# ---- demux2_router_flat ----
Figure 1. The metal 1 layer (demux2_router_flat).
Scale bar: 20 um. Supply wires on this layer in gray.
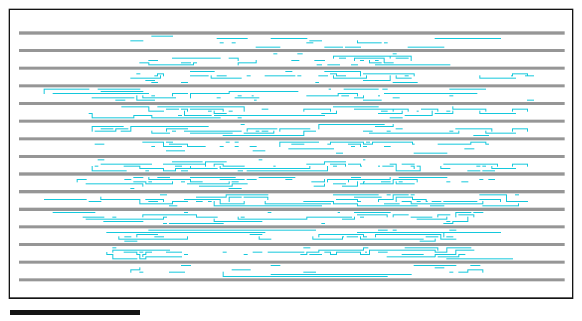
Figure 2. Metal 2 (demux2_router_flat).
Cells faint in the background.
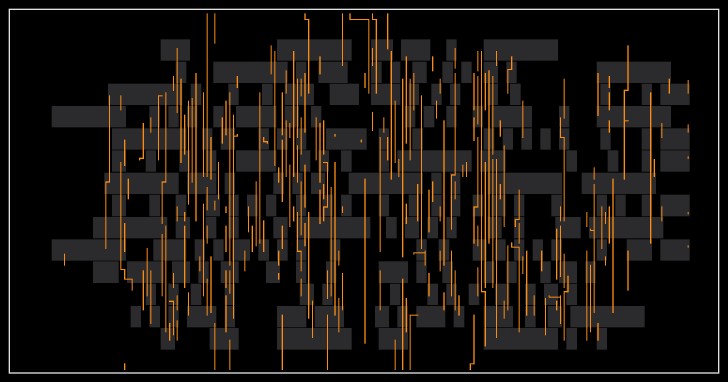
Figure 3. Met3 routing (demux2_router_flat).
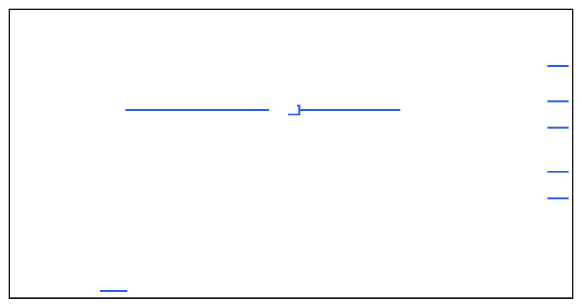
===== src/rtl/demux2_router_pkg.sv =====
// Shared types and constants for the demux2_router steering block.
package demux2_router_pkg;

  typedef enum logic [1:0] {
    Q_EMPTY = 2'd0,
    Q_ONE   = 2'd1,
    Q_TWO   = 2'd2
  } q_state_e;

  localparam int unsigned CNT_W = 8;

endpackage


===== src/rtl/demux2_router_if.sv =====
// Val/rdy bundle for demux2_router: one input stream and two output streams.
interface demux2_router_if #(
  parameter int unsigned nbits = 4
);

  logic             in_val;
  logic             in_rdy;
  logic [nbits-1:0] in_msg;
  logic             in_sel;
  logic             out0_val;
  logic             out0_rdy;
  logic [nbits-1:0] out0_msg;
  logic             out1_val;
  logic             out1_rdy;
  logic [nbits-1:0] out1_msg;

  // Producer/consumer side of the router
  modport master (
    output in_val, in_msg, in_sel, out0_rdy, out1_rdy,
    input  in_rdy, out0_val, out0_msg, out1_val, out1_msg
  );

  // Router side
  modport slave (
    input  in_val, in_msg, in_sel, out0_rdy, out1_rdy,
    output in_rdy, out0_val, out0_msg, out1_val, out1_msg
  );

endinterface


===== src/rtl/demux_queue2.sv =====
// Two-entry val/rdy FIFO; head register is cleared when empty so deq_msg_o reads zero.
module demux_queue2
  import demux2_router_pkg::*;
#(
  parameter int unsigned nbits = 4
) (
  input  logic             clk,
  input  logic             rst,
  input  logic             enq_val_i,
  output logic             enq_rdy_o,
  input  logic [nbits-1:0] enq_msg_i,
  output logic             deq_val_o,
  input  logic             deq_rdy_i,
  output logic [nbits-1:0] deq_msg_o
);

  q_state_e         state_q, state_d;
  logic [nbits-1:0] head_q, head_d;
  logic [nbits-1:0] tail_q, tail_d;
  logic             enq;
  logic             deq;

  // No full bypass: a TWO queue refuses enqueue even while dequeuing
  assign enq_rdy_o = (state_q != Q_TWO);
  assign deq_val_o = (state_q != Q_EMPTY);
  assign deq_msg_o = head_q;
  assign enq       = enq_val_i && enq_rdy_o;
  assign deq       = deq_val_o && deq_rdy_i;

  always_comb begin
    state_d = state_q;
    head_d  = head_q;
    tail_d  = tail_q;
    case (state_q)
      Q_EMPTY: begin
        if (enq) begin
          state_d = Q_ONE;
          head_d  = enq_msg_i;
        end
      end
      Q_ONE: begin
        if (enq && deq) begin
          head_d = enq_msg_i;
        end else if (enq) begin
          state_d = Q_TWO;
          tail_d  = enq_msg_i;
        end else if (deq) begin
          state_d = Q_EMPTY;
          head_d  = '0;
        end
      end
      Q_TWO: begin
        if (deq) begin
          state_d = Q_ONE;
          head_d  = tail_q;
          tail_d  = '0;
        end
      end
      default: begin
        state_d = Q_EMPTY;
        head_d  = '0;
        tail_d  = '0;
      end
    endcase
  end

  always_ff @(posedge clk or posedge rst) begin
    if (rst) begin
      state_q <= Q_EMPTY;
      head_q  <= '0;
      tail_q  <= '0;
    end else begin
      state_q <= state_d;
      head_q  <= head_d;
      tail_q  <= tail_d;
    end
  end

endmodule


===== src/rtl/demux2_router.sv =====
// Routes one val/rdy stream to two buffered outputs by per-message select bit.
// Optional per-output transfer counters under macro DEMUX2_ROUTER_COUNT_EN.
module demux2_router
  import demux2_router_pkg::*;
#(
  parameter int unsigned nbits = 4
) (
  input  logic                   clk,
  input  logic                   rst,
  demux2_router_if.slave         bus
`ifdef DEMUX2_ROUTER_COUNT_EN
  ,
  output logic [CNT_W-1:0]       out0_count,
  output logic [CNT_W-1:0]       out1_count
`endif
);

  logic q0_enq_rdy;
  logic q1_enq_rdy;

  // Ready tracks only the queue currently selected, so the other side never blocks
  assign bus.in_rdy = bus.in_sel ? q1_enq_rdy : q0_enq_rdy;

  demux_queue2 #(.nbits(nbits)) u_q0 (
    .clk       (clk),
    .rst       (rst),
    .enq_val_i (bus.in_val && !bus.in_sel),
    .enq_rdy_o (q0_enq_rdy),
    .enq_msg_i (bus.in_msg),
    .deq_val_o (bus.out0_val),
    .deq_rdy_i (bus.out0_rdy),
    .deq_msg_o (bus.out0_msg)
  );

  demux_queue2 #(.nbits(nbits)) u_q1 (
    .clk       (clk),
    .rst       (rst),
    .enq_val_i (bus.in_val && bus.in_sel),
    .enq_rdy_o (q1_enq_rdy),
    .enq_msg_i (bus.in_msg),
    .deq_val_o (bus.out1_val),
    .deq_rdy_i (bus.out1_rdy),
    .deq_msg_o (bus.out1_msg)
  );

`ifdef DEMUX2_ROUTER_COUNT_EN
  logic [CNT_W-1:0] cnt0_q;
  logic [CNT_W-1:0] cnt1_q;

  // Output transfer counters, wrapping naturally at 2**CNT_W
  always_ff @(posedge clk or posedge rst) begin
    if (rst) begin
      cnt0_q <= '0;
      cnt1_q <= '0;
    end else begin
      if (bus.out0_val && bus.out0_rdy) cnt0_q <= cnt0_q + CNT_W'(1);
      if (bus.out1_val && bus.out1_rdy) cnt1_q <= cnt1_q + CNT_W'(1);
    end
  end

  assign out0_count = cnt0_q;
  assign out1_count = cnt1_q;
`endif

endmodule


===== src/flat_wrapper.sv =====
// flat-port wrapper written by rule: the top's interface ports become plain ports
module demux2_router_flat import demux2_router_pkg::*;
#(
  parameter int unsigned nbits = 4
)
  (clk, rst, bus_in_val, bus_in_msg, bus_in_sel, bus_out0_rdy, bus_out1_rdy, bus_in_rdy, bus_out0_val, bus_out0_msg, bus_out1_val, bus_out1_msg);
  demux2_router_if #(.nbits(nbits)) bus_i ();
  input  logic clk;
  input  logic rst;
  input wire logic [$bits(bus_i.in_val)-1:0] bus_in_val;
  input wire logic [$bits(bus_i.in_msg)-1:0] bus_in_msg;
  input wire logic [$bits(bus_i.in_sel)-1:0] bus_in_sel;
  input wire logic [$bits(bus_i.out0_rdy)-1:0] bus_out0_rdy;
  input wire logic [$bits(bus_i.out1_rdy)-1:0] bus_out1_rdy;
  output wire logic [$bits(bus_i.in_rdy)-1:0] bus_in_rdy;
  output wire logic [$bits(bus_i.out0_val)-1:0] bus_out0_val;
  output wire logic [$bits(bus_i.out0_msg)-1:0] bus_out0_msg;
  output wire logic [$bits(bus_i.out1_val)-1:0] bus_out1_val;
  output wire logic [$bits(bus_i.out1_msg)-1:0] bus_out1_msg;
  assign bus_i.in_val = bus_in_val;
  assign bus_i.in_msg = bus_in_msg;
  assign bus_i.in_sel = bus_in_sel;
  assign bus_i.out0_rdy = bus_out0_rdy;
  assign bus_i.out1_rdy = bus_out1_rdy;
  assign bus_in_rdy = bus_i.in_rdy;
  assign bus_out0_val = bus_i.out0_val;
  assign bus_out0_msg = bus_i.out0_msg;
  assign bus_out1_val = bus_i.out1_val;
  assign bus_out1_msg = bus_i.out1_msg;
  demux2_router #(.nbits(nbits)) u_core (.clk(clk), .rst(rst), .bus(bus_i));
endmodule

===== config.mk =====
export PLATFORM = sky130hd
export DESIGN_NAME = demux2_router_flat
export DESIGN_NICKNAME = d
export VERILOG_FILES = /design/src/rtl/demux2_router_pkg.sv /design/src/rtl/demux2_router_if.sv /design/src/rtl/demux_queue2.sv /design/src/rtl/demux2_router.sv /design/src/flat_wrapper.sv
export SDC_FILE = /design/constraint.sdc
export NUM_CORES = 1
export LEC_CHECK = 0
export ABC_AREA = 1
export CAP_MARGIN = 0
export CELL_PAD_IN_SITES_DETAIL_PLACEMENT = 1
export CELL_PAD_IN_SITES_GLOBAL_PLACEMENT = 1
export CORE_ASPECT_RATIO = 0.5
export CORE_UTILIZATION = 32
export DETAILED_ROUTE_END_ITERATION = 6
export PLACE_DENSITY = 0.83
export REMOVE_ABC_BUFFERS = 1
export SLEW_MARGIN = 20
export SYNTH_ARGS = -nofsm -noshare
export SYNTH_HDL_FRONTEND = slang
export SYNTH_SLANG_ARGS = --single-unit

===== constraint.sdc =====
create_clock -name clk -period 2.4 [get_ports clk]
set_clock_uncertainty 0.2 [all_clocks]
set_input_delay 0.24 -clock clk [delete_from_list [all_inputs] [get_ports clk]]
set_output_delay 0.24 -clock clk [all_outputs]
set_load 0.02 [all_outputs]

==> Changelog: implementation <==
### Implementation results

* Max_cap viols at 0
* Top Ports at 21
* Avg Cell Area, Syn at 6.632 um2
* Simple Share, Synth at 38.06%
* Cells on worst reg2reg path at 7
* Worst r2r src: u_core.u_q0.state_q[1]$_DFFE_PP0P_
* GP Congestion at 0.7813
* Worst-path fanout max at 5
* Layout area overhead at 28.14%
* CP Launch Type: flip-flop
* Fraction of area in non-clock buffers at 14.13%
* Aoi share at 8.288%
* Internal at 0.0008703 W
* P_seq at 0.000543 W
* Via/cell ratio at 4.411
* MUX share of area at 0%
* DRC at 0
* Worst Hold Class: input port to async pin
* TritonCTS clock tree: done
* Beginning of the critical path: u_core.u_q1.state_q[1]$_DFFE_PP0P_
* Clk buf depth at 2
* VDD IR max at 0.3443 mV
* Top Layout Cells: 84 x nand2_1, 21 x inv_1, 20 x clkdlybuf4s50_1, 20 x dfrtp_1, 12 x nor2_1
* Outcome: finished, final reports clean
* Yosys warning total at 0
* Most used logic cell in the final layout: nand2_1
* Post-synth top cells: 84 x nand2_1, 21 x inv_1, 20 x dfrtp_1, 12 x nor2_1, 8 x nand3_1
* Largest class: multi-input combinational cells
## Picture notes: Figure 1
wire length on this layer: 1,510 um
share of all routed wire: 51%
nets with wire on the layer: 189
main direction: horizontal

## Picture notes: Figure 2
share of all routed wire: 46%
wire length on this layer: 1,340 um
main direction: vertical
nets with wire on the layer: 167
longest straight run: 29.4 um

## Picture notes: Figure 3
wire length on this layer: 59.3 um
longest straight run: 21.8 um
main direction: horizontal
share of all routed wire: 2.0%
nets with wire on the layer: 7


# ---- decoder ----
### src/rtl/viterbi_pkg.sv
// viterbi_pkg -- shared definitions for the K=3 rate-1/2 convolutional code
// used by encoder2 and the Viterbi decoder.
//
// Contents: state count, generator polynomials, path-metric width/type,
// branch-output, Hamming-distance and saturating-add helpers.
//
// Build option: DECODER_PM_NORM_EN selects 8-bit metrics (normalized each
// step by the decoder); otherwise metrics are 16-bit and saturate.
package viterbi_pkg;

   localparam int NUM_STATES = 4;
   localparam logic [2:0] G1 = 3'b111;
   localparam logic [2:0] G0 = 3'b101;

`ifdef DECODER_PM_NORM_EN
   localparam int PM_W = 8;
`else
   localparam int PM_W = 16;
`endif

   typedef logic [PM_W-1:0] metric_t;

   localparam metric_t PM_ZERO = metric_t'(5'd0);
   localparam metric_t PM_INIT = metric_t'(5'd16);
   localparam metric_t PM_SAT  = '1;

   // Code bits for input bit_in leaving state {b[k-1], b[k-2]}.
   // The register is {b, s[1], s[0]}; G1 taps all three, G0 taps b and s[0].
   function automatic logic [1:0] branch_out(input logic [1:0] state, input logic bit_in);
      logic [2:0] reg_v;
      reg_v = {bit_in, state};
      return {^(reg_v & G1), ^(reg_v & G0)};
   endfunction

   // Hamming distance between two 2-bit symbols, 0..2.
   function automatic logic [1:0] hamming2(input logic [1:0] a, input logic [1:0] b);
      logic [1:0] x_v;
      x_v = a ^ b;
      return {1'b0, x_v[1]} + {1'b0, x_v[0]};
   endfunction

   // Metric + branch metric, clamped at all-ones so a metric can never wrap.
   function automatic metric_t sat_add(input metric_t pm, input logic [1:0] bm);
      logic [PM_W:0] sum_v;
      sum_v = {1'b0, pm} + {{(PM_W-1){1'b0}}, bm};
      if (sum_v[PM_W]) begin
         return PM_SAT;
      end else begin
         return sum_v[PM_W-1:0];
      end
   endfunction

endpackage

### src/rtl/viterbi_acs.sv
// viterbi_acs -- add-compare-select and register-exchange survivor for one
// trellis state of the K=3 Viterbi decoder.
//
// A state ns = {n1, n0} is reached from predecessors {n0,0} and {n0,1} with
// input bit n1. The caller wires those predecessors' metrics/survivors in.
//
// Ports:
//   clk, rst, enable : clock, sync active-high reset, step enable
//   d_in             : received 2-bit hard-decision symbol
//   pm_p0 / pm_p1    : metric of predecessor {n0,0} / {n0,1}
//   surv_p0 / surv_p1: survivor of predecessor {n0,0} / {n0,1}
//   norm_sub         : (DECODER_PM_NORM_EN only) value subtracted this step
//   pm_new_s         : (DECODER_PM_NORM_EN only) un-normalized new metric
//   pm_r             : this state's registered path metric
//   surv_r           : this state's registered survivor (LSB = newest bit)
module viterbi_acs
   import viterbi_pkg::*;
#(
   parameter int         TB_DEPTH = 16,
   parameter logic [1:0] STATE    = 2'd0
)
(
   input  logic                clk,
   input  logic                rst,
   input  logic                enable,
   input  logic [1:0]          d_in,
   input  metric_t             pm_p0,
   input  metric_t             pm_p1,
   input  logic [TB_DEPTH-1:0] surv_p0,
   input  logic [TB_DEPTH-1:0] surv_p1,
`ifdef DECODER_PM_NORM_EN
   input  metric_t             norm_sub,
   output metric_t             pm_new_s,
`endif
   output metric_t             pm_r,
   output logic [TB_DEPTH-1:0] surv_r
);

   localparam logic [1:0] PRED0  = {STATE[0], 1'b0};
   localparam logic [1:0] PRED1  = {STATE[0], 1'b1};
   localparam logic       IN_BIT = STATE[1];
   localparam metric_t    RST_PM = (STATE == 2'd0) ? PM_ZERO : PM_INIT;

   logic [1:0]          bm0_s;
   logic [1:0]          bm1_s;
   metric_t             sum0_s;
   metric_t             sum1_s;
   metric_t             pm_win_s;
   metric_t             pm_next_s;
   logic [TB_DEPTH-1:0] surv_win_s;

   // Add-compare-select; strict less-than lets the lower predecessor win ties.
   always_comb begin
      bm0_s  = hamming2(d_in, branch_out(PRED0, IN_BIT));
      bm1_s  = hamming2(d_in, branch_out(PRED1, IN_BIT));
      sum0_s = sat_add(pm_p0, bm0_s);
      sum1_s = sat_add(pm_p1, bm1_s);
      if (sum1_s < sum0_s) begin
         pm_win_s   = sum1_s;
         surv_win_s = surv_p1;
      end else begin
         pm_win_s   = sum0_s;
         surv_win_s = surv_p0;
      end
   end

`ifdef DECODER_PM_NORM_EN
   assign pm_new_s  = pm_win_s;
   assign pm_next_s = pm_win_s - norm_sub;
`else
   assign pm_next_s = pm_win_s;
`endif

   // Metric and survivor registers; survivor shifts in this state's input bit.
   always_ff @(posedge clk) begin
      if (rst) begin
         pm_r   <= RST_PM;
         surv_r <= '0;
      end else if (enable) begin
         pm_r   <= pm_next_s;
         surv_r <= {surv_win_s[TB_DEPTH-2:0], IN_BIT};
      end else begin
         pm_r   <= pm_r;
         surv_r <= surv_r;
      end
   end

endmodule

### src/rtl/decoder.sv
// decoder -- hard-decision Viterbi decoder for the K=3 rate-1/2 code
// produced by encoder2, register-exchange survivors of TB_DEPTH bits.
//
// Ports:
//   clk    : clock, rising edge
//   rst    : synchronous active-high reset
//   enable : d_in carries a valid code symbol this cycle
//   d_in   : received symbol, bit1 = G1 output, bit0 = G0 output
//   d_out  : registered decoded bit; the bit for symbol k appears after the
//            enabled edge that consumes symbol k+TB_DEPTH
//
// Build option: DECODER_PM_NORM_EN -- 8-bit metrics with the minimum new
// metric subtracted from all states each step. Without it, 16-bit metrics
// saturate at all-ones.
module decoder
   import viterbi_pkg::*;
#(
   parameter int TB_DEPTH = 16
)
(
   input  logic       clk,
   input  logic       rst,
   input  logic       enable,
   input  logic [1:0] d_in,
   output logic       d_out
);

   metric_t             pm_r   [NUM_STATES];
   logic [TB_DEPTH-1:0] surv_r [NUM_STATES];
   logic [1:0]          best_s;
   metric_t             best_pm_s;
   logic                dec_bit_s;
   logic                d_out_r;

`ifdef DECODER_PM_NORM_EN
   metric_t             pm_new_s [NUM_STATES];
   metric_t             norm_sub_s;

   // Smallest new metric, removed from every state so metrics stay small.
   always_comb begin
      norm_sub_s = pm_new_s[0];
      for (int i = 1; i < NUM_STATES; i++) begin
         if (pm_new_s[i] < norm_sub_s) begin
            norm_sub_s = pm_new_s[i];
         end else begin
            norm_sub_s = norm_sub_s;
         end
      end
   end
`endif

   for (genvar gi = 0; gi < NUM_STATES; gi++) begin : g_acs
      // Predecessors of {n1,n0} are {n0,0} and {n0,1}.
      localparam int P0 = (gi % 2) * 2;
      localparam int P1 = P0 + 1;

      viterbi_acs #(
         .TB_DEPTH (TB_DEPTH),
         .STATE    (2'(gi))
      ) u_acs (
         .clk      (clk),
         .rst      (rst),
         .enable   (enable),
         .d_in     (d_in),
         .pm_p0    (pm_r[P0]),
         .pm_p1    (pm_r[P1]),
         .surv_p0  (surv_r[P0]),
         .surv_p1  (surv_r[P1]),
`ifdef DECODER_PM_NORM_EN
         .norm_sub (norm_sub_s),
         .pm_new_s (pm_new_s[gi]),
`endif
         .pm_r     (pm_r[gi]),
         .surv_r   (surv_r[gi])
      );
   end

   // Best state from the metrics before this step's update; lowest index on tie.
   always_comb begin
      best_s    = 2'd0;
      best_pm_s = pm_r[0];
      for (int i = 1; i < NUM_STATES; i++) begin
         if (pm_r[i] < best_pm_s) begin
            best_s    = 2'(i);
            best_pm_s = pm_r[i];
         end else begin
            best_s    = best_s;
            best_pm_s = best_pm_s;
         end
      end
      dec_bit_s = surv_r[best_s][TB_DEPTH-1];
   end

   // Decoded output register, holds while enable is low.
   always_ff @(posedge clk) begin
      if (rst) begin
         d_out_r <= 1'b0;
      end else if (enable) begin
         d_out_r <= dec_bit_s;
      end else begin
         d_out_r <= d_out_r;
      end
   end

   assign d_out = d_out_r;

endmodule

### config.mk
export PLATFORM = sky130hd
export DESIGN_NAME = decoder
export DESIGN_NICKNAME = d
export VERILOG_FILES = /design/src/rtl/viterbi_pkg.sv /design/src/rtl/viterbi_acs.sv /design/src/rtl/decoder.sv
export SDC_FILE = /design/constraint.sdc
export NUM_CORES = 1
export LEC_CHECK = 0
export CAP_MARGIN = 5
export CORE_ASPECT_RATIO = 1.4
export CORE_MARGIN = 4
export CORE_UTILIZATION = 50
export CTS_CLUSTER_SIZE = 25
export DETAILED_ROUTE_END_ITERATION = 6
export GPL_TIMING_DRIVEN = 0
export PLACE_DENSITY_LB_ADDON = 0.25
export RECOVER_POWER = 25
export SETUP_SLACK_MARGIN = 0.5
export SYNTH_ARGS = -nofsm -noshare
export SYNTH_HDL_FRONTEND = slang
export SYNTH_HIERARCHICAL = 1
export SYNTH_SLANG_ARGS = --single-unit
export TNS_END_PERCENT = 100
### constraint.sdc
create_clock -name clk -period 5.6 [get_ports clk]
set_input_delay 0.84 -clock clk [delete_from_list [all_inputs] [get_ports clk]]
set_output_delay 0.84 -clock clk [all_outputs]
set_load 0.05 [all_outputs]
Figure 4. The metal 1 layer (decoder).
Scale bar: 50 um. Supply wires on this layer in gray.
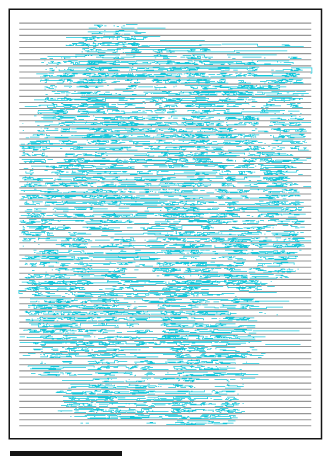
wire length on this layer: 16,000 um
nets with wire on the layer: 1,610

Figure 5. Metal 2 (decoder).
Cells faint in the background.
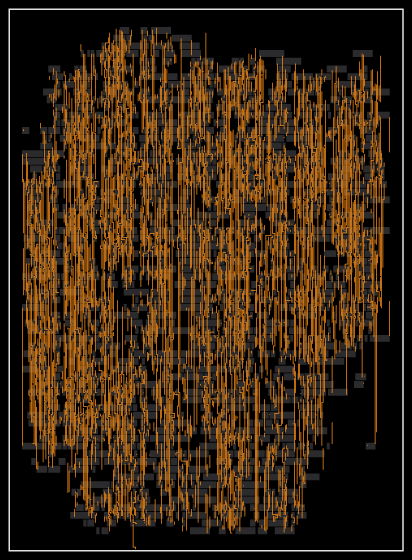
main direction: vertical
longest straight run: 70.7 um
share of all routed wire: 48%
wire length on this layer: 19,500 um
nets with wire on the layer: 1,414

==> Changelog: implementation <==
### Implementation results

* Worst Setup End Kind: flip-flop
* Yosys cell count at 1,496
* H-tree levels at 4
* Top cells by area: dfxtp_1 21%, ha_1 12%, nor2_1 5.1%, mux2i_1 5.0%, nand3_1 3.7%
* Worst R2R End: d_out$_SDFFE_PP0P_
* First drt pass iteration count at 6
* Gate power share at 63.3%
* Mapped Nets at 1,622
* Die width at 138.6 um
* Grt ovf at 0
* VDD IR max at 0.2930 mV
* Largest register FFs at 64
* Worst path depth at 26
* CTS root buffer: clkbuf_16
* TAP cells at 306
* XOR-XNOR Cells, Area Fraction at 3.008%
* Antenna-violating nets left at 0
* ClkCell Share at 3.995%
* Layout area overhead at 12.82%
* Most used logic cell in the final layout: nor2_1
* Non-clock inverters at 55
* Worst Hold Class: flip-flop to flip-flop
* Fin util at 57.63%
* P_seq at 0.00140 W
* Placed Area at 12,480 um2
* Worst-path fanout max at 11
* Outcome: finished, final reports clean
* Met3 usage at 3.588%
* MUX share of area at 5.974%
* Pin count of the biggest net entering global routing at 20

# ---- service_4_alarm_sequencer ----
Figure 6. The metal 1 layer (service_4_alarm_sequencer).
Scale bar: 20 um. Supply wires on this layer in gray.
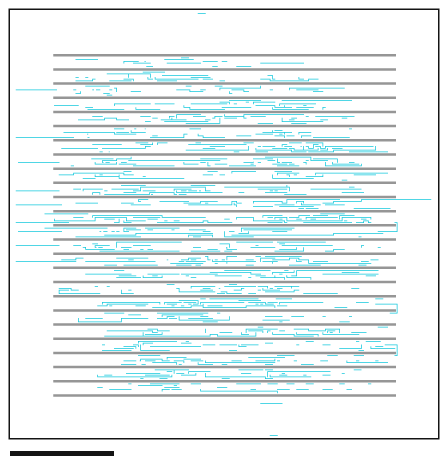
Figure 7. Metal 2 (service_4_alarm_sequencer).
Cells faint in the background.
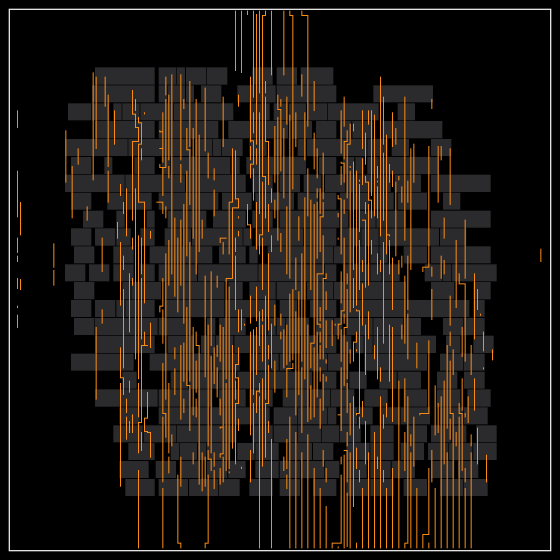
File: src/rtl/service_4_alarm_sequencer.sv
// Alarm sequencer: arms on alarm_en, rings on a time match, then runs a
// multi-round switch-matching minigame before dismissing the alarm.
// Latency: match -> ringing 1 cycle; hit -> new pattern 1 cycle.
// Backpressure: none; all inputs are level or single-cycle pulses sampled every clk.
//
// Ports:
//   clk, resetn      clock, asynchronous active-low reset
//   tick_1s          one-cycle pulse per second (round timeout, snooze timing)
//   alarm_en         alarm enable switch level; low forces IDLE
//   current, alarm   current time and alarm time, compared for equality
//   push_m, snooze   debounced single-cycle button pulses
//   spdts            user switch bank compared against random_led in GAME
//   alarm_state      000 IDLE, 001 ARMED, 010 RING, 100 GAME, 011 SNOOZE
//   random_led       target pattern during GAME, 0 otherwise
//   ringing          buzzer enable, high only in RING
//   round_cnt        matches completed in the current game
//   dismissed        one-cycle pulse when the final round is matched
//
// Optional feature macro: SERVICE_4_SNOOZE_EN adds the SNOOZE state and its
// 9-bit tick counter. Without it the snooze input is unused.
module service_4_alarm_sequencer #(
  parameter int unsigned ROUNDS        = 3,
  parameter int unsigned ROUND_TIMEOUT = 10,
  parameter int unsigned SNOOZE_TICKS  = 300,
  parameter logic [9:0]  LFSR_SEED     = 10'h2A5
) (
  input  logic        clk,
  input  logic        resetn,
  input  logic        tick_1s,
  input  logic        alarm_en,
  input  logic [15:0] current,
  input  logic [15:0] alarm,
  input  logic        push_m,
  input  logic        snooze,
  input  logic [9:0]  spdts,
  output logic [2:0]  alarm_state,
  output logic [9:0]  random_led,
  output logic        ringing,
  output logic [3:0]  round_cnt,
  output logic        dismissed
);

  typedef enum logic [2:0] {
    ST_IDLE   = 3'b000,
    ST_ARMED  = 3'b001,
    ST_RING   = 3'b010,
    ST_SNOOZE = 3'b011,
    ST_GAME   = 3'b100
  } state_t;

  localparam logic [3:0] ROUNDS_L  = 4'(ROUNDS);
  localparam logic [7:0] TIMEOUT_L = 8'(ROUND_TIMEOUT);

  state_t      state_q, state_d;
  logic [9:0]  lfsr_q, lfsr_d;
  logic [9:0]  random_led_q, random_led_d;
  logic [3:0]  round_cnt_q, round_cnt_d;
  logic [7:0]  timeout_q, timeout_d;
  logic        fired_q, fired_d;
  logic        dismissed_q, dismissed_d;

  logic        match;
  logic        hit;
  logic [3:0]  round_inc;
  logic [7:0]  timeout_inc;

`ifdef SERVICE_4_SNOOZE_EN
  localparam logic [8:0] SNOOZE_L = 9'(SNOOZE_TICKS);
  logic [8:0]  snooze_cnt_q, snooze_cnt_d;
  logic [8:0]  snooze_inc;
`else
  logic        unused_snooze;
  assign unused_snooze = snooze ^ (SNOOZE_TICKS == 0);
`endif

  assign match       = (current == alarm);
  assign hit         = (spdts == random_led_q);
  assign round_inc   = round_cnt_q + 4'd1;
  // Saturating increment so the counter can never wrap past the limit.
  assign timeout_inc = (timeout_q >= TIMEOUT_L) ? TIMEOUT_L : (timeout_q + 8'd1);
`ifdef SERVICE_4_SNOOZE_EN
  assign snooze_inc  = snooze_cnt_q + 9'd1;
`endif

  always_comb begin
    state_d      = state_q;
    random_led_d = random_led_q;
    round_cnt_d  = round_cnt_q;
    timeout_d    = timeout_q;
    dismissed_d  = 1'b0;
    fired_d      = fired_q;
`ifdef SERVICE_4_SNOOZE_EN
    snooze_cnt_d = snooze_cnt_q;
`endif
    // Taps 10 and 7: x^10 + x^7 + 1 is primitive, so a nonzero seed never hits 0.
    lfsr_d = {lfsr_q[8:0], lfsr_q[9] ^ lfsr_q[6]};

    // The latch only survives while the matching minute lasts; set (below) wins.
    if (!match || !alarm_en) begin
      fired_d = 1'b0;
    end

    if (!alarm_en) begin
      state_d      = ST_IDLE;
      random_led_d = '0;
      round_cnt_d  = '0;
      timeout_d    = '0;
`ifdef SERVICE_4_SNOOZE_EN
      snooze_cnt_d = '0;
`endif
    end else begin
      unique case (state_q)
        ST_IDLE: begin
          state_d = ST_ARMED;
        end

        ST_ARMED: begin
          if (match && !fired_q) begin
            state_d = ST_RING;
          end
        end

        ST_RING: begin
          // push_m takes priority over snooze when both arrive together.
          if (push_m) begin
            state_d      = ST_GAME;
            random_led_d = lfsr_q;
            round_cnt_d  = '0;
            timeout_d    = '0;
          end
`ifdef SERVICE_4_SNOOZE_EN
          else if (snooze) begin
            state_d      = ST_SNOOZE;
            snooze_cnt_d = '0;
          end
`endif
        end

`ifdef SERVICE_4_SNOOZE_EN
        ST_SNOOZE: begin
          if (tick_1s) begin
            if (snooze_inc >= SNOOZE_L) begin
              state_d      = ST_RING;
              snooze_cnt_d = '0;
            end else begin
              snooze_cnt_d = snooze_inc;
            end
          end
        end
`endif

        ST_GAME: begin
          // A hit on the same edge as a tick beats the timeout.
          if (hit) begin
            timeout_d = '0;
            if (round_inc == ROUNDS_L) begin
              state_d      = ST_ARMED;
              dismissed_d  = 1'b1;
              fired_d      = 1'b1;
              random_led_d = '0;
              round_cnt_d  = '0;
            end else begin
              round_cnt_d  = round_inc;
              random_led_d = lfsr_q;
            end
          end else if (tick_1s) begin
            if (timeout_inc == TIMEOUT_L) begin
              state_d      = ST_RING;
              round_cnt_d  = '0;
              random_led_d = '0;
              timeout_d    = '0;
            end else begin
              timeout_d = timeout_inc;
            end
          end
        end

        default: begin
          state_d = ST_IDLE;
        end
      endcase
    end
  end

  always_ff @(posedge clk or negedge resetn) begin
    if (!resetn) begin
      state_q      <= ST_IDLE;
      lfsr_q       <= LFSR_SEED;
      random_led_q <= '0;
      round_cnt_q  <= '0;
      timeout_q    <= '0;
      fired_q      <= 1'b0;
      dismissed_q  <= 1'b0;
    end else begin
      state_q      <= state_d;
      lfsr_q       <= lfsr_d;
      random_led_q <= random_led_d;
      round_cnt_q  <= round_cnt_d;
      timeout_q    <= timeout_d;
      fired_q      <= fired_d;
      dismissed_q  <= dismissed_d;
    end
  end

`ifdef SERVICE_4_SNOOZE_EN
  always_ff @(posedge clk or negedge resetn) begin
    if (!resetn) begin
      snooze_cnt_q <= '0;
    end else begin
      snooze_cnt_q <= snooze_cnt_d;
    end
  end
`endif

  assign alarm_state = state_q;
  assign random_led  = random_led_q;
  assign ringing     = (state_q == ST_RING);
  assign round_cnt   = round_cnt_q;
  assign dismissed   = dismissed_q;

endmodule

File: config.mk
export PLATFORM = sky130hd
export DESIGN_NAME = service_4_alarm_sequencer
export DESIGN_NICKNAME = d
export VERILOG_FILES = /design/src/rtl/service_4_alarm_sequencer.sv
export SDC_FILE = /design/constraint.sdc
export NUM_CORES = 1
export LEC_CHECK = 0
export CORE_MARGIN = 8
export CORE_UTILIZATION = 46
export DETAILED_ROUTE_END_ITERATION = 10
export MAX_ROUTING_LAYER = met4
export PLACE_DENSITY = 0.8
export SETUP_SLACK_MARGIN = 0.5
export SYNTH_ARGS = -nofsm -noshare
export SYNTH_HDL_FRONTEND = slang
export SYNTH_SLANG_ARGS = --single-unit
File: constraint.sdc
create_clock -name clk -period 2.1 [get_ports clk]
set_input_delay 0.42 -clock clk [delete_from_list [all_inputs] [get_ports clk]]
set_output_delay 0.42 -clock clk [all_outputs]
set_load 0.01 [all_outputs]
==> Changelog: implementation <==
### Implementation results

* Adders+Majority by Area at 2.489%
* P_comb at 0.000511 W
* Sw Share at 27.83%
* Post-synth seq share at 46.36%
* Clock slew at reported path FFs at 0.08 ns
* # diodes at 0
* PwrDens at 580.6 nW/um2
* Grt peak-use layer: met2
* Fin. Hold Viols at 0
* Slowest Stage Delay on Critical Path at 0.40 ns
* Fin crit share at 96.03%
* Area of the mapped netlist at 2011 um2
* Hold Worst Slack at 0.3918 ns
* DRC at 0
* Outcome: finished, final reports clean
* TritonCTS clock tree: done
* Grt ovf at 0
* # clk buffers at 7
* CTS Hold Buffers Added at 0
* Netlist cell types at 44
* Worst EP arrival at 2.23 ns
* Tool Warnings at 32
* First drt pass iteration count at 4
About Figure 6:
wire length on this layer: 2,440 um
longest straight run: 20.2 um
share of all routed wire: 39%
main direction: horizontal

About Figure 7:
wire length on this layer: 3,330 um
main direction: vertical
nets with wire on the layer: 304
longest straight run: 30.3 um


# ---- deb_evt_sched ----
Figure 8. The metal 1 layer (deb_evt_sched).
Scale bar: 20 um. Supply wires on this layer in gray.
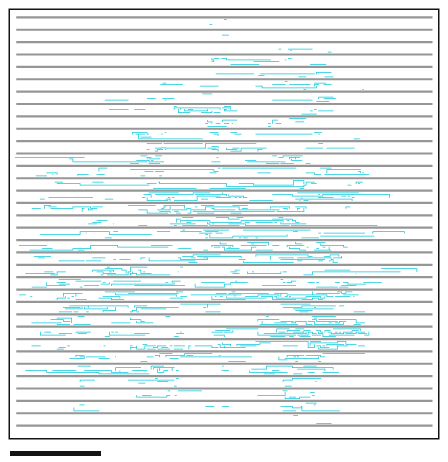
Figure 9. Metal 2 (deb_evt_sched).
Cells faint in the background.
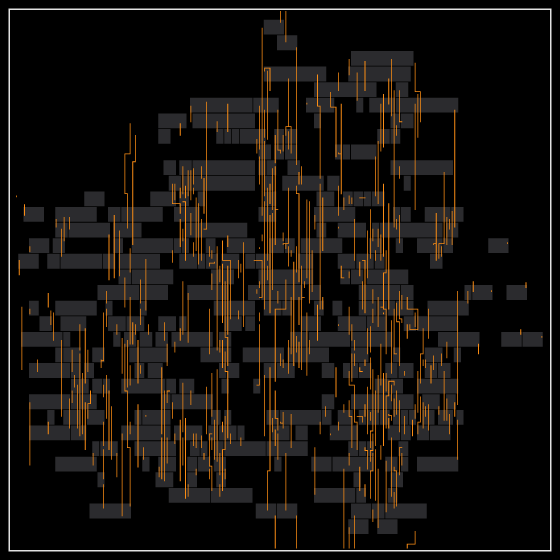
--- src/rtl/deb_evt_sched.sv ---
// Multi-channel debounce controller: shared sample-tick prescaler, per-channel stability
// counters, and a round-robin arbiter that serialises level-change events onto one port.
module deb_evt_sched #(
  parameter int unsigned N_CH          = 4,
  parameter int unsigned CLKS_PER_SMPL = 16,
  parameter int unsigned SMPL_CNT      = 4,
  parameter int unsigned CH_W          = 2
) (
  input  logic            clk,
  input  logic            rst,
  input  logic [N_CH-1:0] i_sig,
  output logic [N_CH-1:0] o_sig,
  output logic            o_evt_vld,
  input  logic            i_evt_rdy,
  output logic [CH_W-1:0] o_evt_ch,
  output logic            o_evt_rise,
  output logic [N_CH-1:0] o_ovf
);

  localparam int unsigned SC_W = $clog2(SMPL_CNT + 1);

  typedef enum logic {StIdle, StPresent} state_e;

  state_e                 state_q;
  logic [N_CH-1:0]        sync_q;
  logic [N_CH-1:0]        sig_s;
  logic [CLKS_PER_SMPL-1:0] pre_q;
  logic                   tck;
  logic [SC_W-1:0]        sc_q [N_CH];
  logic [N_CH-1:0]        raise;
  logic [N_CH-1:0]        pend_q;
  logic [N_CH-1:0]        pol_q;
  logic [CH_W-1:0]        ptr_q;
  logic                   gnt_any;
  logic [CH_W-1:0]        gnt_idx;
  logic                   do_load;

  function automatic logic [CH_W-1:0] wrap_idx(input logic [CH_W-1:0] base,
                                                input int unsigned off);
    int unsigned s;
    s = (32'(base) + off) % N_CH;
    return CH_W'(s);
  endfunction

  // Two-flop synchroniser and free-running sample prescaler.
  always_ff @(posedge clk) begin
    if (rst) begin
      sync_q <= '0;
      sig_s  <= '0;
      pre_q  <= '0;
    end else begin
      sync_q <= i_sig;
      sig_s  <= sync_q;
      pre_q  <= pre_q + 1'b1;
    end
  end

  assign tck = &pre_q;

  always_comb begin
    for (int i = 0; i < N_CH; i++) begin
      raise[i] = tck && (sig_s[i] != o_sig[i]) && ((32'(sc_q[i]) + 1) == SMPL_CNT);
    end
  end

  always_ff @(posedge clk) begin
    if (rst) begin
      o_sig <= '0;
      for (int i = 0; i < N_CH; i++) begin
        sc_q[i] <= '0;
      end
    end else if (tck) begin
      for (int i = 0; i < N_CH; i++) begin
        if (sig_s[i] == o_sig[i]) begin
          sc_q[i] <= '0;
        end else if (raise[i]) begin
          o_sig[i] <= ~o_sig[i];
          sc_q[i]  <= '0;
        end else begin
          sc_q[i] <= sc_q[i] + 1'b1;
        end
      end
    end
  end

  // Round-robin search from ptr+1; descending loop so the nearest set channel wins.
  always_comb begin
    gnt_any = 1'b0;
    gnt_idx = '0;
    for (int k = N_CH; k >= 1; k--) begin
      if (pend_q[wrap_idx(ptr_q, k)]) begin
        gnt_any = 1'b1;
        gnt_idx = wrap_idx(ptr_q, k);
      end
    end
  end

  assign do_load = gnt_any && ((state_q == StIdle) || i_evt_rdy);

  // A raise on a channel being granted this cycle is a fresh event, not an overflow.
  always_ff @(posedge clk) begin
    if (rst) begin
      pend_q <= '0;
      pol_q  <= '0;
      o_ovf  <= '0;
    end else begin
      for (int i = 0; i < N_CH; i++) begin
        if (raise[i]) begin
          pend_q[i] <= 1'b1;
          pol_q[i]  <= ~o_sig[i];
          if (pend_q[i] && !(do_load && (gnt_idx == CH_W'(i)))) begin
            o_ovf[i] <= 1'b1;
          end
        end else if (do_load && (gnt_idx == CH_W'(i))) begin
          pend_q[i] <= 1'b0;
        end
      end
    end
  end

  always_ff @(posedge clk) begin
    if (rst) begin
      state_q    <= StIdle;
      ptr_q      <= CH_W'(N_CH - 1);
      o_evt_ch   <= '0;
      o_evt_rise <= 1'b0;
    end else begin
      case (state_q)
        StIdle: begin
          if (gnt_any) begin
            o_evt_ch   <= gnt_idx;
            o_evt_rise <= pol_q[gnt_idx];
            ptr_q      <= gnt_idx;
            state_q    <= StPresent;
          end
        end
        StPresent: begin
          if (i_evt_rdy) begin
            if (gnt_any) begin
              o_evt_ch   <= gnt_idx;
              o_evt_rise <= pol_q[gnt_idx];
              ptr_q      <= gnt_idx;
            end else begin
              state_q <= StIdle;
            end
          end
        end
        default: state_q <= StIdle;
      endcase
    end
  end

  assign o_evt_vld = (state_q == StPresent);

endmodule

--- config.mk ---
export PLATFORM = sky130hd
export DESIGN_NAME = deb_evt_sched
export DESIGN_NICKNAME = d
export VERILOG_FILES = /design/src/rtl/deb_evt_sched.sv
export SDC_FILE = /design/constraint.sdc
export NUM_CORES = 1
export LEC_CHECK = 0
export CAP_MARGIN = 20
export CORE_UTILIZATION = 31
export DETAILED_ROUTE_END_ITERATION = 12
export GPL_ROUTABILITY_DRIVEN = 0
export MAX_ROUTING_LAYER = met4
export SETUP_SLACK_MARGIN = 0.3
export SYNTH_ARGS = -nofsm -noshare
export SYNTH_HDL_FRONTEND = slang
export SYNTH_SLANG_ARGS = --single-unit
--- constraint.sdc ---
create_clock -name clk -period 4.1 [get_ports clk]
set_input_delay 0.41 -clock clk [delete_from_list [all_inputs] [get_ports clk]]
set_output_delay 0.41 -clock clk [all_outputs]
set_load 0.02 [all_outputs]
==> Changelog: implementation <==
### Implementation results

* Top Layout Cells: 46 x dfxtp_1, 28 x nor2_1, 20 x nand2b_1, 20 x a21oi_1, 17 x clkdlybuf4s50_1
* Post-synth seq share at 48.72%
* Outcome: finished, final reports clean
* Setup WS pre-CTS at 1.905 ns
* Grt peak-use layer: met2
* Non-clock inverters at 9
* Count of non-filler cells in the finished layout at 404
* Clk pwr at 0.000441 W
* Fin. Hold Viols at 0
* # clk buffers at 11
* Post-Route M1 WL at 2.414 mm
* Seq area share at 42.09%
* Synth area leader: dfxtp_1
* Power share of the sequential group at 55.8%
* Placed Area at 2887 um2
* Met2 WL at 2.248 mm
* XOR-XNOR Cells, Area Fraction at 4.995%
* Worst path depth at 4
* Clock power frac at 41.0%
* Adders+Majority by Area at 4.282%
About Figure 8:
nets with wire on the layer: 284
longest straight run: 19.3 um
wire length on this layer: 2,410 um
main direction: horizontal
share of all routed wire: 49%

About Figure 9:
longest straight run: 32.6 um
share of all routed wire: 46%


# ---- regfile_serial_bank ----
### config.mk
export PLATFORM = sky130hd
export DESIGN_NAME = regfile_serial_bank
export DESIGN_NICKNAME = d
export VERILOG_FILES = /design/src/rtl/regfile_serial_bank.sv
export SDC_FILE = /design/constraint.sdc
export NUM_CORES = 1
export LEC_CHECK = 0
export CORE_MARGIN = 5
export CORE_UTILIZATION = 25
export DETAILED_ROUTE_END_ITERATION = 8
export SYNTH_ARGS = -nofsm -noshare
export SYNTH_HDL_FRONTEND = slang
export SYNTH_SLANG_ARGS = --single-unit
### constraint.sdc
create_clock -name clk -period 1.93 [get_ports clk]
set_input_delay 0.386 -clock clk [delete_from_list [all_inputs] [get_ports clk]]
set_output_delay 0.386 -clock clk [all_outputs]
set_load 0.03 [all_outputs]
### src/rtl/regfile_serial_bank.sv
// rtl/regfile_serial_bank.sv - bit-serial register file with rs1/rs2/rd addressing and pass sequencer
//
// Purpose: holds REG_COUNT registers of REG_WIDTH bits. A pass streams two
// operands out LSB-first, one bit per cycle. In the same pass it can write a
// result stream back into rd. There is also a parallel load port and a
// combinational full-word read of rs1_addr.
//
// Ports:
//   clk, rstn                  clock, asynchronous active-low reset
//   start                      begin a pass (honoured only when idle)
//   rs1_addr/rs2_addr/rd_addr  operand and destination indices, latched on start
//   wr_en                      pass writes wr_bit into rd, latched on start
//   wr_bit                     result bit for the current bit_index
//   load_en/load_addr/load_data  parallel store, honoured only when idle
//   rs1_bit/rs2_bit            serial operand bits during a pass, else 0
//   rs1_word                   live full word of regs[rs1_addr]
//   bit_index                  current bit position of the pass
//   busy                       pass in progress
//   done                       one-cycle pulse after the last bit
module regfile_serial_bank #(
    parameter int REG_WIDTH = 8,
    parameter int REG_COUNT = 8,
    parameter int ZERO_REG  = 1,
    localparam int AW = $clog2(REG_COUNT),
    localparam int IW = $clog2(REG_WIDTH)
) (
    input  logic                 clk,
    input  logic                 rstn,
    input  logic                 start,
    input  logic [AW-1:0]        rs1_addr,
    input  logic [AW-1:0]        rs2_addr,
    input  logic [AW-1:0]        rd_addr,
    input  logic                 wr_en,
    input  logic                 wr_bit,
    input  logic                 load_en,
    input  logic [AW-1:0]        load_addr,
    input  logic [REG_WIDTH-1:0] load_data,
    output logic                 rs1_bit,
    output logic                 rs2_bit,
    output logic [REG_WIDTH-1:0] rs1_word,
    output logic [IW-1:0]        bit_index,
    output logic                 busy,
    output logic                 done
);

    // Storage covers every encodable index. Slots that are not writable
    // (r0 when hardwired, and indices >= REG_COUNT) reset to zero and are never
    // written. That makes "reads return 0" fall out of a plain array read.
    localparam int NSLOT = 2 ** AW;
    localparam logic [IW-1:0] LAST_BIT = IW'(REG_WIDTH - 1);

    function automatic logic slot_writable(input int r);
        return (r < REG_COUNT) && !((ZERO_REG != 0) && (r == 0));
    endfunction

    typedef enum logic {
        IDLE,
        SHIFT
    } state_t;

    state_t state;
    state_t state_next;

    logic [REG_WIDTH-1:0] regs [NSLOT];
    logic [AW-1:0]        rs1_l;
    logic [AW-1:0]        rs2_l;
    logic [AW-1:0]        rd_l;
    logic                 wr_en_l;

    logic accept_start;
    logic last_bit;
    logic load_hit;
    logic shift_wr;

    assign accept_start = (state == IDLE) && start;
    assign last_bit     = (state == SHIFT) && (bit_index == LAST_BIT);
    assign load_hit     = (state == IDLE) && load_en;
    assign shift_wr     = (state == SHIFT) && wr_en_l;

    always_comb begin
        state_next = state;
        case (state)
            IDLE:  if (start)    state_next = SHIFT;
            SHIFT: if (last_bit) state_next = IDLE;
        endcase
    end

    always_ff @(posedge clk or negedge rstn) begin
        if (!rstn) begin
            state <= IDLE;
        end else begin
            state <= state_next;
        end
    end

    always_ff @(posedge clk or negedge rstn) begin
        if (!rstn) begin
            rs1_l     <= '0;
            rs2_l     <= '0;
            rd_l      <= '0;
            wr_en_l   <= 1'b0;
            bit_index <= '0;
            done      <= 1'b0;
        end else begin
            done <= last_bit;
            if (accept_start) begin
                rs1_l     <= rs1_addr;
                rs2_l     <= rs2_addr;
                rd_l      <= rd_addr;
                wr_en_l   <= wr_en;
                bit_index <= '0;
            end else if (last_bit) begin
                bit_index <= '0;
            end else if (state == SHIFT) begin
                bit_index <= bit_index + IW'(1);
            end
        end
    end

    // Loads happen only in IDLE and serial writes only in SHIFT, so the two
    // never target the same edge. A load that coincides with an accepted start
    // commits before the pass makes its first read.
    always_ff @(posedge clk or negedge rstn) begin
        if (!rstn) begin
            for (int r = 0; r < NSLOT; r++) begin
                regs[r] <= '0;
            end
        end else begin
            for (int r = 0; r < NSLOT; r++) begin
                if (slot_writable(r)) begin
                    if (load_hit && (load_addr == AW'(r))) begin
                        regs[r] <= load_data;
                    end
                    if (shift_wr && (rd_l == AW'(r))) begin
                        regs[r][bit_index] <= wr_bit;
                    end
                end
            end
        end
    end

    // Serial reads see the pre-edge contents. For an in-place pass (rd == rs),
    // the current bit is therefore still the original value.
    assign busy     = (state == SHIFT);
    assign rs1_bit  = busy ? regs[rs1_l][bit_index] : 1'b0;
    assign rs2_bit  = busy ? regs[rs2_l][bit_index] : 1'b0;
    assign rs1_word = regs[rs1_addr];

endmodule

Figure 10. The metal 1 layer (regfile_serial_bank).
Scale bar: 50 um. Supply wires on this layer in gray.
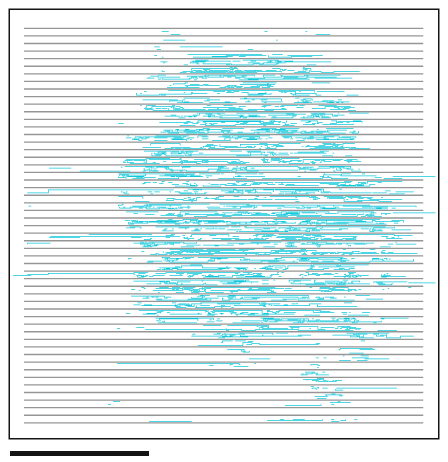
share of all routed wire: 43%
nets with wire on the layer: 595

Figure 11. Metal 2 (regfile_serial_bank).
Cells faint in the background.
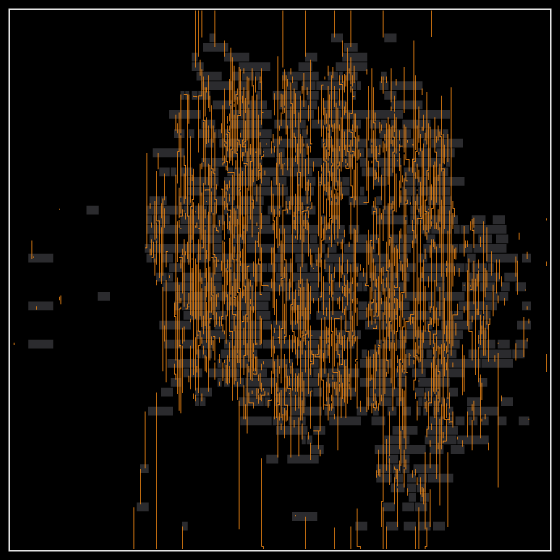
share of all routed wire: 48%
nets with wire on the layer: 557
wire length on this layer: 8,940 um

Figure 12. Met3 routing (regfile_serial_bank).
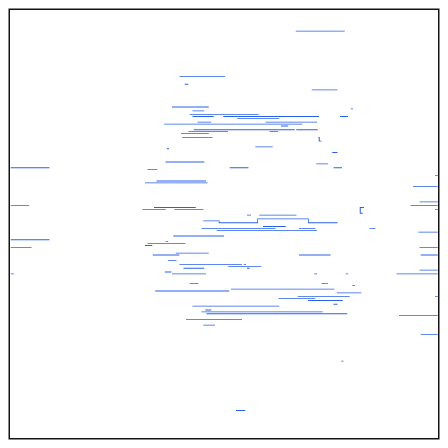
longest straight run: 50.1 um
nets with wire on the layer: 67
wire length on this layer: 1,080 um
share of all routed wire: 5.8%
main direction: horizontal

==> Changelog: implementation <==
### Implementation results

* Crit path time final at 2.672 ns
* Chip area at 23,540 um2
* Pleak at 2.931 nW
* Fraction of area in non-clock buffers at 21.81%
* Worst EP arrival at 2.29 ns
* Vias after detailed routing at 4,741
* Outcome: finished with violations
* Seq area share at 24.57%
* Top Ports at 41
* MI comb cells at 396
* Fin. Hold Viols at 0
* Proportion of layout cells with a drive suffix above 1 at 37.91%
* Die width at 153.4 um
* MUX share of area at 29.94%
* Global-route wire length before repair at 28.76 mm
* Highest metal used: met4
* GR Util met2 at 25.47%
* Setup_tns at -2.411 ns
* Yosys stat area at 5144 um2
* Layout area overhead at 40.99%
* Resized Gates After CTS at 56
* Post-synth regs at 71
* Adders+Majority by Area at 0.4865%
* Worst Hold Class: input port to flip-flop
* Cell with the most instances after synthesis: dfrtp_1
* Setup-failing EPs final at 10
* Failing checks: setup timing
* Antenna-violating nets left at 0
* Post-route setup slack at -0.7420 ns
* Critical-path cell list: buf_6 > mux4_2 > mux2i_2 > a2111oi_2 > nor3_2 > a211oi_4 > buf_6

# ---- spi_cfg_master ----
Figure 13. The metal 1 layer (spi_cfg_master).
Scale bar: 20 um. Supply wires on this layer in gray.
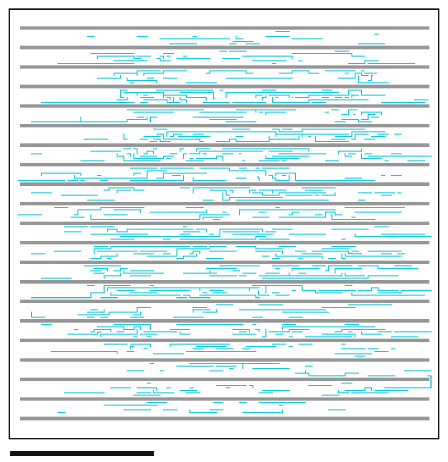
Figure 14. Metal 2 (spi_cfg_master).
Cells faint in the background.
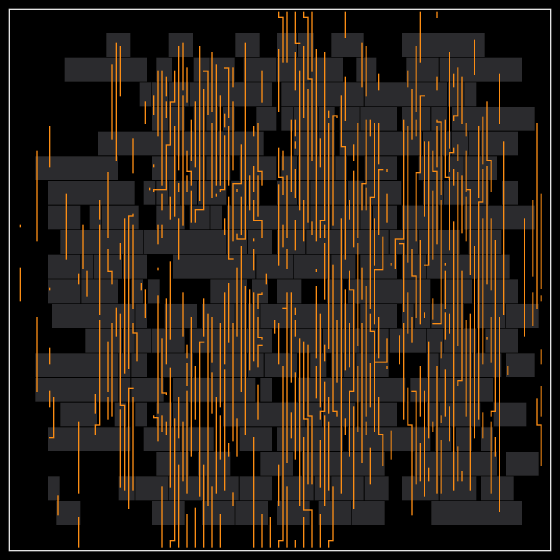
Figure 15. Met3 routing (spi_cfg_master).
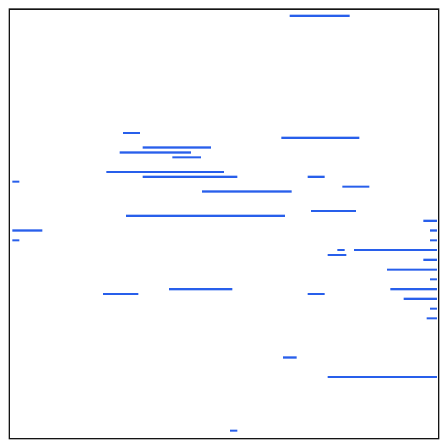
`config.mk`:
```
export PLATFORM = sky130hd
export DESIGN_NAME = spi_cfg_master
export DESIGN_NICKNAME = d
export VERILOG_FILES = /design/src/rtl/spi_cfg_pkg.sv /design/src/rtl/spi_cfg_master_rr_arbiter.sv /design/src/rtl/spi_cfg_master.sv
export SDC_FILE = /design/constraint.sdc
export NUM_CORES = 1
export LEC_CHECK = 0
export CORE_UTILIZATION = 48
export DETAILED_ROUTE_END_ITERATION = 10
export GPL_TIMING_DRIVEN = 0
export PLACE_DENSITY = 0.79
export SYNTH_ARGS = -nofsm -noshare
export SYNTH_HDL_FRONTEND = slang
export SYNTH_SLANG_ARGS = --single-unit
```
`constraint.sdc`:
```
create_clock -name clk -period 2.05 [get_ports clk]
set_input_delay 0.5125 -clock clk [delete_from_list [all_inputs] [get_ports clk]]
set_output_delay 0.5125 -clock clk [all_outputs]
set_load 0.01 [all_outputs]
```
`src/rtl/spi_cfg_pkg.sv`:
```
// spi_cfg_pkg: shared state type, frame geometry and register map for spi_cfg_master.
package spi_cfg_pkg;

    typedef enum logic [1:0] {
        IDLE  = 2'd0,
        SHIFT = 2'd1,
        HOLD  = 2'd2,
        GAP   = 2'd3
    } state_e;

    localparam int FRAME_W = 16;
    localparam int ADDR_W  = 7;
    localparam int DATA_W  = 8;

    localparam logic WRITE_FLAG = 1'b1;

    localparam logic [ADDR_W-1:0] REG_OUT_LO = 7'd0;
    localparam logic [ADDR_W-1:0] REG_OUT_HI = 7'd1;
    localparam logic [ADDR_W-1:0] REG_PWM_LO = 7'd2;
    localparam logic [ADDR_W-1:0] REG_PWM_HI = 7'd3;
    localparam logic [ADDR_W-1:0] REG_DUTY   = 7'd4;

    // Frame goes out LSB first: write flag, then address, then data.
    function automatic logic [FRAME_W-1:0] build_frame(input logic [ADDR_W-1:0] addr,
                                                       input logic [DATA_W-1:0] data);
        return {data, addr, WRITE_FLAG};
    endfunction

endpackage

```
`src/rtl/spi_cfg_master_rr_arbiter.sv`:
```
// rr_arbiter: round-robin grant over NUM_REQ requesters; the pointer moves past the winner on advance.
module rr_arbiter #(
    parameter int NUM_REQ = 2,
    localparam int IDX_W  = $clog2(NUM_REQ)
) (
    input  logic               clk,
    input  logic               rst_n,
    input  logic [NUM_REQ-1:0] req,
    input  logic               advance,
    output logic [NUM_REQ-1:0] grant,
    output logic [IDX_W-1:0]   idx
);

    logic [IDX_W-1:0] ptr_q, ptr_d;
    logic [IDX_W:0]   cand;

    // Scan from the farthest offset down so the nearest request at or after ptr wins.
    always_comb begin
        idx  = '0;
        cand = '0;
        for (int k = NUM_REQ - 1; k >= 0; k--) begin
            cand = {1'b0, ptr_q} + (IDX_W + 1)'(k);
            if (cand >= (IDX_W + 1)'(NUM_REQ)) begin
                cand = cand - (IDX_W + 1)'(NUM_REQ);
            end
            if (req[cand[IDX_W-1:0]]) begin
                idx = cand[IDX_W-1:0];
            end
        end
        grant      = '0;
        grant[idx] = |req;
    end

    always_comb begin
        ptr_d = ptr_q;
        if (advance) begin
            ptr_d = (idx == IDX_W'(NUM_REQ - 1)) ? '0 : idx + IDX_W'(1);
        end
    end

    always_ff @(posedge clk or negedge rst_n) begin
        if (!rst_n) begin
            ptr_q <= '0;
        end else begin
            ptr_q <= ptr_d;
        end
    end

endmodule

```
`src/rtl/spi_cfg_master.sv`:
```
// spi_cfg_master: arbitrates register writes and serialises each into a 16-bit SPI frame.
// Define SPI_CFG_SHADOW_EN to keep per-address shadows and skip writes that change nothing.
module spi_cfg_master
    import spi_cfg_pkg::*;
#(
    parameter int NUM_REQ  = 2,
    parameter int CLK_DIV  = 4,
    parameter int CS_GAP   = 4,
    parameter int MAX_ADDR = 4
) (
    input  logic                      clk,
    input  logic                      rst_n,
    input  logic [NUM_REQ-1:0]        req_valid,
    input  logic [ADDR_W*NUM_REQ-1:0] req_addr,
    input  logic [DATA_W*NUM_REQ-1:0] req_data,
    output logic [NUM_REQ-1:0]        req_ready,
    output logic                      cs_n,
    output logic                      sclk,
    output logic                      copi,
    output logic                      busy,
    output logic                      err_addr,
    output logic                      skip
);

    localparam int IDX_W  = $clog2(NUM_REQ);
    localparam int PH_MAX = (CLK_DIV > CS_GAP) ? CLK_DIV : CS_GAP;
    localparam int PH_W   = $clog2(PH_MAX);
    localparam logic [PH_W-1:0] DIV_LAST = PH_W'(CLK_DIV - 1);
    localparam logic [PH_W-1:0] GAP_LAST = PH_W'(CS_GAP - 1);

    state_e             state_q, state_d;
    logic [FRAME_W-1:0] shift_q, shift_d;
    logic [3:0]         bit_q, bit_d;
    logic [PH_W-1:0]    ph_q, ph_d;
    logic               cs_n_q, cs_n_d, sclk_q, sclk_d, copi_q, copi_d;
    logic               busy_q, busy_d, err_q, err_d;

    logic [NUM_REQ-1:0] grant;
    logic [IDX_W-1:0]   g_idx;
    logic               advance;
    logic [ADDR_W-1:0]  g_addr;
    logic [DATA_W-1:0]  g_data;
    logic               addr_ok;

    rr_arbiter #(.NUM_REQ(NUM_REQ)) u_arb (
        .clk     (clk),
        .rst_n   (rst_n),
        .req     (req_valid),
        .advance (advance),
        .grant   (grant),
        .idx     (g_idx)
    );

    always_comb begin
        g_addr = '0;
        g_data = '0;
        for (int i = 0; i < NUM_REQ; i++) begin
            if (g_idx == IDX_W'(i)) begin
                g_addr = req_addr[i*ADDR_W +: ADDR_W];
                g_data = req_data[i*DATA_W +: DATA_W];
            end
        end
    end

    // Every grant consumes the request, whether it becomes a frame, an error or a skip.
    assign addr_ok   = (g_addr <= ADDR_W'(MAX_ADDR));
    assign advance   = rst_n && (state_q == IDLE) && (|req_valid);
    assign req_ready = advance ? grant : '0;

`ifdef SPI_CFG_SHADOW_EN
    localparam int SH_W = (MAX_ADDR > 0) ? $clog2(MAX_ADDR + 1) : 1;
    logic [DATA_W-1:0] shadow_q [MAX_ADDR+1];
    logic [DATA_W-1:0] shadow_d [MAX_ADDR+1];
    logic [SH_W-1:0]   sh_idx;
    logic              redundant, skip_q, skip_d;

    assign sh_idx    = g_addr[SH_W-1:0];
    assign redundant = addr_ok && (shadow_q[sh_idx] == g_data);
`endif

    always_comb begin
        state_d = state_q;
        shift_d = shift_q;
        bit_d   = bit_q;
        ph_d    = ph_q;
        cs_n_d  = cs_n_q;
        sclk_d  = sclk_q;
        copi_d  = copi_q;
        err_d   = 1'b0;
`ifdef SPI_CFG_SHADOW_EN
        skip_d   = 1'b0;
        shadow_d = shadow_q;
`endif
        case (state_q)
            IDLE: begin
                if (advance) begin
                    if (!addr_ok) begin
                        err_d = 1'b1;
                    end
`ifdef SPI_CFG_SHADOW_EN
                    else if (redundant) begin
                        skip_d = 1'b1;
                    end
`endif
                    else begin
`ifdef SPI_CFG_SHADOW_EN
                        shadow_d[sh_idx] = g_data;
`endif
                        state_d = SHIFT;
                        shift_d = build_frame(g_addr, g_data);
                        copi_d  = shift_d[0];
                        cs_n_d  = 1'b0;
                        sclk_d  = 1'b0;
                        bit_d   = '0;
                        ph_d    = '0;
                    end
                end
            end
            SHIFT: begin
                if (ph_q == DIV_LAST) begin
                    ph_d = '0;
                    if (!sclk_q) begin
                        sclk_d = 1'b1;
                    end else begin
                        sclk_d = 1'b0;
                        if (bit_q == 4'd15) begin
                            state_d = HOLD;
                            copi_d  = 1'b0;
                        end else begin
                            bit_d   = bit_q + 4'd1;
                            shift_d = shift_q >> 1;
                            copi_d  = shift_q[1];
                        end
                    end
                end else begin
                    ph_d = ph_q + PH_W'(1);
                end
            end
            HOLD: begin
                if (ph_q == DIV_LAST) begin
                    ph_d    = '0;
                    cs_n_d  = 1'b1;
                    state_d = GAP;
                end else begin
                    ph_d = ph_q + PH_W'(1);
                end
            end
            GAP: begin
                if (ph_q == GAP_LAST) begin
                    ph_d    = '0;
                    state_d = IDLE;
                end else begin
                    ph_d = ph_q + PH_W'(1);
                end
            end
            default: state_d = IDLE;
        endcase
        busy_d = (state_d != IDLE);
    end

    always_ff @(posedge clk or negedge rst_n) begin
        if (!rst_n) begin
            state_q <= IDLE;
            shift_q <= '0;
            bit_q   <= '0;
            ph_q    <= '0;
            cs_n_q  <= 1'b1;
            sclk_q  <= 1'b0;
            copi_q  <= 1'b0;
            busy_q  <= 1'b0;
            err_q   <= 1'b0;
        end else begin
            state_q <= state_d;
            shift_q <= shift_d;
            bit_q   <= bit_d;
            ph_q    <= ph_d;
            cs_n_q  <= cs_n_d;
            sclk_q  <= sclk_d;
            copi_q  <= copi_d;
            busy_q  <= busy_d;
            err_q   <= err_d;
        end
    end

`ifdef SPI_CFG_SHADOW_EN
    // Shadows reset to 0x00 to match the peripheral's own reset value.
    always_ff @(posedge clk or negedge rst_n) begin
        if (!rst_n) begin
            skip_q <= 1'b0;
            for (int a = 0; a <= MAX_ADDR; a++) begin
                shadow_q[a] <= '0;
            end
        end else begin
            skip_q   <= skip_d;
            shadow_q <= shadow_d;
        end
    end
    assign skip = skip_q;
`else
    assign skip = 1'b0;
`endif

    assign cs_n     = cs_n_q;
    assign sclk     = sclk_q;
    assign copi     = copi_q;
    assign busy     = busy_q;
    assign err_addr = err_q;

endmodule
```
==> Changelog: implementation <==
### Implementation results

* Fin. max-slew vios at 0
* Worst EP arrival at 1.52 ns
* Final instance area at 2300 um2
* Clock slew at reported path FFs at 0.10 ns
* Top Ports at 42
* Global-route wire length before repair at 7.341 mm
* Outcome: finished, final reports clean
* Setup_tns at 0 ns
* Vias in the first global route at 1,576
* Seq area share at 31.61%
* Synth async-reset ratio at 100.0%
* # port buffers at 40
* # clk buffers at 8
* Drt wl/cell at 17.14 um
* Largest register FFs at 15
* Hold Worst Slack at 0.09560 ns
* Post-synth regs at 29
* Highest metal used: met4
* Core Rows at 20
* TritonCTS clock tree: done
* Simple Share, Synth at 14.36%
* WP data required at 1.54 ns
* Internal at 0.001467 W
* Area of the mapped netlist at 1594 um2
* Power share of the sequential group at 42.0%
* Proportion of layout cells with a drive suffix above 1 at 16.59%
* Worst path slowest cell: or3_1
## Picture notes: Figure 13
longest straight run: 21.2 um
main direction: horizontal

## Picture notes: Figure 14
share of all routed wire: 53%
wire length on this layer: 2,430 um
nets with wire on the layer: 233

## Picture notes: Figure 15
wire length on this layer: 194 um
longest straight run: 21.8 um
share of all routed wire: 4.2%
nets with wire on the layer: 28
main direction: horizontal


# ---- dct_row_serializer ----
Figure 16. The metal 1 layer (dct_row_serializer).
Scale bar: 50 um. Supply wires on this layer in gray.
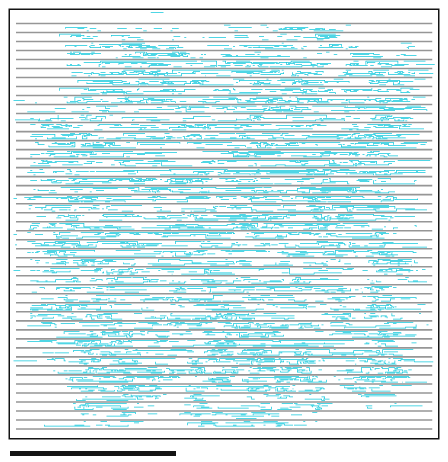
Figure 17. Metal 2 (dct_row_serializer).
Cells faint in the background.
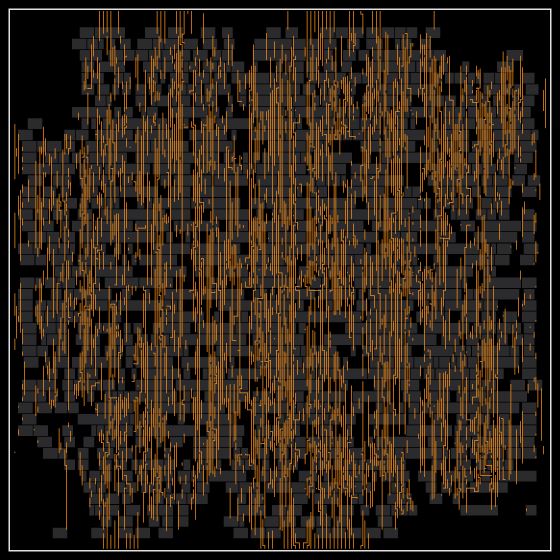
## src/rtl/dct_row_serializer.sv

```systemverilog
// -----------------------------------------------------------------------------
// dct_row_serializer
//
// Sits behind the DCT MAC units. Captures the NUNITS parallel accumulator
// results of one dct_block row in a single cycle, rounds (round-half-up) and
// saturates every word to the OW-bit coefficient width, then streams the
// coefficients out one per cycle in unit-index order over valid/ready.
//
// Ports
//   clk         in   system clock, rising edge
//   rst         in   asynchronous active-low reset
//   ena         in   global clock enable; low freezes all state and forces
//                    dout_valid / din_ready low
//   din_valid   in   a row of results is present on din
//   din         in   NUNITS*IW packed results, unit k at [k*IW +: IW]
//   din_ready   out  a row can be accepted this cycle
//   dout_valid  out  dout carries a coefficient
//   dout_ready  in   consumer takes dout this cycle
//   dout        out  rounded, saturated coefficient (signed OW bits)
//   dout_idx    out  unit index of dout
//   dout_last   out  dout is the final coefficient of the row
//   sat_clr     in   synchronous clear of sat_cnt (wins over increments)
//   sat_cnt     out  sticky-at-255 count of clipped coefficients
// -----------------------------------------------------------------------------
module dct_row_serializer #(
  parameter int NUNITS = 8,
  parameter int IW     = 22,
  parameter int OW     = 12,
  parameter int FRAC   = 10,
  localparam int IDXW  = (NUNITS > 1) ? $clog2(NUNITS) : 1
) (
  input  logic                   clk,
  input  logic                   rst,
  input  logic                   ena,
  input  logic                   din_valid,
  input  logic [NUNITS*IW-1:0]   din,
  output logic                   din_ready,
  output logic                   dout_valid,
  input  logic                   dout_ready,
  output logic [OW-1:0]          dout,
  output logic [IDXW-1:0]        dout_idx,
  output logic                   dout_last,
  input  logic                   sat_clr,
  output logic [7:0]             sat_cnt
);

  typedef enum logic [0:0] {
    ST_IDLE  = 1'b0,
    ST_SHIFT = 1'b1
  } state_t;

  // Rounding constant 2^(FRAC-1) and clip limits, all at IW+1 bits so the
  // rounding sum can never overflow.
  localparam logic signed [IW:0] HALF  = $signed((IW+1)'(1) << (FRAC - 1));
  localparam logic signed [IW:0] MAX_R = $signed(((IW+1)'(1) << (OW - 1)) - (IW+1)'(1));
  // -2^(OW-1) is the bitwise complement of 2^(OW-1)-1.
  localparam logic signed [IW:0] MIN_R = ~MAX_R;
  localparam logic [IDXW-1:0]    LAST_IDX = IDXW'(NUNITS - 1);

  // Round-half-up: sign-extend, add half an LSB, arithmetic shift.
  function automatic logic signed [IW:0] round_word(input logic [IW-1:0] x);
    logic signed [IW:0] ext;
    ext = $signed({x[IW-1], x});
    return (ext + HALF) >>> FRAC;
  endfunction

  function automatic logic is_clipped(input logic signed [IW:0] r);
    return (r > MAX_R) || (r < MIN_R);
  endfunction

  function automatic logic [OW-1:0] saturate(input logic signed [IW:0] r);
    logic [OW-1:0] res;
    if (r > MAX_R) begin
      res = MAX_R[OW-1:0];
    end else if (r < MIN_R) begin
      res = MIN_R[OW-1:0];
    end else begin
      res = r[OW-1:0];
    end
    return res;
  endfunction

  state_t          state_q, state_d;
  logic [IDXW-1:0] idx_q, idx_d;
  logic [OW-1:0]   dout_q, dout_d;
  logic [7:0]      sat_cnt_q, sat_cnt_d;
  logic [OW-1:0]   buf_q [NUNITS];
  logic [OW-1:0]   buf_d [NUNITS];

  logic [OW-1:0]   load_word_s [NUNITS];
  logic [8:0]      clip_cnt_s;
  logic [8:0]      sat_sum_s;
  logic            last_idx_s;
  logic [IDXW-1:0] idx_inc_s;
  logic            accept_s;
  logic            transfer_s;
  logic            shifting_s;

  // Round/saturate every din word in parallel and count the clipped ones.
  // Results only reach state on an accept, so din is otherwise ignored.
  always_comb begin
    clip_cnt_s = 9'd0;
    for (int k = 0; k < NUNITS; k++) begin
      load_word_s[k] = saturate(round_word(din[k*IW +: IW]));
      clip_cnt_s     = clip_cnt_s + {8'd0, is_clipped(round_word(din[k*IW +: IW]))};
    end
  end

  // Handshake qualification; both sides are gated by ena.
  always_comb begin
    shifting_s = 1'b0;
    case (state_q)
      ST_IDLE:  shifting_s = 1'b0;
      ST_SHIFT: shifting_s = 1'b1;
      default:  shifting_s = 1'b0;
    endcase
    last_idx_s = (idx_q == LAST_IDX);
    idx_inc_s  = idx_q + IDXW'(1);
    dout_valid = ena & shifting_s;
    // Ready on the final coefficient lets the next row load with no bubble.
    din_ready  = ena & (~shifting_s | (last_idx_s & dout_ready));
    accept_s   = din_valid & din_ready;
    transfer_s = dout_valid & dout_ready;
    dout_last  = dout_valid & last_idx_s;
  end

  // Next-state logic for the row buffer, index, output word and FSM.
  always_comb begin
    state_d = state_q;
    idx_d   = idx_q;
    dout_d  = dout_q;
    buf_d   = buf_q;
    if (accept_s) begin
      // Covers both a load from IDLE and a reload on the last transfer.
      buf_d   = load_word_s;
      dout_d  = load_word_s[0];
      idx_d   = '0;
      state_d = ST_SHIFT;
    end else if (transfer_s) begin
      if (last_idx_s) begin
        state_d = ST_IDLE;
      end else begin
        idx_d  = idx_inc_s;
        dout_d = buf_q[idx_inc_s];
      end
    end else begin
      state_d = state_q;
    end
  end

  // Saturation counter: clear wins, increments stick at 255.
  always_comb begin
    sat_sum_s = {1'b0, sat_cnt_q} + clip_cnt_s;
    sat_cnt_d = sat_cnt_q;
    if (ena & sat_clr) begin
      sat_cnt_d = 8'd0;
    end else if (accept_s) begin
      if (sat_sum_s > 9'd255) begin
        sat_cnt_d = 8'd255;
      end else begin
        sat_cnt_d = sat_sum_s[7:0];
      end
    end else begin
      sat_cnt_d = sat_cnt_q;
    end
  end

  // State registers; reset aborts any row in flight.
  always_ff @(posedge clk or negedge rst) begin
    if (!rst) begin
      state_q   <= ST_IDLE;
      idx_q     <= '0;
      dout_q    <= '0;
      sat_cnt_q <= 8'd0;
      for (int k = 0; k < NUNITS; k++) begin
        buf_q[k] <= '0;
      end
    end else begin
      state_q   <= state_d;
      idx_q     <= idx_d;
      dout_q    <= dout_d;
      sat_cnt_q <= sat_cnt_d;
      buf_q     <= buf_d;
    end
  end

  assign dout     = dout_q;
  assign dout_idx = idx_q;
  assign sat_cnt  = sat_cnt_q;

endmodule

```

## config.mk

```make
export PLATFORM = sky130hd
export DESIGN_NAME = dct_row_serializer
export DESIGN_NICKNAME = d
export VERILOG_FILES = /design/src/rtl/dct_row_serializer.sv
export SDC_FILE = /design/constraint.sdc
export NUM_CORES = 1
export LEC_CHECK = 0
export CAP_MARGIN = 20
export CORE_MARGIN = 1.5
export CORE_UTILIZATION = 50
export CTS_BUF_LIST = sky130_fd_sc_hd__clkbuf_8 sky130_fd_sc_hd__clkbuf_16
export DETAILED_ROUTE_END_ITERATION = 8
export PLACE_DENSITY_LB_ADDON = 0.15
export SLEW_MARGIN = 10
export SYNTH_ARGS = -nofsm -noshare
export SYNTH_HDL_FRONTEND = slang
export SYNTH_SLANG_ARGS = --single-unit
```

## constraint.sdc

```tcl
create_clock -name clk -period 4.4 [get_ports clk]
set_input_delay 0.88 -clock clk [delete_from_list [all_inputs] [get_ports clk]]
set_output_delay 0.88 -clock clk [all_outputs]
set_load 0.1 [all_outputs]
```

==> Changelog: implementation <==
### Implementation results

* Beginning of the critical path: din[53]
* Yosys warning total at 0
* Layout area overhead at 39.89%
* First drt pass iteration count at 6
* Area of the mapped netlist at 7960 um2
* Chip area at 16,690 um2
* P_comb at 0.00274 W
* Maximum clock rate at 0.2113 GHz
* Post-route setup slack at -0.3332 ns
* # diodes at 0
* Failing checks: setup timing
* Total GRT Usage at 29.24%
* Hold Worst Slack at 0.4440 ns
* Outcome: finished with violations
* Avg Cell Area, Syn at 9.108 um2
* Setup-failing EPs final at 8
## Picture notes: Figure 16
nets with wire on the layer: 1,140
main direction: horizontal
longest straight run: 74.1 um
share of all routed wire: 42%

## Picture notes: Figure 17
longest straight run: 55.4 um
share of all routed wire: 49%
nets with wire on the layer: 1,106
main direction: vertical
wire length on this layer: 11,400 um


# ---- name_decoder ----
--- src/rtl/name_decoder.sv ---
// name_decoder: streaming matcher for the fixed 14-character name "Mihir Mahajan ".
// One character is accepted per clk edge when valid is high. The only sequence
// state is pos (characters matched so far). q, match, err and hits are all
// registered views of that progress. After a mismatch the matcher can restart
// only on 'M'; it does not search for any other overlapping prefix.
module name_decoder (
  input  logic        clk,
  input  logic        reset,
  input  logic [6:0]  ascii,
  input  logic        valid,
  output logic [0:13] q,
  output logic [3:0]  pos,
  output logic        match,
  output logic        err,
  output logic [7:0]  hits
);

  localparam logic [6:0] RESTART_CH = 7'h4D;  // 'M', the first ROM character
  localparam logic [3:0] LAST_IDX   = 4'd13;

  // Name ROM, indexed by the number of characters already matched.
  function automatic logic [6:0] rom(input logic [3:0] i);
    logic [6:0] c;
    c = 7'h20;
    case (i)
      4'd0:    c = 7'h4D;
      4'd1:    c = 7'h69;
      4'd2:    c = 7'h68;
      4'd3:    c = 7'h69;
      4'd4:    c = 7'h72;
      4'd5:    c = 7'h20;
      4'd6:    c = 7'h4D;
      4'd7:    c = 7'h61;
      4'd8:    c = 7'h68;
      4'd9:    c = 7'h61;
      4'd10:   c = 7'h6A;
      4'd11:   c = 7'h61;
      4'd12:   c = 7'h6E;
      4'd13:   c = 7'h20;
      default: c = 7'h20;
    endcase
    return c;
  endfunction

  logic [3:0]  pos_n;
  logic [0:13] q_n;
  logic        match_n;
  logic        err_n;
  logic [7:0]  hits_n;

  // Next state: advance on a match, wrap after the final character, and
  // restart (on 'M' only) after a mismatch. Pulses default to 0.
  always_comb begin
    pos_n   = pos;
    match_n = 1'b0;
    err_n   = 1'b0;
    hits_n  = hits;
    q_n     = '0;
    if (valid) begin
      if (ascii == rom(pos)) begin
        if (pos == LAST_IDX) begin
          pos_n   = 4'd0;
          match_n = 1'b1;
          if (hits != 8'hFF) hits_n = hits + 8'd1;
        end else begin
          pos_n = pos + 4'd1;
        end
      end else begin
        err_n = (pos != 4'd0);
        pos_n = (ascii == RESTART_CH) ? 4'd1 : 4'd0;
      end
    end
    // q reflects the last matched index. On the completion cycle it shows the
    // final index even though pos has already wrapped to 0.
    for (int i = 0; i < 14; i++) begin
      q_n[i] = match_n ? (i == 13) : (pos_n == 4'(i + 1));
    end
  end

  // Register all outputs. Reset clears everything asynchronously.
  always_ff @(posedge clk or posedge reset) begin
    if (reset) begin
      pos   <= 4'd0;
      q     <= '0;
      match <= 1'b0;
      err   <= 1'b0;
      hits  <= 8'd0;
    end else begin
      pos   <= pos_n;
      q     <= q_n;
      match <= match_n;
      err   <= err_n;
      hits  <= hits_n;
    end
  end

endmodule

--- config.mk ---
export PLATFORM = sky130hd
export DESIGN_NAME = name_decoder
export DESIGN_NICKNAME = d
export VERILOG_FILES = /design/src/rtl/name_decoder.sv
export SDC_FILE = /design/constraint.sdc
export NUM_CORES = 1
export LEC_CHECK = 0
export CAP_MARGIN = 20
export CORE_ASPECT_RATIO = 0.5
export CORE_UTILIZATION = 45
export DETAILED_ROUTE_END_ITERATION = 8
export PLACE_DENSITY = 0.76
export SETUP_SLACK_MARGIN = 0.5
export SLEW_MARGIN = 40
export SYNTH_ARGS = -nofsm -noshare
export SYNTH_HDL_FRONTEND = slang
export SYNTH_SLANG_ARGS = --single-unit
--- constraint.sdc ---
create_clock -name clk -period 2.3 [get_ports clk]
set_input_delay 0.46 -clock clk [delete_from_list [all_inputs] [get_ports clk]]
set_output_delay 0.46 -clock clk [all_outputs]
set_load 0.005 [all_outputs]
Figure 18. The metal 1 layer (name_decoder).
Scale bar: 20 um. Supply wires on this layer in gray.
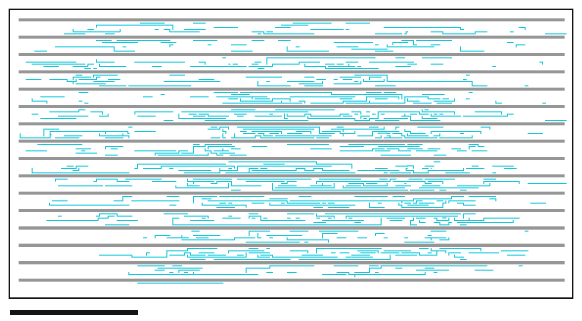
wire length on this layer: 2,270 um
main direction: horizontal
share of all routed wire: 43%
longest straight run: 32.7 um
nets with wire on the layer: 251

Figure 19. Metal 2 (name_decoder).
Cells faint in the background.
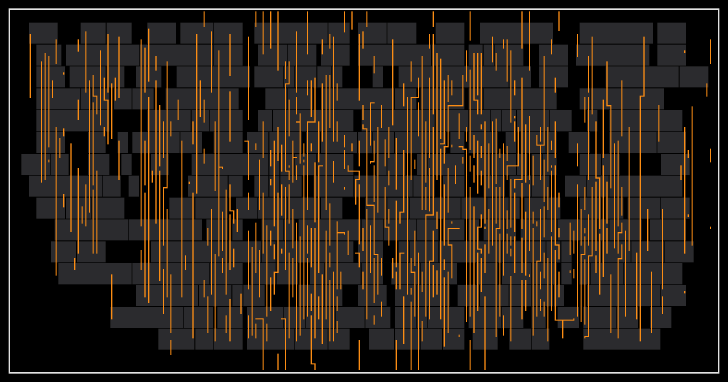
wire length on this layer: 2,530 um
nets with wire on the layer: 250
longest straight run: 30.4 um
share of all routed wire: 48%

==> Changelog: implementation <==
### Implementation results

* Setup-failing EPs final at 10
* Pleak at 1.256 nW
* # clk buffers at 3
* Failing checks: setup timing
* Outcome: finished with violations
* Core area at 3491 um2
* Post-synth top cells: 28 x dfrtp_1, 17 x nor2_1, 13 x nand2_1, 9 x o21ai_0
* Post-route setup slack at -0.03852 ns
* Global-route wire length before repair at 7.734 mm
* Crit Path Category: flip-flop to flip-flop
* Worst path depth at 11
* Fin. max-slew vios at 0
* Non-clock inverters at 8
* Mapped Nets at 175
* P_seq at 0.000493 W
* Worst Skew at 0.006067 ns
* Core Rows at 15
* Yosys stat area at 1668 um2

# ---- mul_div_seq_flat ----
[src/rtl/mul_div_seq_if.sv]
// mul_div_seq_if: operation/bus bundle for the sequential multiply/divide unit.
//   Start   - operation request (sampled only while the unit is idle)
//   Op      - 00 MULTU, 01 MULT, 10 DIVU, 11 DIV
//   DA, DB  - operands; DA is also the direct HI/LO write data
//   Write   - direct HI/LO load, SelHL picks HI (1) or LO (0) for Write and DC
//   DC      - read data, SelHL ? HI : LO
//   Busy, Done, DivZero - status back to the requester
interface mul_div_seq_if #(
  parameter int WIDTH = 32
);
  logic             Start;
  logic [1:0]       Op;
  logic [WIDTH-1:0] DA;
  logic [WIDTH-1:0] DB;
  logic             Write;
  logic             SelHL;
  logic [WIDTH-1:0] DC;
  logic             Busy;
  logic             Done;
  logic             DivZero;

  modport master (
    output Start, Op, DA, DB, Write, SelHL,
    input  DC, Busy, Done, DivZero
  );

  modport slave (
    input  Start, Op, DA, DB, Write, SelHL,
    output DC, Busy, Done, DivZero
  );
endinterface

[src/rtl/mul_div_seq.sv]
// mul_div_seq: iterative radix-2 multiply/divide unit with HI/LO result registers.
//   Clk   - clock, all state changes on the rising edge
//   Reset - synchronous active-high reset; aborts any operation in flight
//   bus   - mul_div_seq_if slave port (Start/Op/DA/DB/Write/SelHL in,
//           DC/Busy/Done/DivZero out)
// An operation takes WIDTH+1 cycles: WIDTH iteration steps in CALC, then one
// FIN cycle that sign-corrects the magnitude result and writes HI/LO.
module mul_div_seq #(
  parameter int WIDTH = 32,
  parameter int CNT_W = 6
) (
  input  logic          Clk,
  input  logic          Reset,
  mul_div_seq_if.slave  bus
);

  typedef enum logic [1:0] {S_IDLE, S_CALC, S_FIN} state_t;

  state_t           state_reg, state_next;
  logic [CNT_W-1:0] cnt_reg;
  logic             is_div_reg, sign_a_reg, sign_b_reg;
  logic [WIDTH-1:0] a_reg, b_reg;      // operand magnitudes
  logic [WIDTH-1:0] rem_reg, q_reg;    // working pair: {hi,lo} for multiply, {rem,quot} for divide
  logic [WIDTH-1:0] hi_reg, lo_reg;
  logic             done_reg, div_zero_reg;
  logic             busy;

  // Operand magnitude capture; only the signed ops (Op[0]=1) look at sign bits.
  logic             sign_da, sign_db;
  logic [WIDTH-1:0] abs_da, abs_db;
  assign sign_da = bus.Op[0] & bus.DA[WIDTH-1];
  assign sign_db = bus.Op[0] & bus.DB[WIDTH-1];
  assign abs_da  = sign_da ? (~bus.DA + 1'b1) : bus.DA;
  assign abs_db  = sign_db ? (~bus.DB + 1'b1) : bus.DB;

  logic last_step;
  assign last_step = (cnt_reg == CNT_W'(WIDTH - 1));

  // ---------------- FSM: state register ----------------
  always_ff @(posedge Clk) begin
    if (Reset) state_reg <= S_IDLE;
    else       state_reg <= state_next;
  end

  // ---------------- FSM: next state ----------------
  always_comb begin
    state_next = state_reg;
    case (state_reg)
      S_IDLE:  if (bus.Start) state_next = S_CALC;
      S_CALC:  if (last_step) state_next = S_FIN;
      S_FIN:   state_next = S_IDLE;
      default: state_next = S_IDLE;
    endcase
  end

  // ---------------- FSM: outputs ----------------
  always_comb begin
    busy = (state_reg != S_IDLE);
  end

  // ---------------- one iteration step ----------------
  // Multiply: add the multiplicand when the multiplier LSB is set, then shift
  // the {hi,lo} pair right; the multiplier bits drain out of q_reg as product
  // bits shift in.
  logic [WIDTH:0]   mul_sum;
  // Divide (restoring): shift {rem,quot} left, subtract the divisor when it fits.
  // The remainder stays below the divisor, so it never needs more than WIDTH bits.
  logic [WIDTH:0]   div_shift;
  logic             div_fits;
  logic [WIDTH-1:0] div_diff;
  logic [WIDTH-1:0] rem_step, q_step;

  assign mul_sum   = {1'b0, rem_reg} + (q_reg[0] ? {1'b0, a_reg} : '0);
  assign div_shift = {rem_reg, q_reg[WIDTH-1]};
  assign div_fits  = (div_shift >= {1'b0, b_reg});
  assign div_diff  = div_shift[WIDTH-1:0] - b_reg;

  always_comb begin
    rem_step = '0;
    q_step   = '0;
    if (is_div_reg) begin
      rem_step = div_fits ? div_diff : div_shift[WIDTH-1:0];
      q_step   = {q_reg[WIDTH-2:0], div_fits};
    end else begin
      rem_step = mul_sum[WIDTH:1];
      q_step   = {mul_sum[0], q_reg[WIDTH-1:1]};
    end
  end

  // ---------------- sign correction for the FIN write ----------------
  logic [2*WIDTH-1:0] prod, prod_neg;
  logic [WIDTH-1:0]   q_neg, rem_neg;
  logic               res_neg, div_by_zero;
  logic [WIDTH-1:0]   res_hi, res_lo;

  assign prod        = {rem_reg, q_reg};
  assign prod_neg    = ~prod + 1'b1;
  assign q_neg       = ~q_reg + 1'b1;
  assign rem_neg     = ~rem_reg + 1'b1;
  assign res_neg     = sign_a_reg ^ sign_b_reg;
  assign div_by_zero = (b_reg == '0);

  // With a zero divisor the restoring loop already leaves |DA| in the remainder;
  // undoing the dividend sign recovers DA exactly, and the quotient is forced
  // to all ones regardless of operand signs.
  always_comb begin
    res_hi = '0;
    res_lo = '0;
    if (is_div_reg) begin
      res_hi = sign_a_reg ? rem_neg : rem_reg;
      res_lo = div_by_zero ? '1 : (res_neg ? q_neg : q_reg);
    end else begin
      {res_hi, res_lo} = res_neg ? prod_neg : prod;
    end
  end

  // ---------------- datapath ----------------
  always_ff @(posedge Clk) begin
    if (Reset) begin
      cnt_reg      <= '0;
      is_div_reg   <= 1'b0;
      sign_a_reg   <= 1'b0;
      sign_b_reg   <= 1'b0;
      a_reg        <= '0;
      b_reg        <= '0;
      rem_reg      <= '0;
      q_reg        <= '0;
      hi_reg       <= '0;
      lo_reg       <= '0;
      done_reg     <= 1'b0;
      div_zero_reg <= 1'b0;
    end else begin
      done_reg <= (state_reg == S_FIN);
      case (state_reg)
        S_IDLE: begin
          if (bus.Start) begin
            is_div_reg <= bus.Op[1];
            sign_a_reg <= sign_da;
            sign_b_reg <= sign_db;
            a_reg      <= abs_da;
            b_reg      <= abs_db;
            rem_reg    <= '0;
            q_reg      <= bus.Op[1] ? abs_da : abs_db;
            cnt_reg    <= '0;
          end else if (bus.Write) begin
            if (bus.SelHL) hi_reg <= bus.DA;
            else           lo_reg <= bus.DA;
          end
        end
        S_CALC: begin
          rem_reg <= rem_step;
          q_reg   <= q_step;
          cnt_reg <= cnt_reg + 1'b1;
        end
        S_FIN: begin
          hi_reg       <= res_hi;
          lo_reg       <= res_lo;
          div_zero_reg <= is_div_reg & div_by_zero;
        end
        default: ;
      endcase
    end
  end

  assign bus.DC      = bus.SelHL ? hi_reg : lo_reg;
  assign bus.Busy    = busy;
  assign bus.Done    = done_reg;
  assign bus.DivZero = div_zero_reg;

endmodule
[src/flat_wrapper.sv]
// flat-port wrapper written by rule: the top's interface ports become plain ports
module mul_div_seq_flat 
#(
  parameter int WIDTH = 32,
  parameter int CNT_W = 6
)
  (Clk, Reset, bus_Start, bus_Op, bus_DA, bus_DB, bus_Write, bus_SelHL, bus_DC, bus_Busy, bus_Done, bus_DivZero);
  mul_div_seq_if #(.WIDTH(WIDTH)) bus_i ();
  input  logic Clk;
  input  logic Reset;
  input wire logic [$bits(bus_i.Start)-1:0] bus_Start;
  input wire logic [$bits(bus_i.Op)-1:0] bus_Op;
  input wire logic [$bits(bus_i.DA)-1:0] bus_DA;
  input wire logic [$bits(bus_i.DB)-1:0] bus_DB;
  input wire logic [$bits(bus_i.Write)-1:0] bus_Write;
  input wire logic [$bits(bus_i.SelHL)-1:0] bus_SelHL;
  output wire logic [$bits(bus_i.DC)-1:0] bus_DC;
  output wire logic [$bits(bus_i.Busy)-1:0] bus_Busy;
  output wire logic [$bits(bus_i.Done)-1:0] bus_Done;
  output wire logic [$bits(bus_i.DivZero)-1:0] bus_DivZero;
  assign bus_i.Start = bus_Start;
  assign bus_i.Op = bus_Op;
  assign bus_i.DA = bus_DA;
  assign bus_i.DB = bus_DB;
  assign bus_i.Write = bus_Write;
  assign bus_i.SelHL = bus_SelHL;
  assign bus_DC = bus_i.DC;
  assign bus_Busy = bus_i.Busy;
  assign bus_Done = bus_i.Done;
  assign bus_DivZero = bus_i.DivZero;
  mul_div_seq #(.WIDTH(WIDTH), .CNT_W(CNT_W)) u_core (.Clk(Clk), .Reset(Reset), .bus(bus_i));
endmodule
[config.mk]
export PLATFORM = sky130hd
export DESIGN_NAME = mul_div_seq_flat
export DESIGN_NICKNAME = d
export VERILOG_FILES = /design/src/rtl/mul_div_seq_if.sv /design/src/rtl/mul_div_seq.sv /design/src/flat_wrapper.sv
export SDC_FILE = /design/constraint.sdc
export NUM_CORES = 1
export LEC_CHECK = 0
export CAP_MARGIN = 30
export CELL_PAD_IN_SITES_DETAIL_PLACEMENT = 1
export CELL_PAD_IN_SITES_GLOBAL_PLACEMENT = 1
export CORE_MARGIN = 5
export CORE_UTILIZATION = 41
export CTS_CLUSTER_SIZE = 25
export DETAILED_ROUTE_END_ITERATION = 8
export PLACE_DENSITY_LB_ADDON = 0.2
export SYNTH_ARGS = -nofsm -noshare
export SYNTH_HDL_FRONTEND = slang
export SYNTH_SLANG_ARGS = --single-unit
[constraint.sdc]
create_clock -name Clk -period 3 [get_ports Clk]
set_input_delay 0.3 -clock Clk [delete_from_list [all_inputs] [get_ports Clk]]
set_output_delay 0.3 -clock Clk [all_outputs]
set_load 0.005 [all_outputs]
Figure 20. The metal 1 layer (mul_div_seq_flat).
Scale bar: 50 um. Supply wires on this layer in gray.
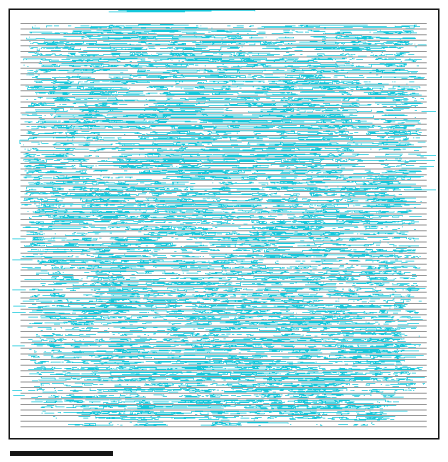
longest straight run: 96.1 um
wire length on this layer: 33.7 mm
share of all routed wire: 43%
nets with wire on the layer: 2,534

==> Changelog: implementation <==
### Implementation results

* Maximum clock rate at 0.3257 GHz
* Beginning of the critical path: u_core.q_reg[31]$_SDFFE_PP0P_
* Synth Instances at 2,107
* Met2 WL at 36.76 mm
* Failing checks: setup timing
* Setup-failing EPs final at 3
* Post-synth seq share at 25.58%
* Fin util at 57.66%
* Outcome: finished with violations
* Global-route wire length before repair at 114.5 mm
* Sw Share at 34.78%
* Clk ins delay skew pair at 0.59 ns
* Pin count of the biggest net entering global routing at 107
* Grt peak-use layer: met2
* Worst EP arrival at 3.53 ns
* Post-synth top cells: 329 x nor2_1, 205 x dfxtp_1, 166 x a21oi_1, 136 x nand2_1, 115 x o21ai_0
* Count of non-filler cells in the finished layout at 3,059
* Core Rows at 72
* Power Total at 0.01006 W
* Cell with the most instances after synthesis: nor2_1
* Synth area leader: dfxtp_1
* Post-route setup slack at -0.07041 ns
* Vias after detailed routing at 18,460
* Worst path bufs/invs at 2
* Cell mode on critical path: inv_2
* Slew headroom at 29.83%
* CP Launch Type: flip-flop
Figure 21. Metal 2 (mul_div_seq_flat).
Cells faint in the background.
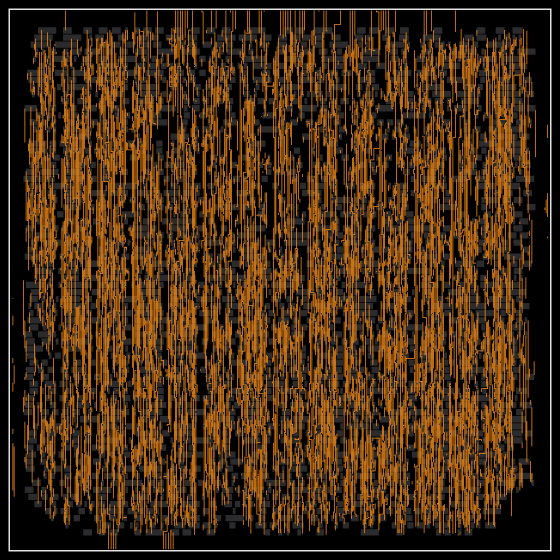
nets with wire on the layer: 2,435
longest straight run: 82.6 um


# ---- layer_compositor ----
Figure 22. The metal 1 layer (layer_compositor).
Scale bar: 20 um. Supply wires on this layer in gray.
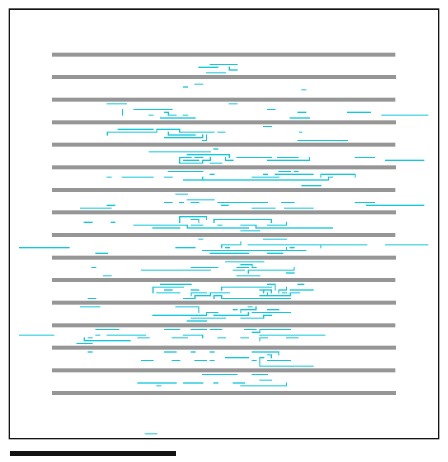
[config.mk]
export PLATFORM = sky130hd
export DESIGN_NAME = layer_compositor
export DESIGN_NICKNAME = d
export VERILOG_FILES = /design/src/rtl/layer_compositor.sv
export SDC_FILE = /design/constraint.sdc
export NUM_CORES = 1
export LEC_CHECK = 0
export CAP_MARGIN = 20
export CORE_MARGIN = 5
export CORE_UTILIZATION = 25
export DETAILED_ROUTE_END_ITERATION = 8
export PLACE_DENSITY = 0.76
export SYNTH_ARGS = -nofsm -noshare
export SYNTH_HDL_FRONTEND = slang
export SYNTH_SLANG_ARGS = --single-unit
[constraint.sdc]
create_clock -name clk -period 1 [get_ports clk]
set_input_delay 0.2 -clock clk [delete_from_list [all_inputs] [get_ports clk]]
set_output_delay 0.2 -clock clk [all_outputs]
set_load 0.03 [all_outputs]
[src/rtl/layer_compositor.sv]
// Two-stage sprite-layer compositor: priority colour-class select, day/night palette map,
// and per-frame collision detection between two programmable layer groups.
module layer_compositor #(
  parameter int unsigned NUM_LAYERS = 4,
  parameter int unsigned COORD_W    = 11,
  parameter int unsigned SCREEN_W   = 640,
  parameter int unsigned SCREEN_H   = 480,
  parameter int unsigned RW         = 3,
  parameter int unsigned GW         = 3,
  parameter int unsigned BW         = 2
) (
  input  logic                  clk,
  input  logic                  rst,
  input  logic                  pix_en,
  input  logic                  frame_start,
  input  logic [COORD_W-1:0]    vga_x,
  input  logic [COORD_W-1:0]    vga_y,
  input  logic [NUM_LAYERS-1:0] layer_grey,
  input  logic [NUM_LAYERS-1:0] layer_white,
  input  logic [NUM_LAYERS-1:0] grp_a_mask,
  input  logic [NUM_LAYERS-1:0] grp_b_mask,
  input  logic                  night_req,
  output logic [RW-1:0]         vgaRed,
  output logic [GW-1:0]         vgaGreen,
  output logic [BW-1:0]         vgaBlue,
  output logic                  collision,
  output logic                  collision_rise,
  output logic                  night_active
);

  typedef enum logic [1:0] {
    ClsOff,
    ClsBg,
    ClsDark,
    ClsLight
  } cls_e;

  localparam logic [COORD_W-1:0] XLim = COORD_W'(SCREEN_W);
  localparam logic [COORD_W-1:0] YLim = COORD_W'(SCREEN_H);

  logic                  w_active;
  logic [NUM_LAYERS-1:0] w_layers;
  logic                  w_hit;
  cls_e                  w_cls;
  logic                  w_light;

  cls_e          r_cls;
  logic [RW-1:0] r_red;
  logic [GW-1:0] r_green;
  logic [BW-1:0] r_blue;
  logic          r_acc;
  logic          r_coll;
  logic          r_rise;
  logic          r_night;

  assign w_active = (vga_x < XLim) && (vga_y < YLim);
  assign w_layers = layer_grey | layer_white;
  assign w_hit    = w_active & (|(w_layers & grp_a_mask)) & (|(w_layers & grp_b_mask));

  // Walk from lowest priority upward so the lowest active index overwrites the rest.
  always_comb begin
    w_cls = ClsBg;
    for (int i = int'(NUM_LAYERS) - 1; i >= 0; i--) begin
      if (layer_grey[i]) begin
        w_cls = ClsDark;
      end else if (layer_white[i]) begin
        w_cls = ClsLight;
      end
    end
    if (!w_active) begin
      w_cls = ClsOff;
    end
  end

  // Blanking is never inverted by the night palette.
  always_comb begin
    w_light = 1'b0;
    unique case (r_cls)
      ClsDark:         w_light = r_night;
      ClsLight, ClsBg: w_light = ~r_night;
      ClsOff:          w_light = 1'b0;
      default:         w_light = 1'b0;
    endcase
  end

  always_ff @(posedge clk) begin
    if (rst) begin
      r_cls   <= ClsOff;
      r_red   <= '0;
      r_green <= '0;
      r_blue  <= '0;
      r_acc   <= 1'b0;
      r_coll  <= 1'b0;
      r_rise  <= 1'b0;
      r_night <= 1'b0;
    end else begin
      r_rise <= 1'b0;
      if (pix_en) begin
        r_cls   <= w_cls;
        r_red   <= {RW{w_light}};
        r_green <= {GW{w_light}};
        r_blue  <= {BW{w_light}};
        if (frame_start) begin
          // The frame_start pixel's hit belongs to the new frame, not the latched one.
          r_coll  <= r_acc;
          r_rise  <= r_acc & ~r_coll;
          r_acc   <= w_hit;
          r_night <= night_req;
        end else begin
          r_acc <= r_acc | w_hit;
        end
      end
    end
  end

  assign vgaRed         = r_red;
  assign vgaGreen       = r_green;
  assign vgaBlue        = r_blue;
  assign collision      = r_coll;
  assign collision_rise = r_rise;
  assign night_active   = r_night;

endmodule

==> Changelog: implementation <==
### Implementation results

* Fraction of area in non-clock buffers at 47.50%
* PwrDens at 907.2 nW/um2
* Highest metal used: met4
* # port buffers at 41
* Post-synth top cells: 9 x o21ai_0, 7 x buf_4, 7 x dfxtp_1, 5 x nand2_1
* Total GRT Usage at 11.04%
* Fillcell total at 175
* Crit Path Category: flip-flop to primary output
* Worst path depth at 1
* Largest register FFs at 2
* Worst Setup EP: vgaRed[0]
* Worst hold stages at 3
* Vias in the first global route at 533
* Post-synth seq share at 32.37%
* CTS root buffer: clkbuf_4
* Die Height at 51.62 um
* Outcome: finished, final reports clean
* Grt peak-use layer: met2
## Picture notes: Figure 22
nets with wire on the layer: 111
wire length on this layer: 526 um
longest straight run: 17.5 um
main direction: horizontal


# ---- dtcm_ctrl ----
Figure 23. The metal 1 layer (dtcm_ctrl).
Scale bar: 20 um. Supply wires on this layer in gray.
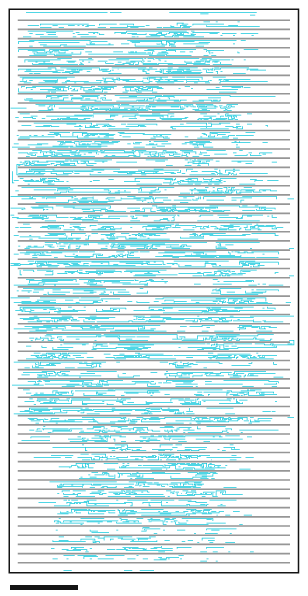
Figure 24. Metal 2 (dtcm_ctrl).
Cells faint in the background.
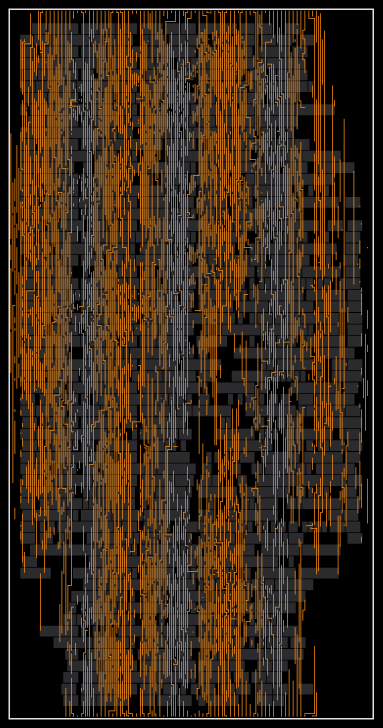
Figure 25. Met3 routing (dtcm_ctrl).
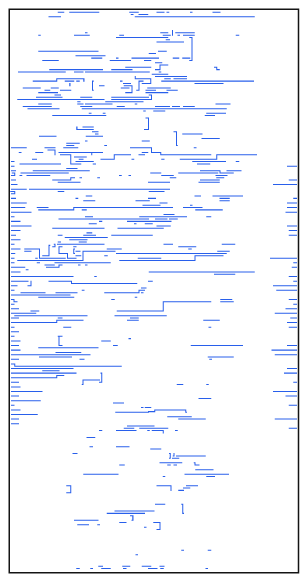
**config.mk**
```make
export PLATFORM = sky130hd
export DESIGN_NAME = dtcm_ctrl
export DESIGN_NICKNAME = d
export VERILOG_FILES = /design/src/rtl/dtcm_pkg.sv /design/src/rtl/dtcm_ctrl_rr_arb2.sv /design/src/rtl/dtcm_ctrl.sv
export SDC_FILE = /design/constraint.sdc
export NUM_CORES = 1
export LEC_CHECK = 0
export ABC_AREA = 1
export CAP_MARGIN = 30
export CORE_ASPECT_RATIO = 2
export CORE_MARGIN = 2
export CORE_UTILIZATION = 45
export DETAILED_ROUTE_END_ITERATION = 16
export PLACE_DENSITY = 0.94
export SLEW_MARGIN = 25
export SYNTH_ARGS = -nofsm -noshare
export SYNTH_HDL_FRONTEND = slang
export SYNTH_HIERARCHICAL = 1
export SYNTH_SLANG_ARGS = --single-unit
```
**constraint.sdc**
```tcl
create_clock -name clk -period 2.6 [get_ports clk]
set_input_delay 0.52 -clock clk [delete_from_list [all_inputs] [get_ports clk]]
set_output_delay 0.52 -clock clk [all_outputs]
set_load 0.05 [all_outputs]
```
**src/rtl/dtcm_pkg.sv**
```systemverilog
// Shared types and helpers for the data-TCM controller: FSM states, port ids, byte merge.
package dtcm_pkg;

    typedef enum logic {
        IDLE   = 1'b0,
        RMW_WR = 1'b1
    } state_t;

    typedef logic port_id_t;

    localparam port_id_t PORT_A = 1'b0;
    localparam port_id_t PORT_B = 1'b1;

    // Merge helper works on the widest supported word; callers zero-extend and truncate.
    localparam int MAX_DW = 64;
    localparam int MAX_BW = MAX_DW / 8;

    function automatic logic [MAX_DW-1:0] merge_bytes(input logic [MAX_DW-1:0] old_word,
                                                      input logic [MAX_DW-1:0] new_word,
                                                      input logic [MAX_BW-1:0] be);
        logic [MAX_DW-1:0] result;
        for (int i = 0; i < MAX_BW; i++) begin
            result[i*8 +: 8] = be[i] ? new_word[i*8 +: 8] : old_word[i*8 +: 8];
        end
        return result;
    endfunction

endpackage

```
**src/rtl/dtcm_ctrl_rr_arb2.sv**
```systemverilog
// Two-way round-robin arbiter; the port not granted last wins a tie.
module rr_arb2
    import dtcm_pkg::*;
(
    input  logic       clk,
    input  logic       rst_n,
    input  logic [1:0] req,
    input  logic       accept,
    output logic [1:0] grant
);

    port_id_t last_grant_q;

    always_comb begin
        grant = 2'b00;
        case (req)
            2'b01:   grant = 2'b01;
            2'b10:   grant = 2'b10;
            2'b11:   grant = (last_grant_q == PORT_B) ? 2'b01 : 2'b10;
            default: grant = 2'b00;
        endcase
    end

    always_ff @(posedge clk or negedge rst_n) begin
        if (!rst_n) begin
            last_grant_q <= PORT_B;
        end else if (accept) begin
            last_grant_q <= grant[PORT_B] ? PORT_B : PORT_A;
        end
    end

endmodule

```
**src/rtl/dtcm_ctrl.sv**
```systemverilog
// Data-TCM controller: arbitrates LSU (A) and debug/DMA (B) ports onto one TCM,
// turning partial byte-enable stores into a read-modify-write.
module dtcm_ctrl
    import dtcm_pkg::*;
#(
    parameter int AW = 4,
    parameter int DW = 32
) (
    input  logic            clk,
    input  logic            rst_n,
    input  logic            a_req,
    input  logic            a_we,
    input  logic [AW-1:0]   a_addr,
    input  logic [DW-1:0]   a_wdata,
    input  logic [DW/8-1:0] a_be,
    output logic            a_ready,
    output logic            a_rvalid,
    output logic [DW-1:0]   a_rdata,
    input  logic            b_req,
    input  logic            b_we,
    input  logic [AW-1:0]   b_addr,
    input  logic [DW-1:0]   b_wdata,
    input  logic [DW/8-1:0] b_be,
    output logic            b_ready,
    output logic            b_rvalid,
    output logic [DW-1:0]   b_rdata,
    output logic [AW-1:0]   m_waddr,
    output logic [DW-1:0]   m_wdata,
    output logic            m_wen,
    output logic [AW-1:0]   m_raddr,
    output logic            m_ren,
    input  logic [DW-1:0]   m_rdata
);

    localparam int BW = DW / 8;

    state_t          state_q;
    logic [AW-1:0]   rmw_addr_q;
    logic [DW-1:0]   rmw_data_q;
    port_id_t        rmw_owner_q;

    logic [1:0]      req;
    logic [1:0]      grant;
    logic            accept;
    port_id_t        sel;
    logic            sel_we;
    logic [AW-1:0]   sel_addr;
    logic [DW-1:0]   sel_wdata;
    logic [BW-1:0]   sel_be;
    logic            sel_full;
    logic            sel_partial;
    logic [DW-1:0]   merged;

    // Nothing is granted while the RMW write-back owns the TCM.
    assign req = (state_q == IDLE) ? {b_req, a_req} : 2'b00;

    rr_arb2 u_arb (
        .clk    (clk),
        .rst_n  (rst_n),
        .req    (req),
        .accept (accept),
        .grant  (grant)
    );

    assign accept  = |grant;
    assign a_ready = grant[PORT_A];
    assign b_ready = grant[PORT_B];
    assign sel     = grant[PORT_B] ? PORT_B : PORT_A;

    always_comb begin
        sel_we    = a_we;
        sel_addr  = a_addr;
        sel_wdata = a_wdata;
        sel_be    = a_be;
        if (sel == PORT_B) begin
            sel_we    = b_we;
            sel_addr  = b_addr;
            sel_wdata = b_wdata;
            sel_be    = b_be;
        end
    end

    assign sel_full    = (sel_be == {BW{1'b1}});
    assign sel_partial = (sel_be != '0) && !sel_full;
    assign merged      = DW'(merge_bytes(MAX_DW'(m_rdata), MAX_DW'(sel_wdata), MAX_BW'(sel_be)));

    // Read port only enabled for reads and the old-word fetch of a partial write.
    assign m_ren   = accept && (!sel_we || sel_partial);
    assign m_raddr = sel_addr;
    assign m_wen   = (state_q == RMW_WR) || (accept && sel_we && sel_full);
    assign m_waddr = (state_q == RMW_WR) ? rmw_addr_q : sel_addr;
    assign m_wdata = (state_q == RMW_WR) ? rmw_data_q : sel_wdata;

    always_ff @(posedge clk or negedge rst_n) begin
        if (!rst_n) begin
            state_q     <= IDLE;
            rmw_addr_q  <= '0;
            rmw_data_q  <= '0;
            rmw_owner_q <= PORT_A;
            a_rvalid    <= 1'b0;
            a_rdata     <= '0;
            b_rvalid    <= 1'b0;
            b_rdata     <= '0;
        end else begin
            a_rvalid <= 1'b0;
            b_rvalid <= 1'b0;
            unique case (state_q)
                IDLE: begin
                    if (accept) begin
                        if (sel_we && sel_partial) begin
                            rmw_addr_q  <= sel_addr;
                            rmw_data_q  <= merged;
                            rmw_owner_q <= sel;
                            state_q     <= RMW_WR;
                        end else if (sel == PORT_A) begin
                            a_rvalid <= 1'b1;
                            a_rdata  <= sel_we ? '0 : m_rdata;
                        end else begin
                            b_rvalid <= 1'b1;
                            b_rdata  <= sel_we ? '0 : m_rdata;
                        end
                    end
                end
                RMW_WR: begin
                    state_q <= IDLE;
                    if (rmw_owner_q == PORT_A) begin
                        a_rvalid <= 1'b1;
                        a_rdata  <= '0;
                    end else begin
                        b_rvalid <= 1'b1;
                        b_rdata  <= '0;
                    end
                end
            endcase
        end
    end

endmodule

```
==> Changelog: implementation <==
### Implementation results

* Failing checks: setup timing
* Pin count of the biggest net entering global routing at 54
* Simple Share, Synth at 34.32%
* Post-route setup slack at -0.4457 ns
* Worst path bufs/invs at 5
* Clk buf depth at 2
* Init Core Util at 45.83%
* Beginning of the critical path: state_q$_DFF_PN0_
* Switching power at 0.007272 W
* Top power group: combinational logic
* Setup-failing EPs final at 42
* Worst Setup EP: rmw_data_q[31]$_DFFE_PN0P_
* Outcome: finished with violations
* Total Wirelength at 28.22 mm
* Core area at 12,920 um2
* Logic share of the area at 33.26%
* Total GRT Usage at 34.10%
* Mapped Nets at 888
* Die Height at 166.2 um
* Met1 Track Usage GR at 37.53%
* Fillcell total at 661
* Placed Area at 9429 um2
* Grt peak-use layer: met2
* Seq area share at 25.34%
* GR Util met2 at 58.08%
* Power Total at 0.01426 W
* Initial antenna violation count at 1
* Clock slew at reported path FFs at 0.09 ns
## Picture notes: Figure 23
wire length on this layer: 9,050 um
longest straight run: 43.7 um
share of all routed wire: 32%

## Picture notes: Figure 24
wire length on this layer: 14,100 um
main direction: vertical
nets with wire on the layer: 1,035
longest straight run: 66.8 um
share of all routed wire: 50%

## Picture notes: Figure 25
wire length on this layer: 2,270 um
main direction: horizontal


# ---- micro_seq ----
## src/rtl/micro_pkg.sv

```systemverilog
// -----------------------------------------------------------------------------
// micro_pkg
// Shared definitions for the micro_seq microcode sequencer:
//   - microword field bit positions
//   - op encodings (op_e) and sequencer state encoding (state_e)
//   - default ROM depth and return-stack depth
// No ports; imported by micro_seq and micro_stack.
// -----------------------------------------------------------------------------
package micro_pkg;

    // Number of valid microcode words by default (addresses 0..135)
    localparam int ROM_DEPTH_DEFAULT = 136;

    // Address widths: ADDR_W for the micro-PC, NEXT_W keeps one extra bit so
    // that upc+1 and dispatch sums can be range-checked without wrapping.
    localparam int ADDR_W = 8;
    localparam int NEXT_W = 9;

    // Return stack depth (only used when the CALL/RET feature is built)
    localparam int STACK_DEPTH = 4;

    // Microword field positions
    localparam int CTRL_HI = 31;
    localparam int CTRL_LO = 16;
    localparam int OP_HI   = 15;
    localparam int OP_LO   = 13;
    localparam int SEL_HI  = 12;
    localparam int SEL_LO  = 11;
    localparam int INV_BIT = 10;
    localparam int RSV_HI  = 9;
    localparam int RSV_LO  = 8;
    localparam int TGT_HI  = 7;
    localparam int TGT_LO  = 0;

    typedef enum logic [2:0] {
        OP_SEQ      = 3'd0,
        OP_JMP      = 3'd1,
        OP_CJMP     = 3'd2,
        OP_DISPATCH = 3'd3,
        OP_CALL     = 3'd4,
        OP_RET      = 3'd5,
        OP_WAIT     = 3'd6,
        OP_HALT     = 3'd7
    } op_e;

    typedef enum logic [2:0] {
        ST_IDLE  = 3'd0,
        ST_RUN   = 3'd1,
        ST_STALL = 3'd2,
        ST_DISP  = 3'd3,
        ST_HALT  = 3'd4
    } state_e;

    // Extract the op field of a microword as a typed value
    function automatic op_e word_op(input logic [31:0] word);
        return op_e'(word[OP_HI:OP_LO]);
    endfunction

endpackage

```

## src/rtl/micro_stack.sv

```systemverilog
// -----------------------------------------------------------------------------
// micro_stack
// Small LIFO return-address stack for micro_seq CALL/RET.
// Ports:
//   clk, rst_n : clock, asynchronous active-low reset (empties the stack)
//   clr        : synchronous clear (empties the stack)
//   push, din  : push din when not full
//   pop        : discard top entry when not empty
//   dout       : current top entry (combinational, valid when !empty)
//   full/empty : occupancy flags
// -----------------------------------------------------------------------------
module micro_stack
    import micro_pkg::*;
#(
    parameter int DEPTH = STACK_DEPTH,
    parameter int W     = NEXT_W
) (
    input  logic         clk,
    input  logic         rst_n,
    input  logic         clr,
    input  logic         push,
    input  logic         pop,
    input  logic [W-1:0] din,
    output logic [W-1:0] dout,
    output logic         full,
    output logic         empty
);

    localparam int SPW = $clog2(DEPTH + 1);
    localparam int AW  = $clog2(DEPTH);

    logic [W-1:0]   mem_r [DEPTH];
    logic [SPW-1:0] sp_r;   // number of entries currently held

    assign full  = (sp_r == SPW'(DEPTH));
    assign empty = (sp_r == {SPW{1'b0}});
    assign dout  = mem_r[AW'(sp_r - SPW'(1))];

    // Stack storage and pointer; clear wins over push/pop
    always_ff @(posedge clk or negedge rst_n) begin
        if (!rst_n) begin
            sp_r <= {SPW{1'b0}};
            for (int i = 0; i < DEPTH; i++) begin
                mem_r[i] <= {W{1'b0}};
            end
        end else if (clr) begin
            sp_r <= {SPW{1'b0}};
        end else if (push && !full) begin
            mem_r[AW'(sp_r)] <= din;
            sp_r             <= sp_r + SPW'(1);
        end else if (pop && !empty) begin
            sp_r <= sp_r - SPW'(1);
        end else begin
            sp_r <= sp_r;
        end
    end

endmodule

```

## src/rtl/micro_seq.sv

```systemverilog
// -----------------------------------------------------------------------------
// micro_seq
// Microcode sequencer: fetches 32-bit microwords from an external
// combinational ROM addressed by a registered micro-PC, registers the control
// field and computes the next address (SEQ/JMP/CJMP/DISPATCH/CALL/RET/WAIT/HALT).
// Any next address >= ROM_DEPTH raises a sticky fault and halts.
//
// Build option: define MICRO_SEQ_CALL_EN to get a 4-entry return stack
// (micro_stack). Without it, CALL behaves as JMP and RET as SEQ.
//
// Ports:
//   clk, rst_n          : clock, asynchronous active-low reset
//   start               : begin execution at address 0 (IDLE/HALT only)
//   address[7:0]        : ROM address (the micro-PC)
//   data[31:0]          : microword at address
//   cond[3:0]           : condition flags for CJMP
//   mem_ready           : releases WAIT
//   ir_valid, ir_opcode : opcode handshake for DISPATCH
//   ir_ready            : one-cycle pulse when an opcode is accepted
//   ctrl[CTRL_W-1:0]    : registered control field
//   halted, fault       : in HALT / sticky fault
// -----------------------------------------------------------------------------
module micro_seq
    import micro_pkg::*;
#(
    parameter int ROM_DEPTH = ROM_DEPTH_DEFAULT,
    parameter int CTRL_W    = 16
) (
    input  logic              clk,
    input  logic              rst_n,
    input  logic              start,
    output logic [7:0]        address,
    input  logic [31:0]       data,
    input  logic [3:0]        cond,
    input  logic              mem_ready,
    input  logic              ir_valid,
    input  logic [7:0]        ir_opcode,
    output logic              ir_ready,
    output logic [CTRL_W-1:0] ctrl,
    output logic              halted,
    output logic              fault
);

    localparam logic [NEXT_W-1:0] ROM_LIMIT = NEXT_W'(ROM_DEPTH);

    state_e              state_r;
    logic [ADDR_W-1:0]   upc_r;

    op_e                 op_s;
    logic [1:0]          sel_s;
    logic                inv_s;
    logic [7:0]          tgt_s;
    logic [CTRL_W-1:0]   ctrl_word_s;
    logic                cond_hit_s;
    logic [NEXT_W-1:0]   seq_addr_s;
    logic [NEXT_W-1:0]   tgt_addr_s;
    logic [NEXT_W-1:0]   disp_addr_s;
    logic [NEXT_W-1:0]   nxt_s;
    logic                range_fault_s;
    logic                stk_fault_s;
    logic                any_fault_s;
    logic                unused_s;

    assign address = upc_r;

    // Reserved microword bits and the upper opcode bits carry no meaning here
    assign unused_s = ^{data[RSV_HI:RSV_LO], ir_opcode[7:6]};

`ifdef MICRO_SEQ_CALL_EN
    logic              stk_push_s;
    logic              stk_pop_s;
    logic              stk_clr_s;
    logic              stk_full_s;
    logic              stk_empty_s;
    logic [NEXT_W-1:0] stk_top_s;

    micro_stack #(
        .DEPTH (STACK_DEPTH),
        .W     (NEXT_W)
    ) u_stack (
        .clk   (clk),
        .rst_n (rst_n),
        .clr   (stk_clr_s),
        .push  (stk_push_s),
        .pop   (stk_pop_s),
        .din   (seq_addr_s),
        .dout  (stk_top_s),
        .full  (stk_full_s),
        .empty (stk_empty_s)
    );

    // Stack control: only touch the stack on a RUN cycle that really advances
    always_comb begin
        stk_push_s = 1'b0;
        stk_pop_s  = 1'b0;
        stk_clr_s  = (state_r == ST_HALT) && start;
        if ((state_r == ST_RUN) && !any_fault_s) begin
            stk_push_s = (op_s == OP_CALL);
            stk_pop_s  = (op_s == OP_RET);
        end else begin
            stk_push_s = 1'b0;
            stk_pop_s  = 1'b0;
        end
    end
`endif

    // Decode the current microword and select the candidate next address.
    // Sums are NEXT_W wide so an overflow past 255 is still seen as out of range.
    always_comb begin
        op_s        = word_op(data);
        sel_s       = data[SEL_HI:SEL_LO];
        inv_s       = data[INV_BIT];
        tgt_s       = data[TGT_HI:TGT_LO];
        ctrl_word_s = CTRL_W'(data[CTRL_HI:CTRL_LO]);
        cond_hit_s  = cond[sel_s] ^ inv_s;
        seq_addr_s  = {1'b0, upc_r} + 9'd1;
        tgt_addr_s  = {1'b0, tgt_s};
        disp_addr_s = tgt_addr_s + {3'b000, ir_opcode[5:0]};
        nxt_s       = seq_addr_s;
        stk_fault_s = 1'b0;
        case (op_s)
            OP_SEQ:      nxt_s = seq_addr_s;
            OP_JMP:      nxt_s = tgt_addr_s;
            OP_CJMP: begin
                if (cond_hit_s) begin
                    nxt_s = tgt_addr_s;
                end else begin
                    nxt_s = seq_addr_s;
                end
            end
            OP_DISPATCH: nxt_s = disp_addr_s;
`ifdef MICRO_SEQ_CALL_EN
            OP_CALL: begin
                nxt_s       = tgt_addr_s;
                stk_fault_s = stk_full_s;
            end
            OP_RET: begin
                nxt_s       = stk_top_s;
                stk_fault_s = stk_empty_s;
            end
`else
            OP_CALL:     nxt_s = tgt_addr_s;
            OP_RET:      nxt_s = seq_addr_s;
`endif
            OP_WAIT:     nxt_s = seq_addr_s;
            OP_HALT:     nxt_s = {1'b0, upc_r};
            default:     nxt_s = seq_addr_s;
        endcase
        range_fault_s = (nxt_s >= ROM_LIMIT);
        any_fault_s   = range_fault_s || stk_fault_s;
    end

    // Sequencer FSM with all outputs registered
    always_ff @(posedge clk or negedge rst_n) begin
        if (!rst_n) begin
            state_r  <= ST_IDLE;
            upc_r    <= {ADDR_W{1'b0}};
            ctrl     <= {CTRL_W{1'b0}};
            ir_ready <= 1'b0;
            halted   <= 1'b0;
            fault    <= 1'b0;
        end else begin
            ir_ready <= 1'b0;
            case (state_r)
                ST_IDLE: begin
                    upc_r <= {ADDR_W{1'b0}};
                    ctrl  <= {CTRL_W{1'b0}};
                    if (start) begin
                        state_r <= ST_RUN;
                    end else begin
                        state_r <= ST_IDLE;
                    end
                end

                ST_RUN: begin
                    ctrl <= ctrl_word_s;
                    if (op_s == OP_HALT) begin
                        state_r <= ST_HALT;
                        halted  <= 1'b1;
                    end else if ((op_s == OP_WAIT) && !mem_ready) begin
                        state_r <= ST_STALL;
                    end else if ((op_s == OP_DISPATCH) && !ir_valid) begin
                        // No opcode yet: park with a neutral control word
                        state_r <= ST_DISP;
                        ctrl    <= {CTRL_W{1'b0}};
                    end else if (any_fault_s) begin
                        state_r <= ST_HALT;
                        halted  <= 1'b1;
                        fault   <= 1'b1;
                    end else begin
                        upc_r    <= nxt_s[ADDR_W-1:0];
                        ir_ready <= (op_s == OP_DISPATCH);
                    end
                end

                ST_STALL: begin
                    // upc and ctrl hold the WAIT word until memory is ready
                    if (!mem_ready) begin
                        state_r <= ST_STALL;
                    end else if (range_fault_s) begin
                        state_r <= ST_HALT;
                        halted  <= 1'b1;
                        fault   <= 1'b1;
                    end else begin
                        state_r <= ST_RUN;
                        upc_r   <= seq_addr_s[ADDR_W-1:0];
                    end
                end

                ST_DISP: begin
                    if (!ir_valid) begin
                        ctrl    <= {CTRL_W{1'b0}};
                        state_r <= ST_DISP;
                    end else if (range_fault_s) begin
                        ctrl    <= ctrl_word_s;
                        state_r <= ST_HALT;
                        halted  <= 1'b1;
                        fault   <= 1'b1;
                    end else begin
                        ctrl     <= ctrl_word_s;
                        upc_r    <= disp_addr_s[ADDR_W-1:0];
                        ir_ready <= 1'b1;
                        state_r  <= ST_RUN;
                    end
                end

                ST_HALT: begin
                    if (start) begin
                        state_r <= ST_RUN;
                        upc_r   <= {ADDR_W{1'b0}};
                        halted  <= 1'b0;
                        fault   <= 1'b0;
                    end else begin
                        state_r <= ST_HALT;
                    end
                end

                default: begin
                    state_r <= ST_IDLE;
                    upc_r   <= {ADDR_W{1'b0}};
                    ctrl    <= {CTRL_W{1'b0}};
                    halted  <= 1'b0;
                end
            endcase
        end
    end

endmodule

```

## config.mk

```make
export PLATFORM = sky130hd
export DESIGN_NAME = micro_seq
export DESIGN_NICKNAME = d
export VERILOG_FILES = /design/src/rtl/micro_pkg.sv /design/src/rtl/micro_stack.sv /design/src/rtl/micro_seq.sv
export SDC_FILE = /design/constraint.sdc
export NUM_CORES = 1
export LEC_CHECK = 0
export CELL_PAD_IN_SITES_DETAIL_PLACEMENT = 0
export CELL_PAD_IN_SITES_GLOBAL_PLACEMENT = 1
export CORE_MARGIN = 2
export CORE_UTILIZATION = 38
export CTS_CLUSTER_SIZE = 12
export DETAILED_ROUTE_END_ITERATION = 6
export GPL_ROUTABILITY_DRIVEN = 0
export PLACE_DENSITY = 0.83
export SETUP_SLACK_MARGIN = 0.1
export SLEW_MARGIN = 20
export SYNTH_ARGS = -nofsm -noshare
export SYNTH_HDL_FRONTEND = slang
export SYNTH_SLANG_ARGS = --single-unit
```

## constraint.sdc

```tcl
create_clock -name clk -period 7 [get_ports clk]
set_input_delay 1.4 -clock clk [delete_from_list [all_inputs] [get_ports clk]]
set_output_delay 1.4 -clock clk [all_outputs]
set_load 0.05 [all_outputs]
```

==> Changelog: implementation <==
### Implementation results

* Gate power share at 61.9%
* Initial drt markers at 130
* H-tree levels at 2
* Adders+Majority by Area at 4.559%
* Ys flop type: dfrtp_1
* Top Layout Cells: 71 x clkdlybuf4s50_1, 32 x nand2_1, 30 x dfrtp_1, 28 x nor2_1, 19 x o21ai_0
* Layout area overhead at 32.25%
* Power Total at 0.001269 W
* Drt wl/cell at 16.58 um
* Yosys warning total at 0
* Met3 wire length at 505 um
* Fin crit share at 65.92%
* Worst hold stages at 1
* Outcome: finished, final reports clean
* Yosys stat area at 2580 um2
* Tool Warnings at 30
Figure 26. The metal 1 layer (micro_seq).
Scale bar: 20 um. Supply wires on this layer in gray.
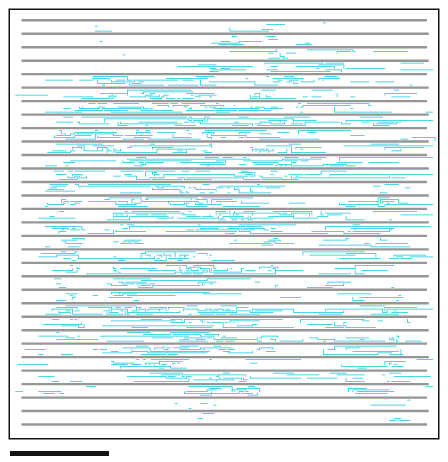
main direction: horizontal
wire length on this layer: 3,590 um
share of all routed wire: 48%

Figure 27. Metal 2 (micro_seq).
Cells faint in the background.
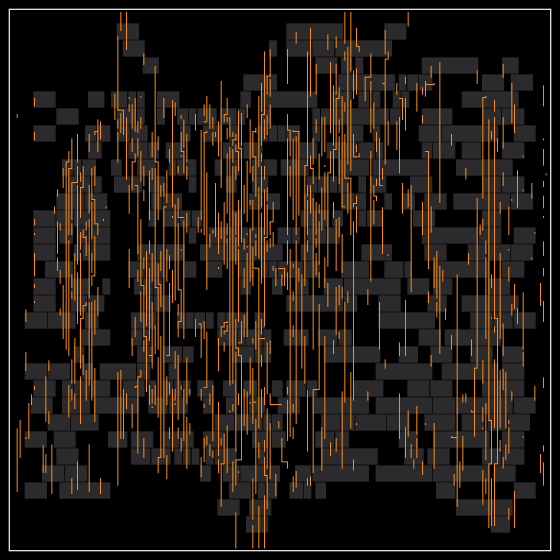
share of all routed wire: 44%
nets with wire on the layer: 359
longest straight run: 48.1 um
main direction: vertical



==> layout pictures side by side <==
The metal 4 layer.
Supply wires on this layer in gray.
(a)
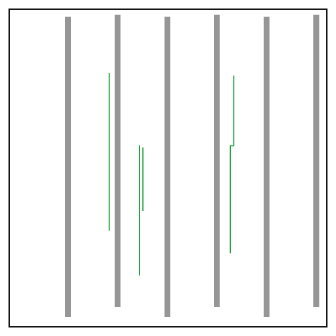
(b)
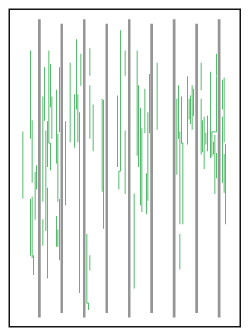
(c)
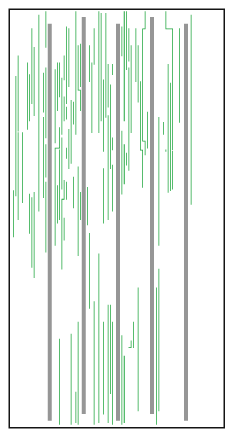
(d)
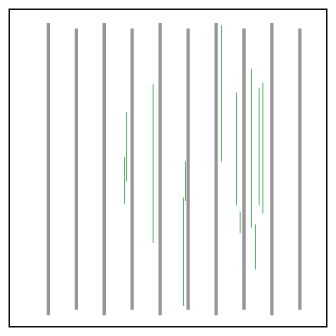
(e)
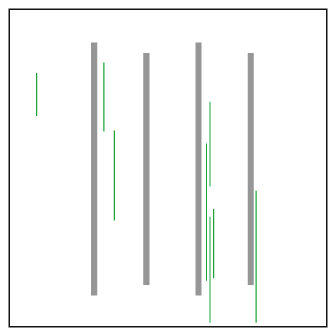
(f)
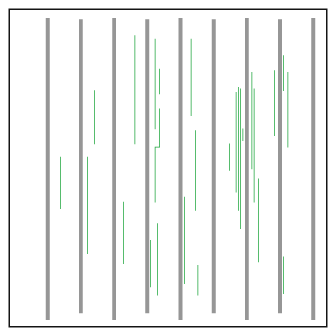
service_4_alarm_sequencer: (e)
decoder: (b)
dtcm_ctrl: (c)
regfile_serial_bank: (d)
dct_row_serializer: (f)
micro_seq: (a)

Key to (f):
wire length on this layer: 768 um
main direction: vertical
longest straight run: 57.1 um


==> gallery <==
Met3 routing.
Plate I
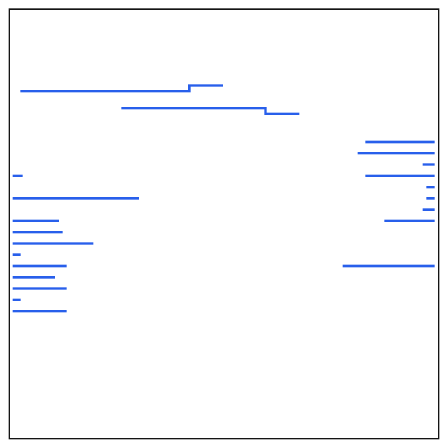
Plate II
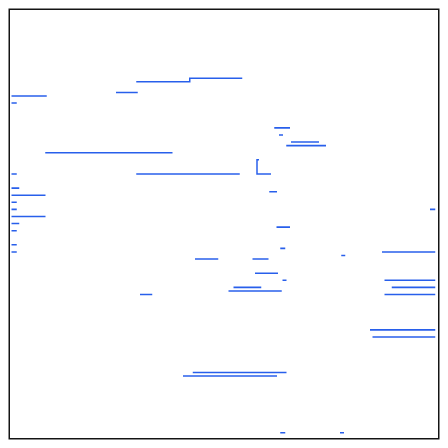
Plate III
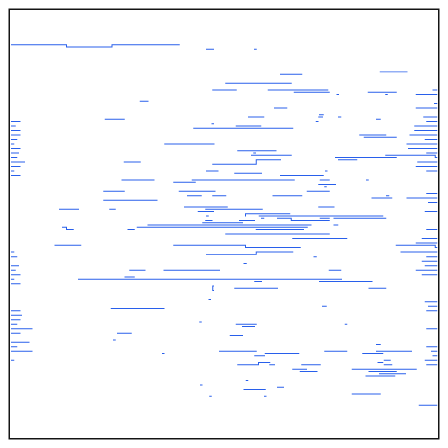
Plate IV
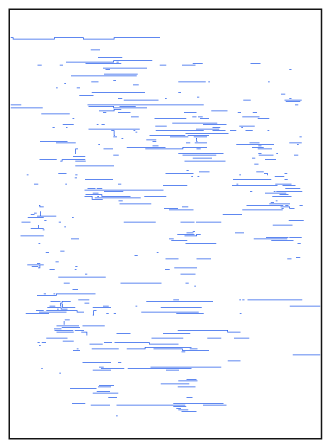
Plate V
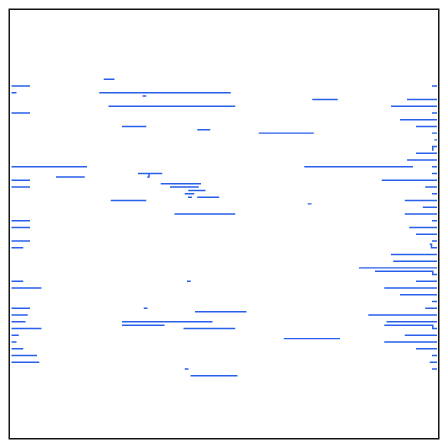
Plate VI
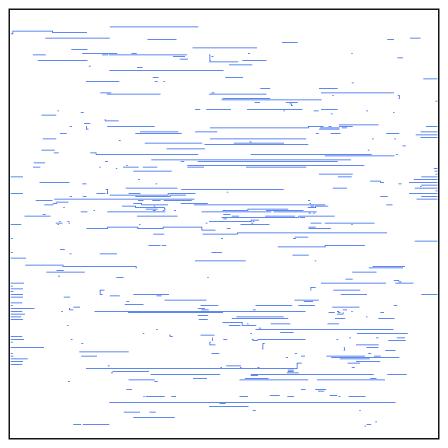
Plate IV: decoder
Plate V: micro_seq
Plate II: service_4_alarm_sequencer
Plate VI: mul_div_seq_flat
Plate III: dct_row_serializer
Plate I: layer_compositor

Key to Plate V:
nets with wire on the layer: 83
share of all routed wire: 6.7%

Power figures rest on the tool's default switching activity, not on a simulated workload.
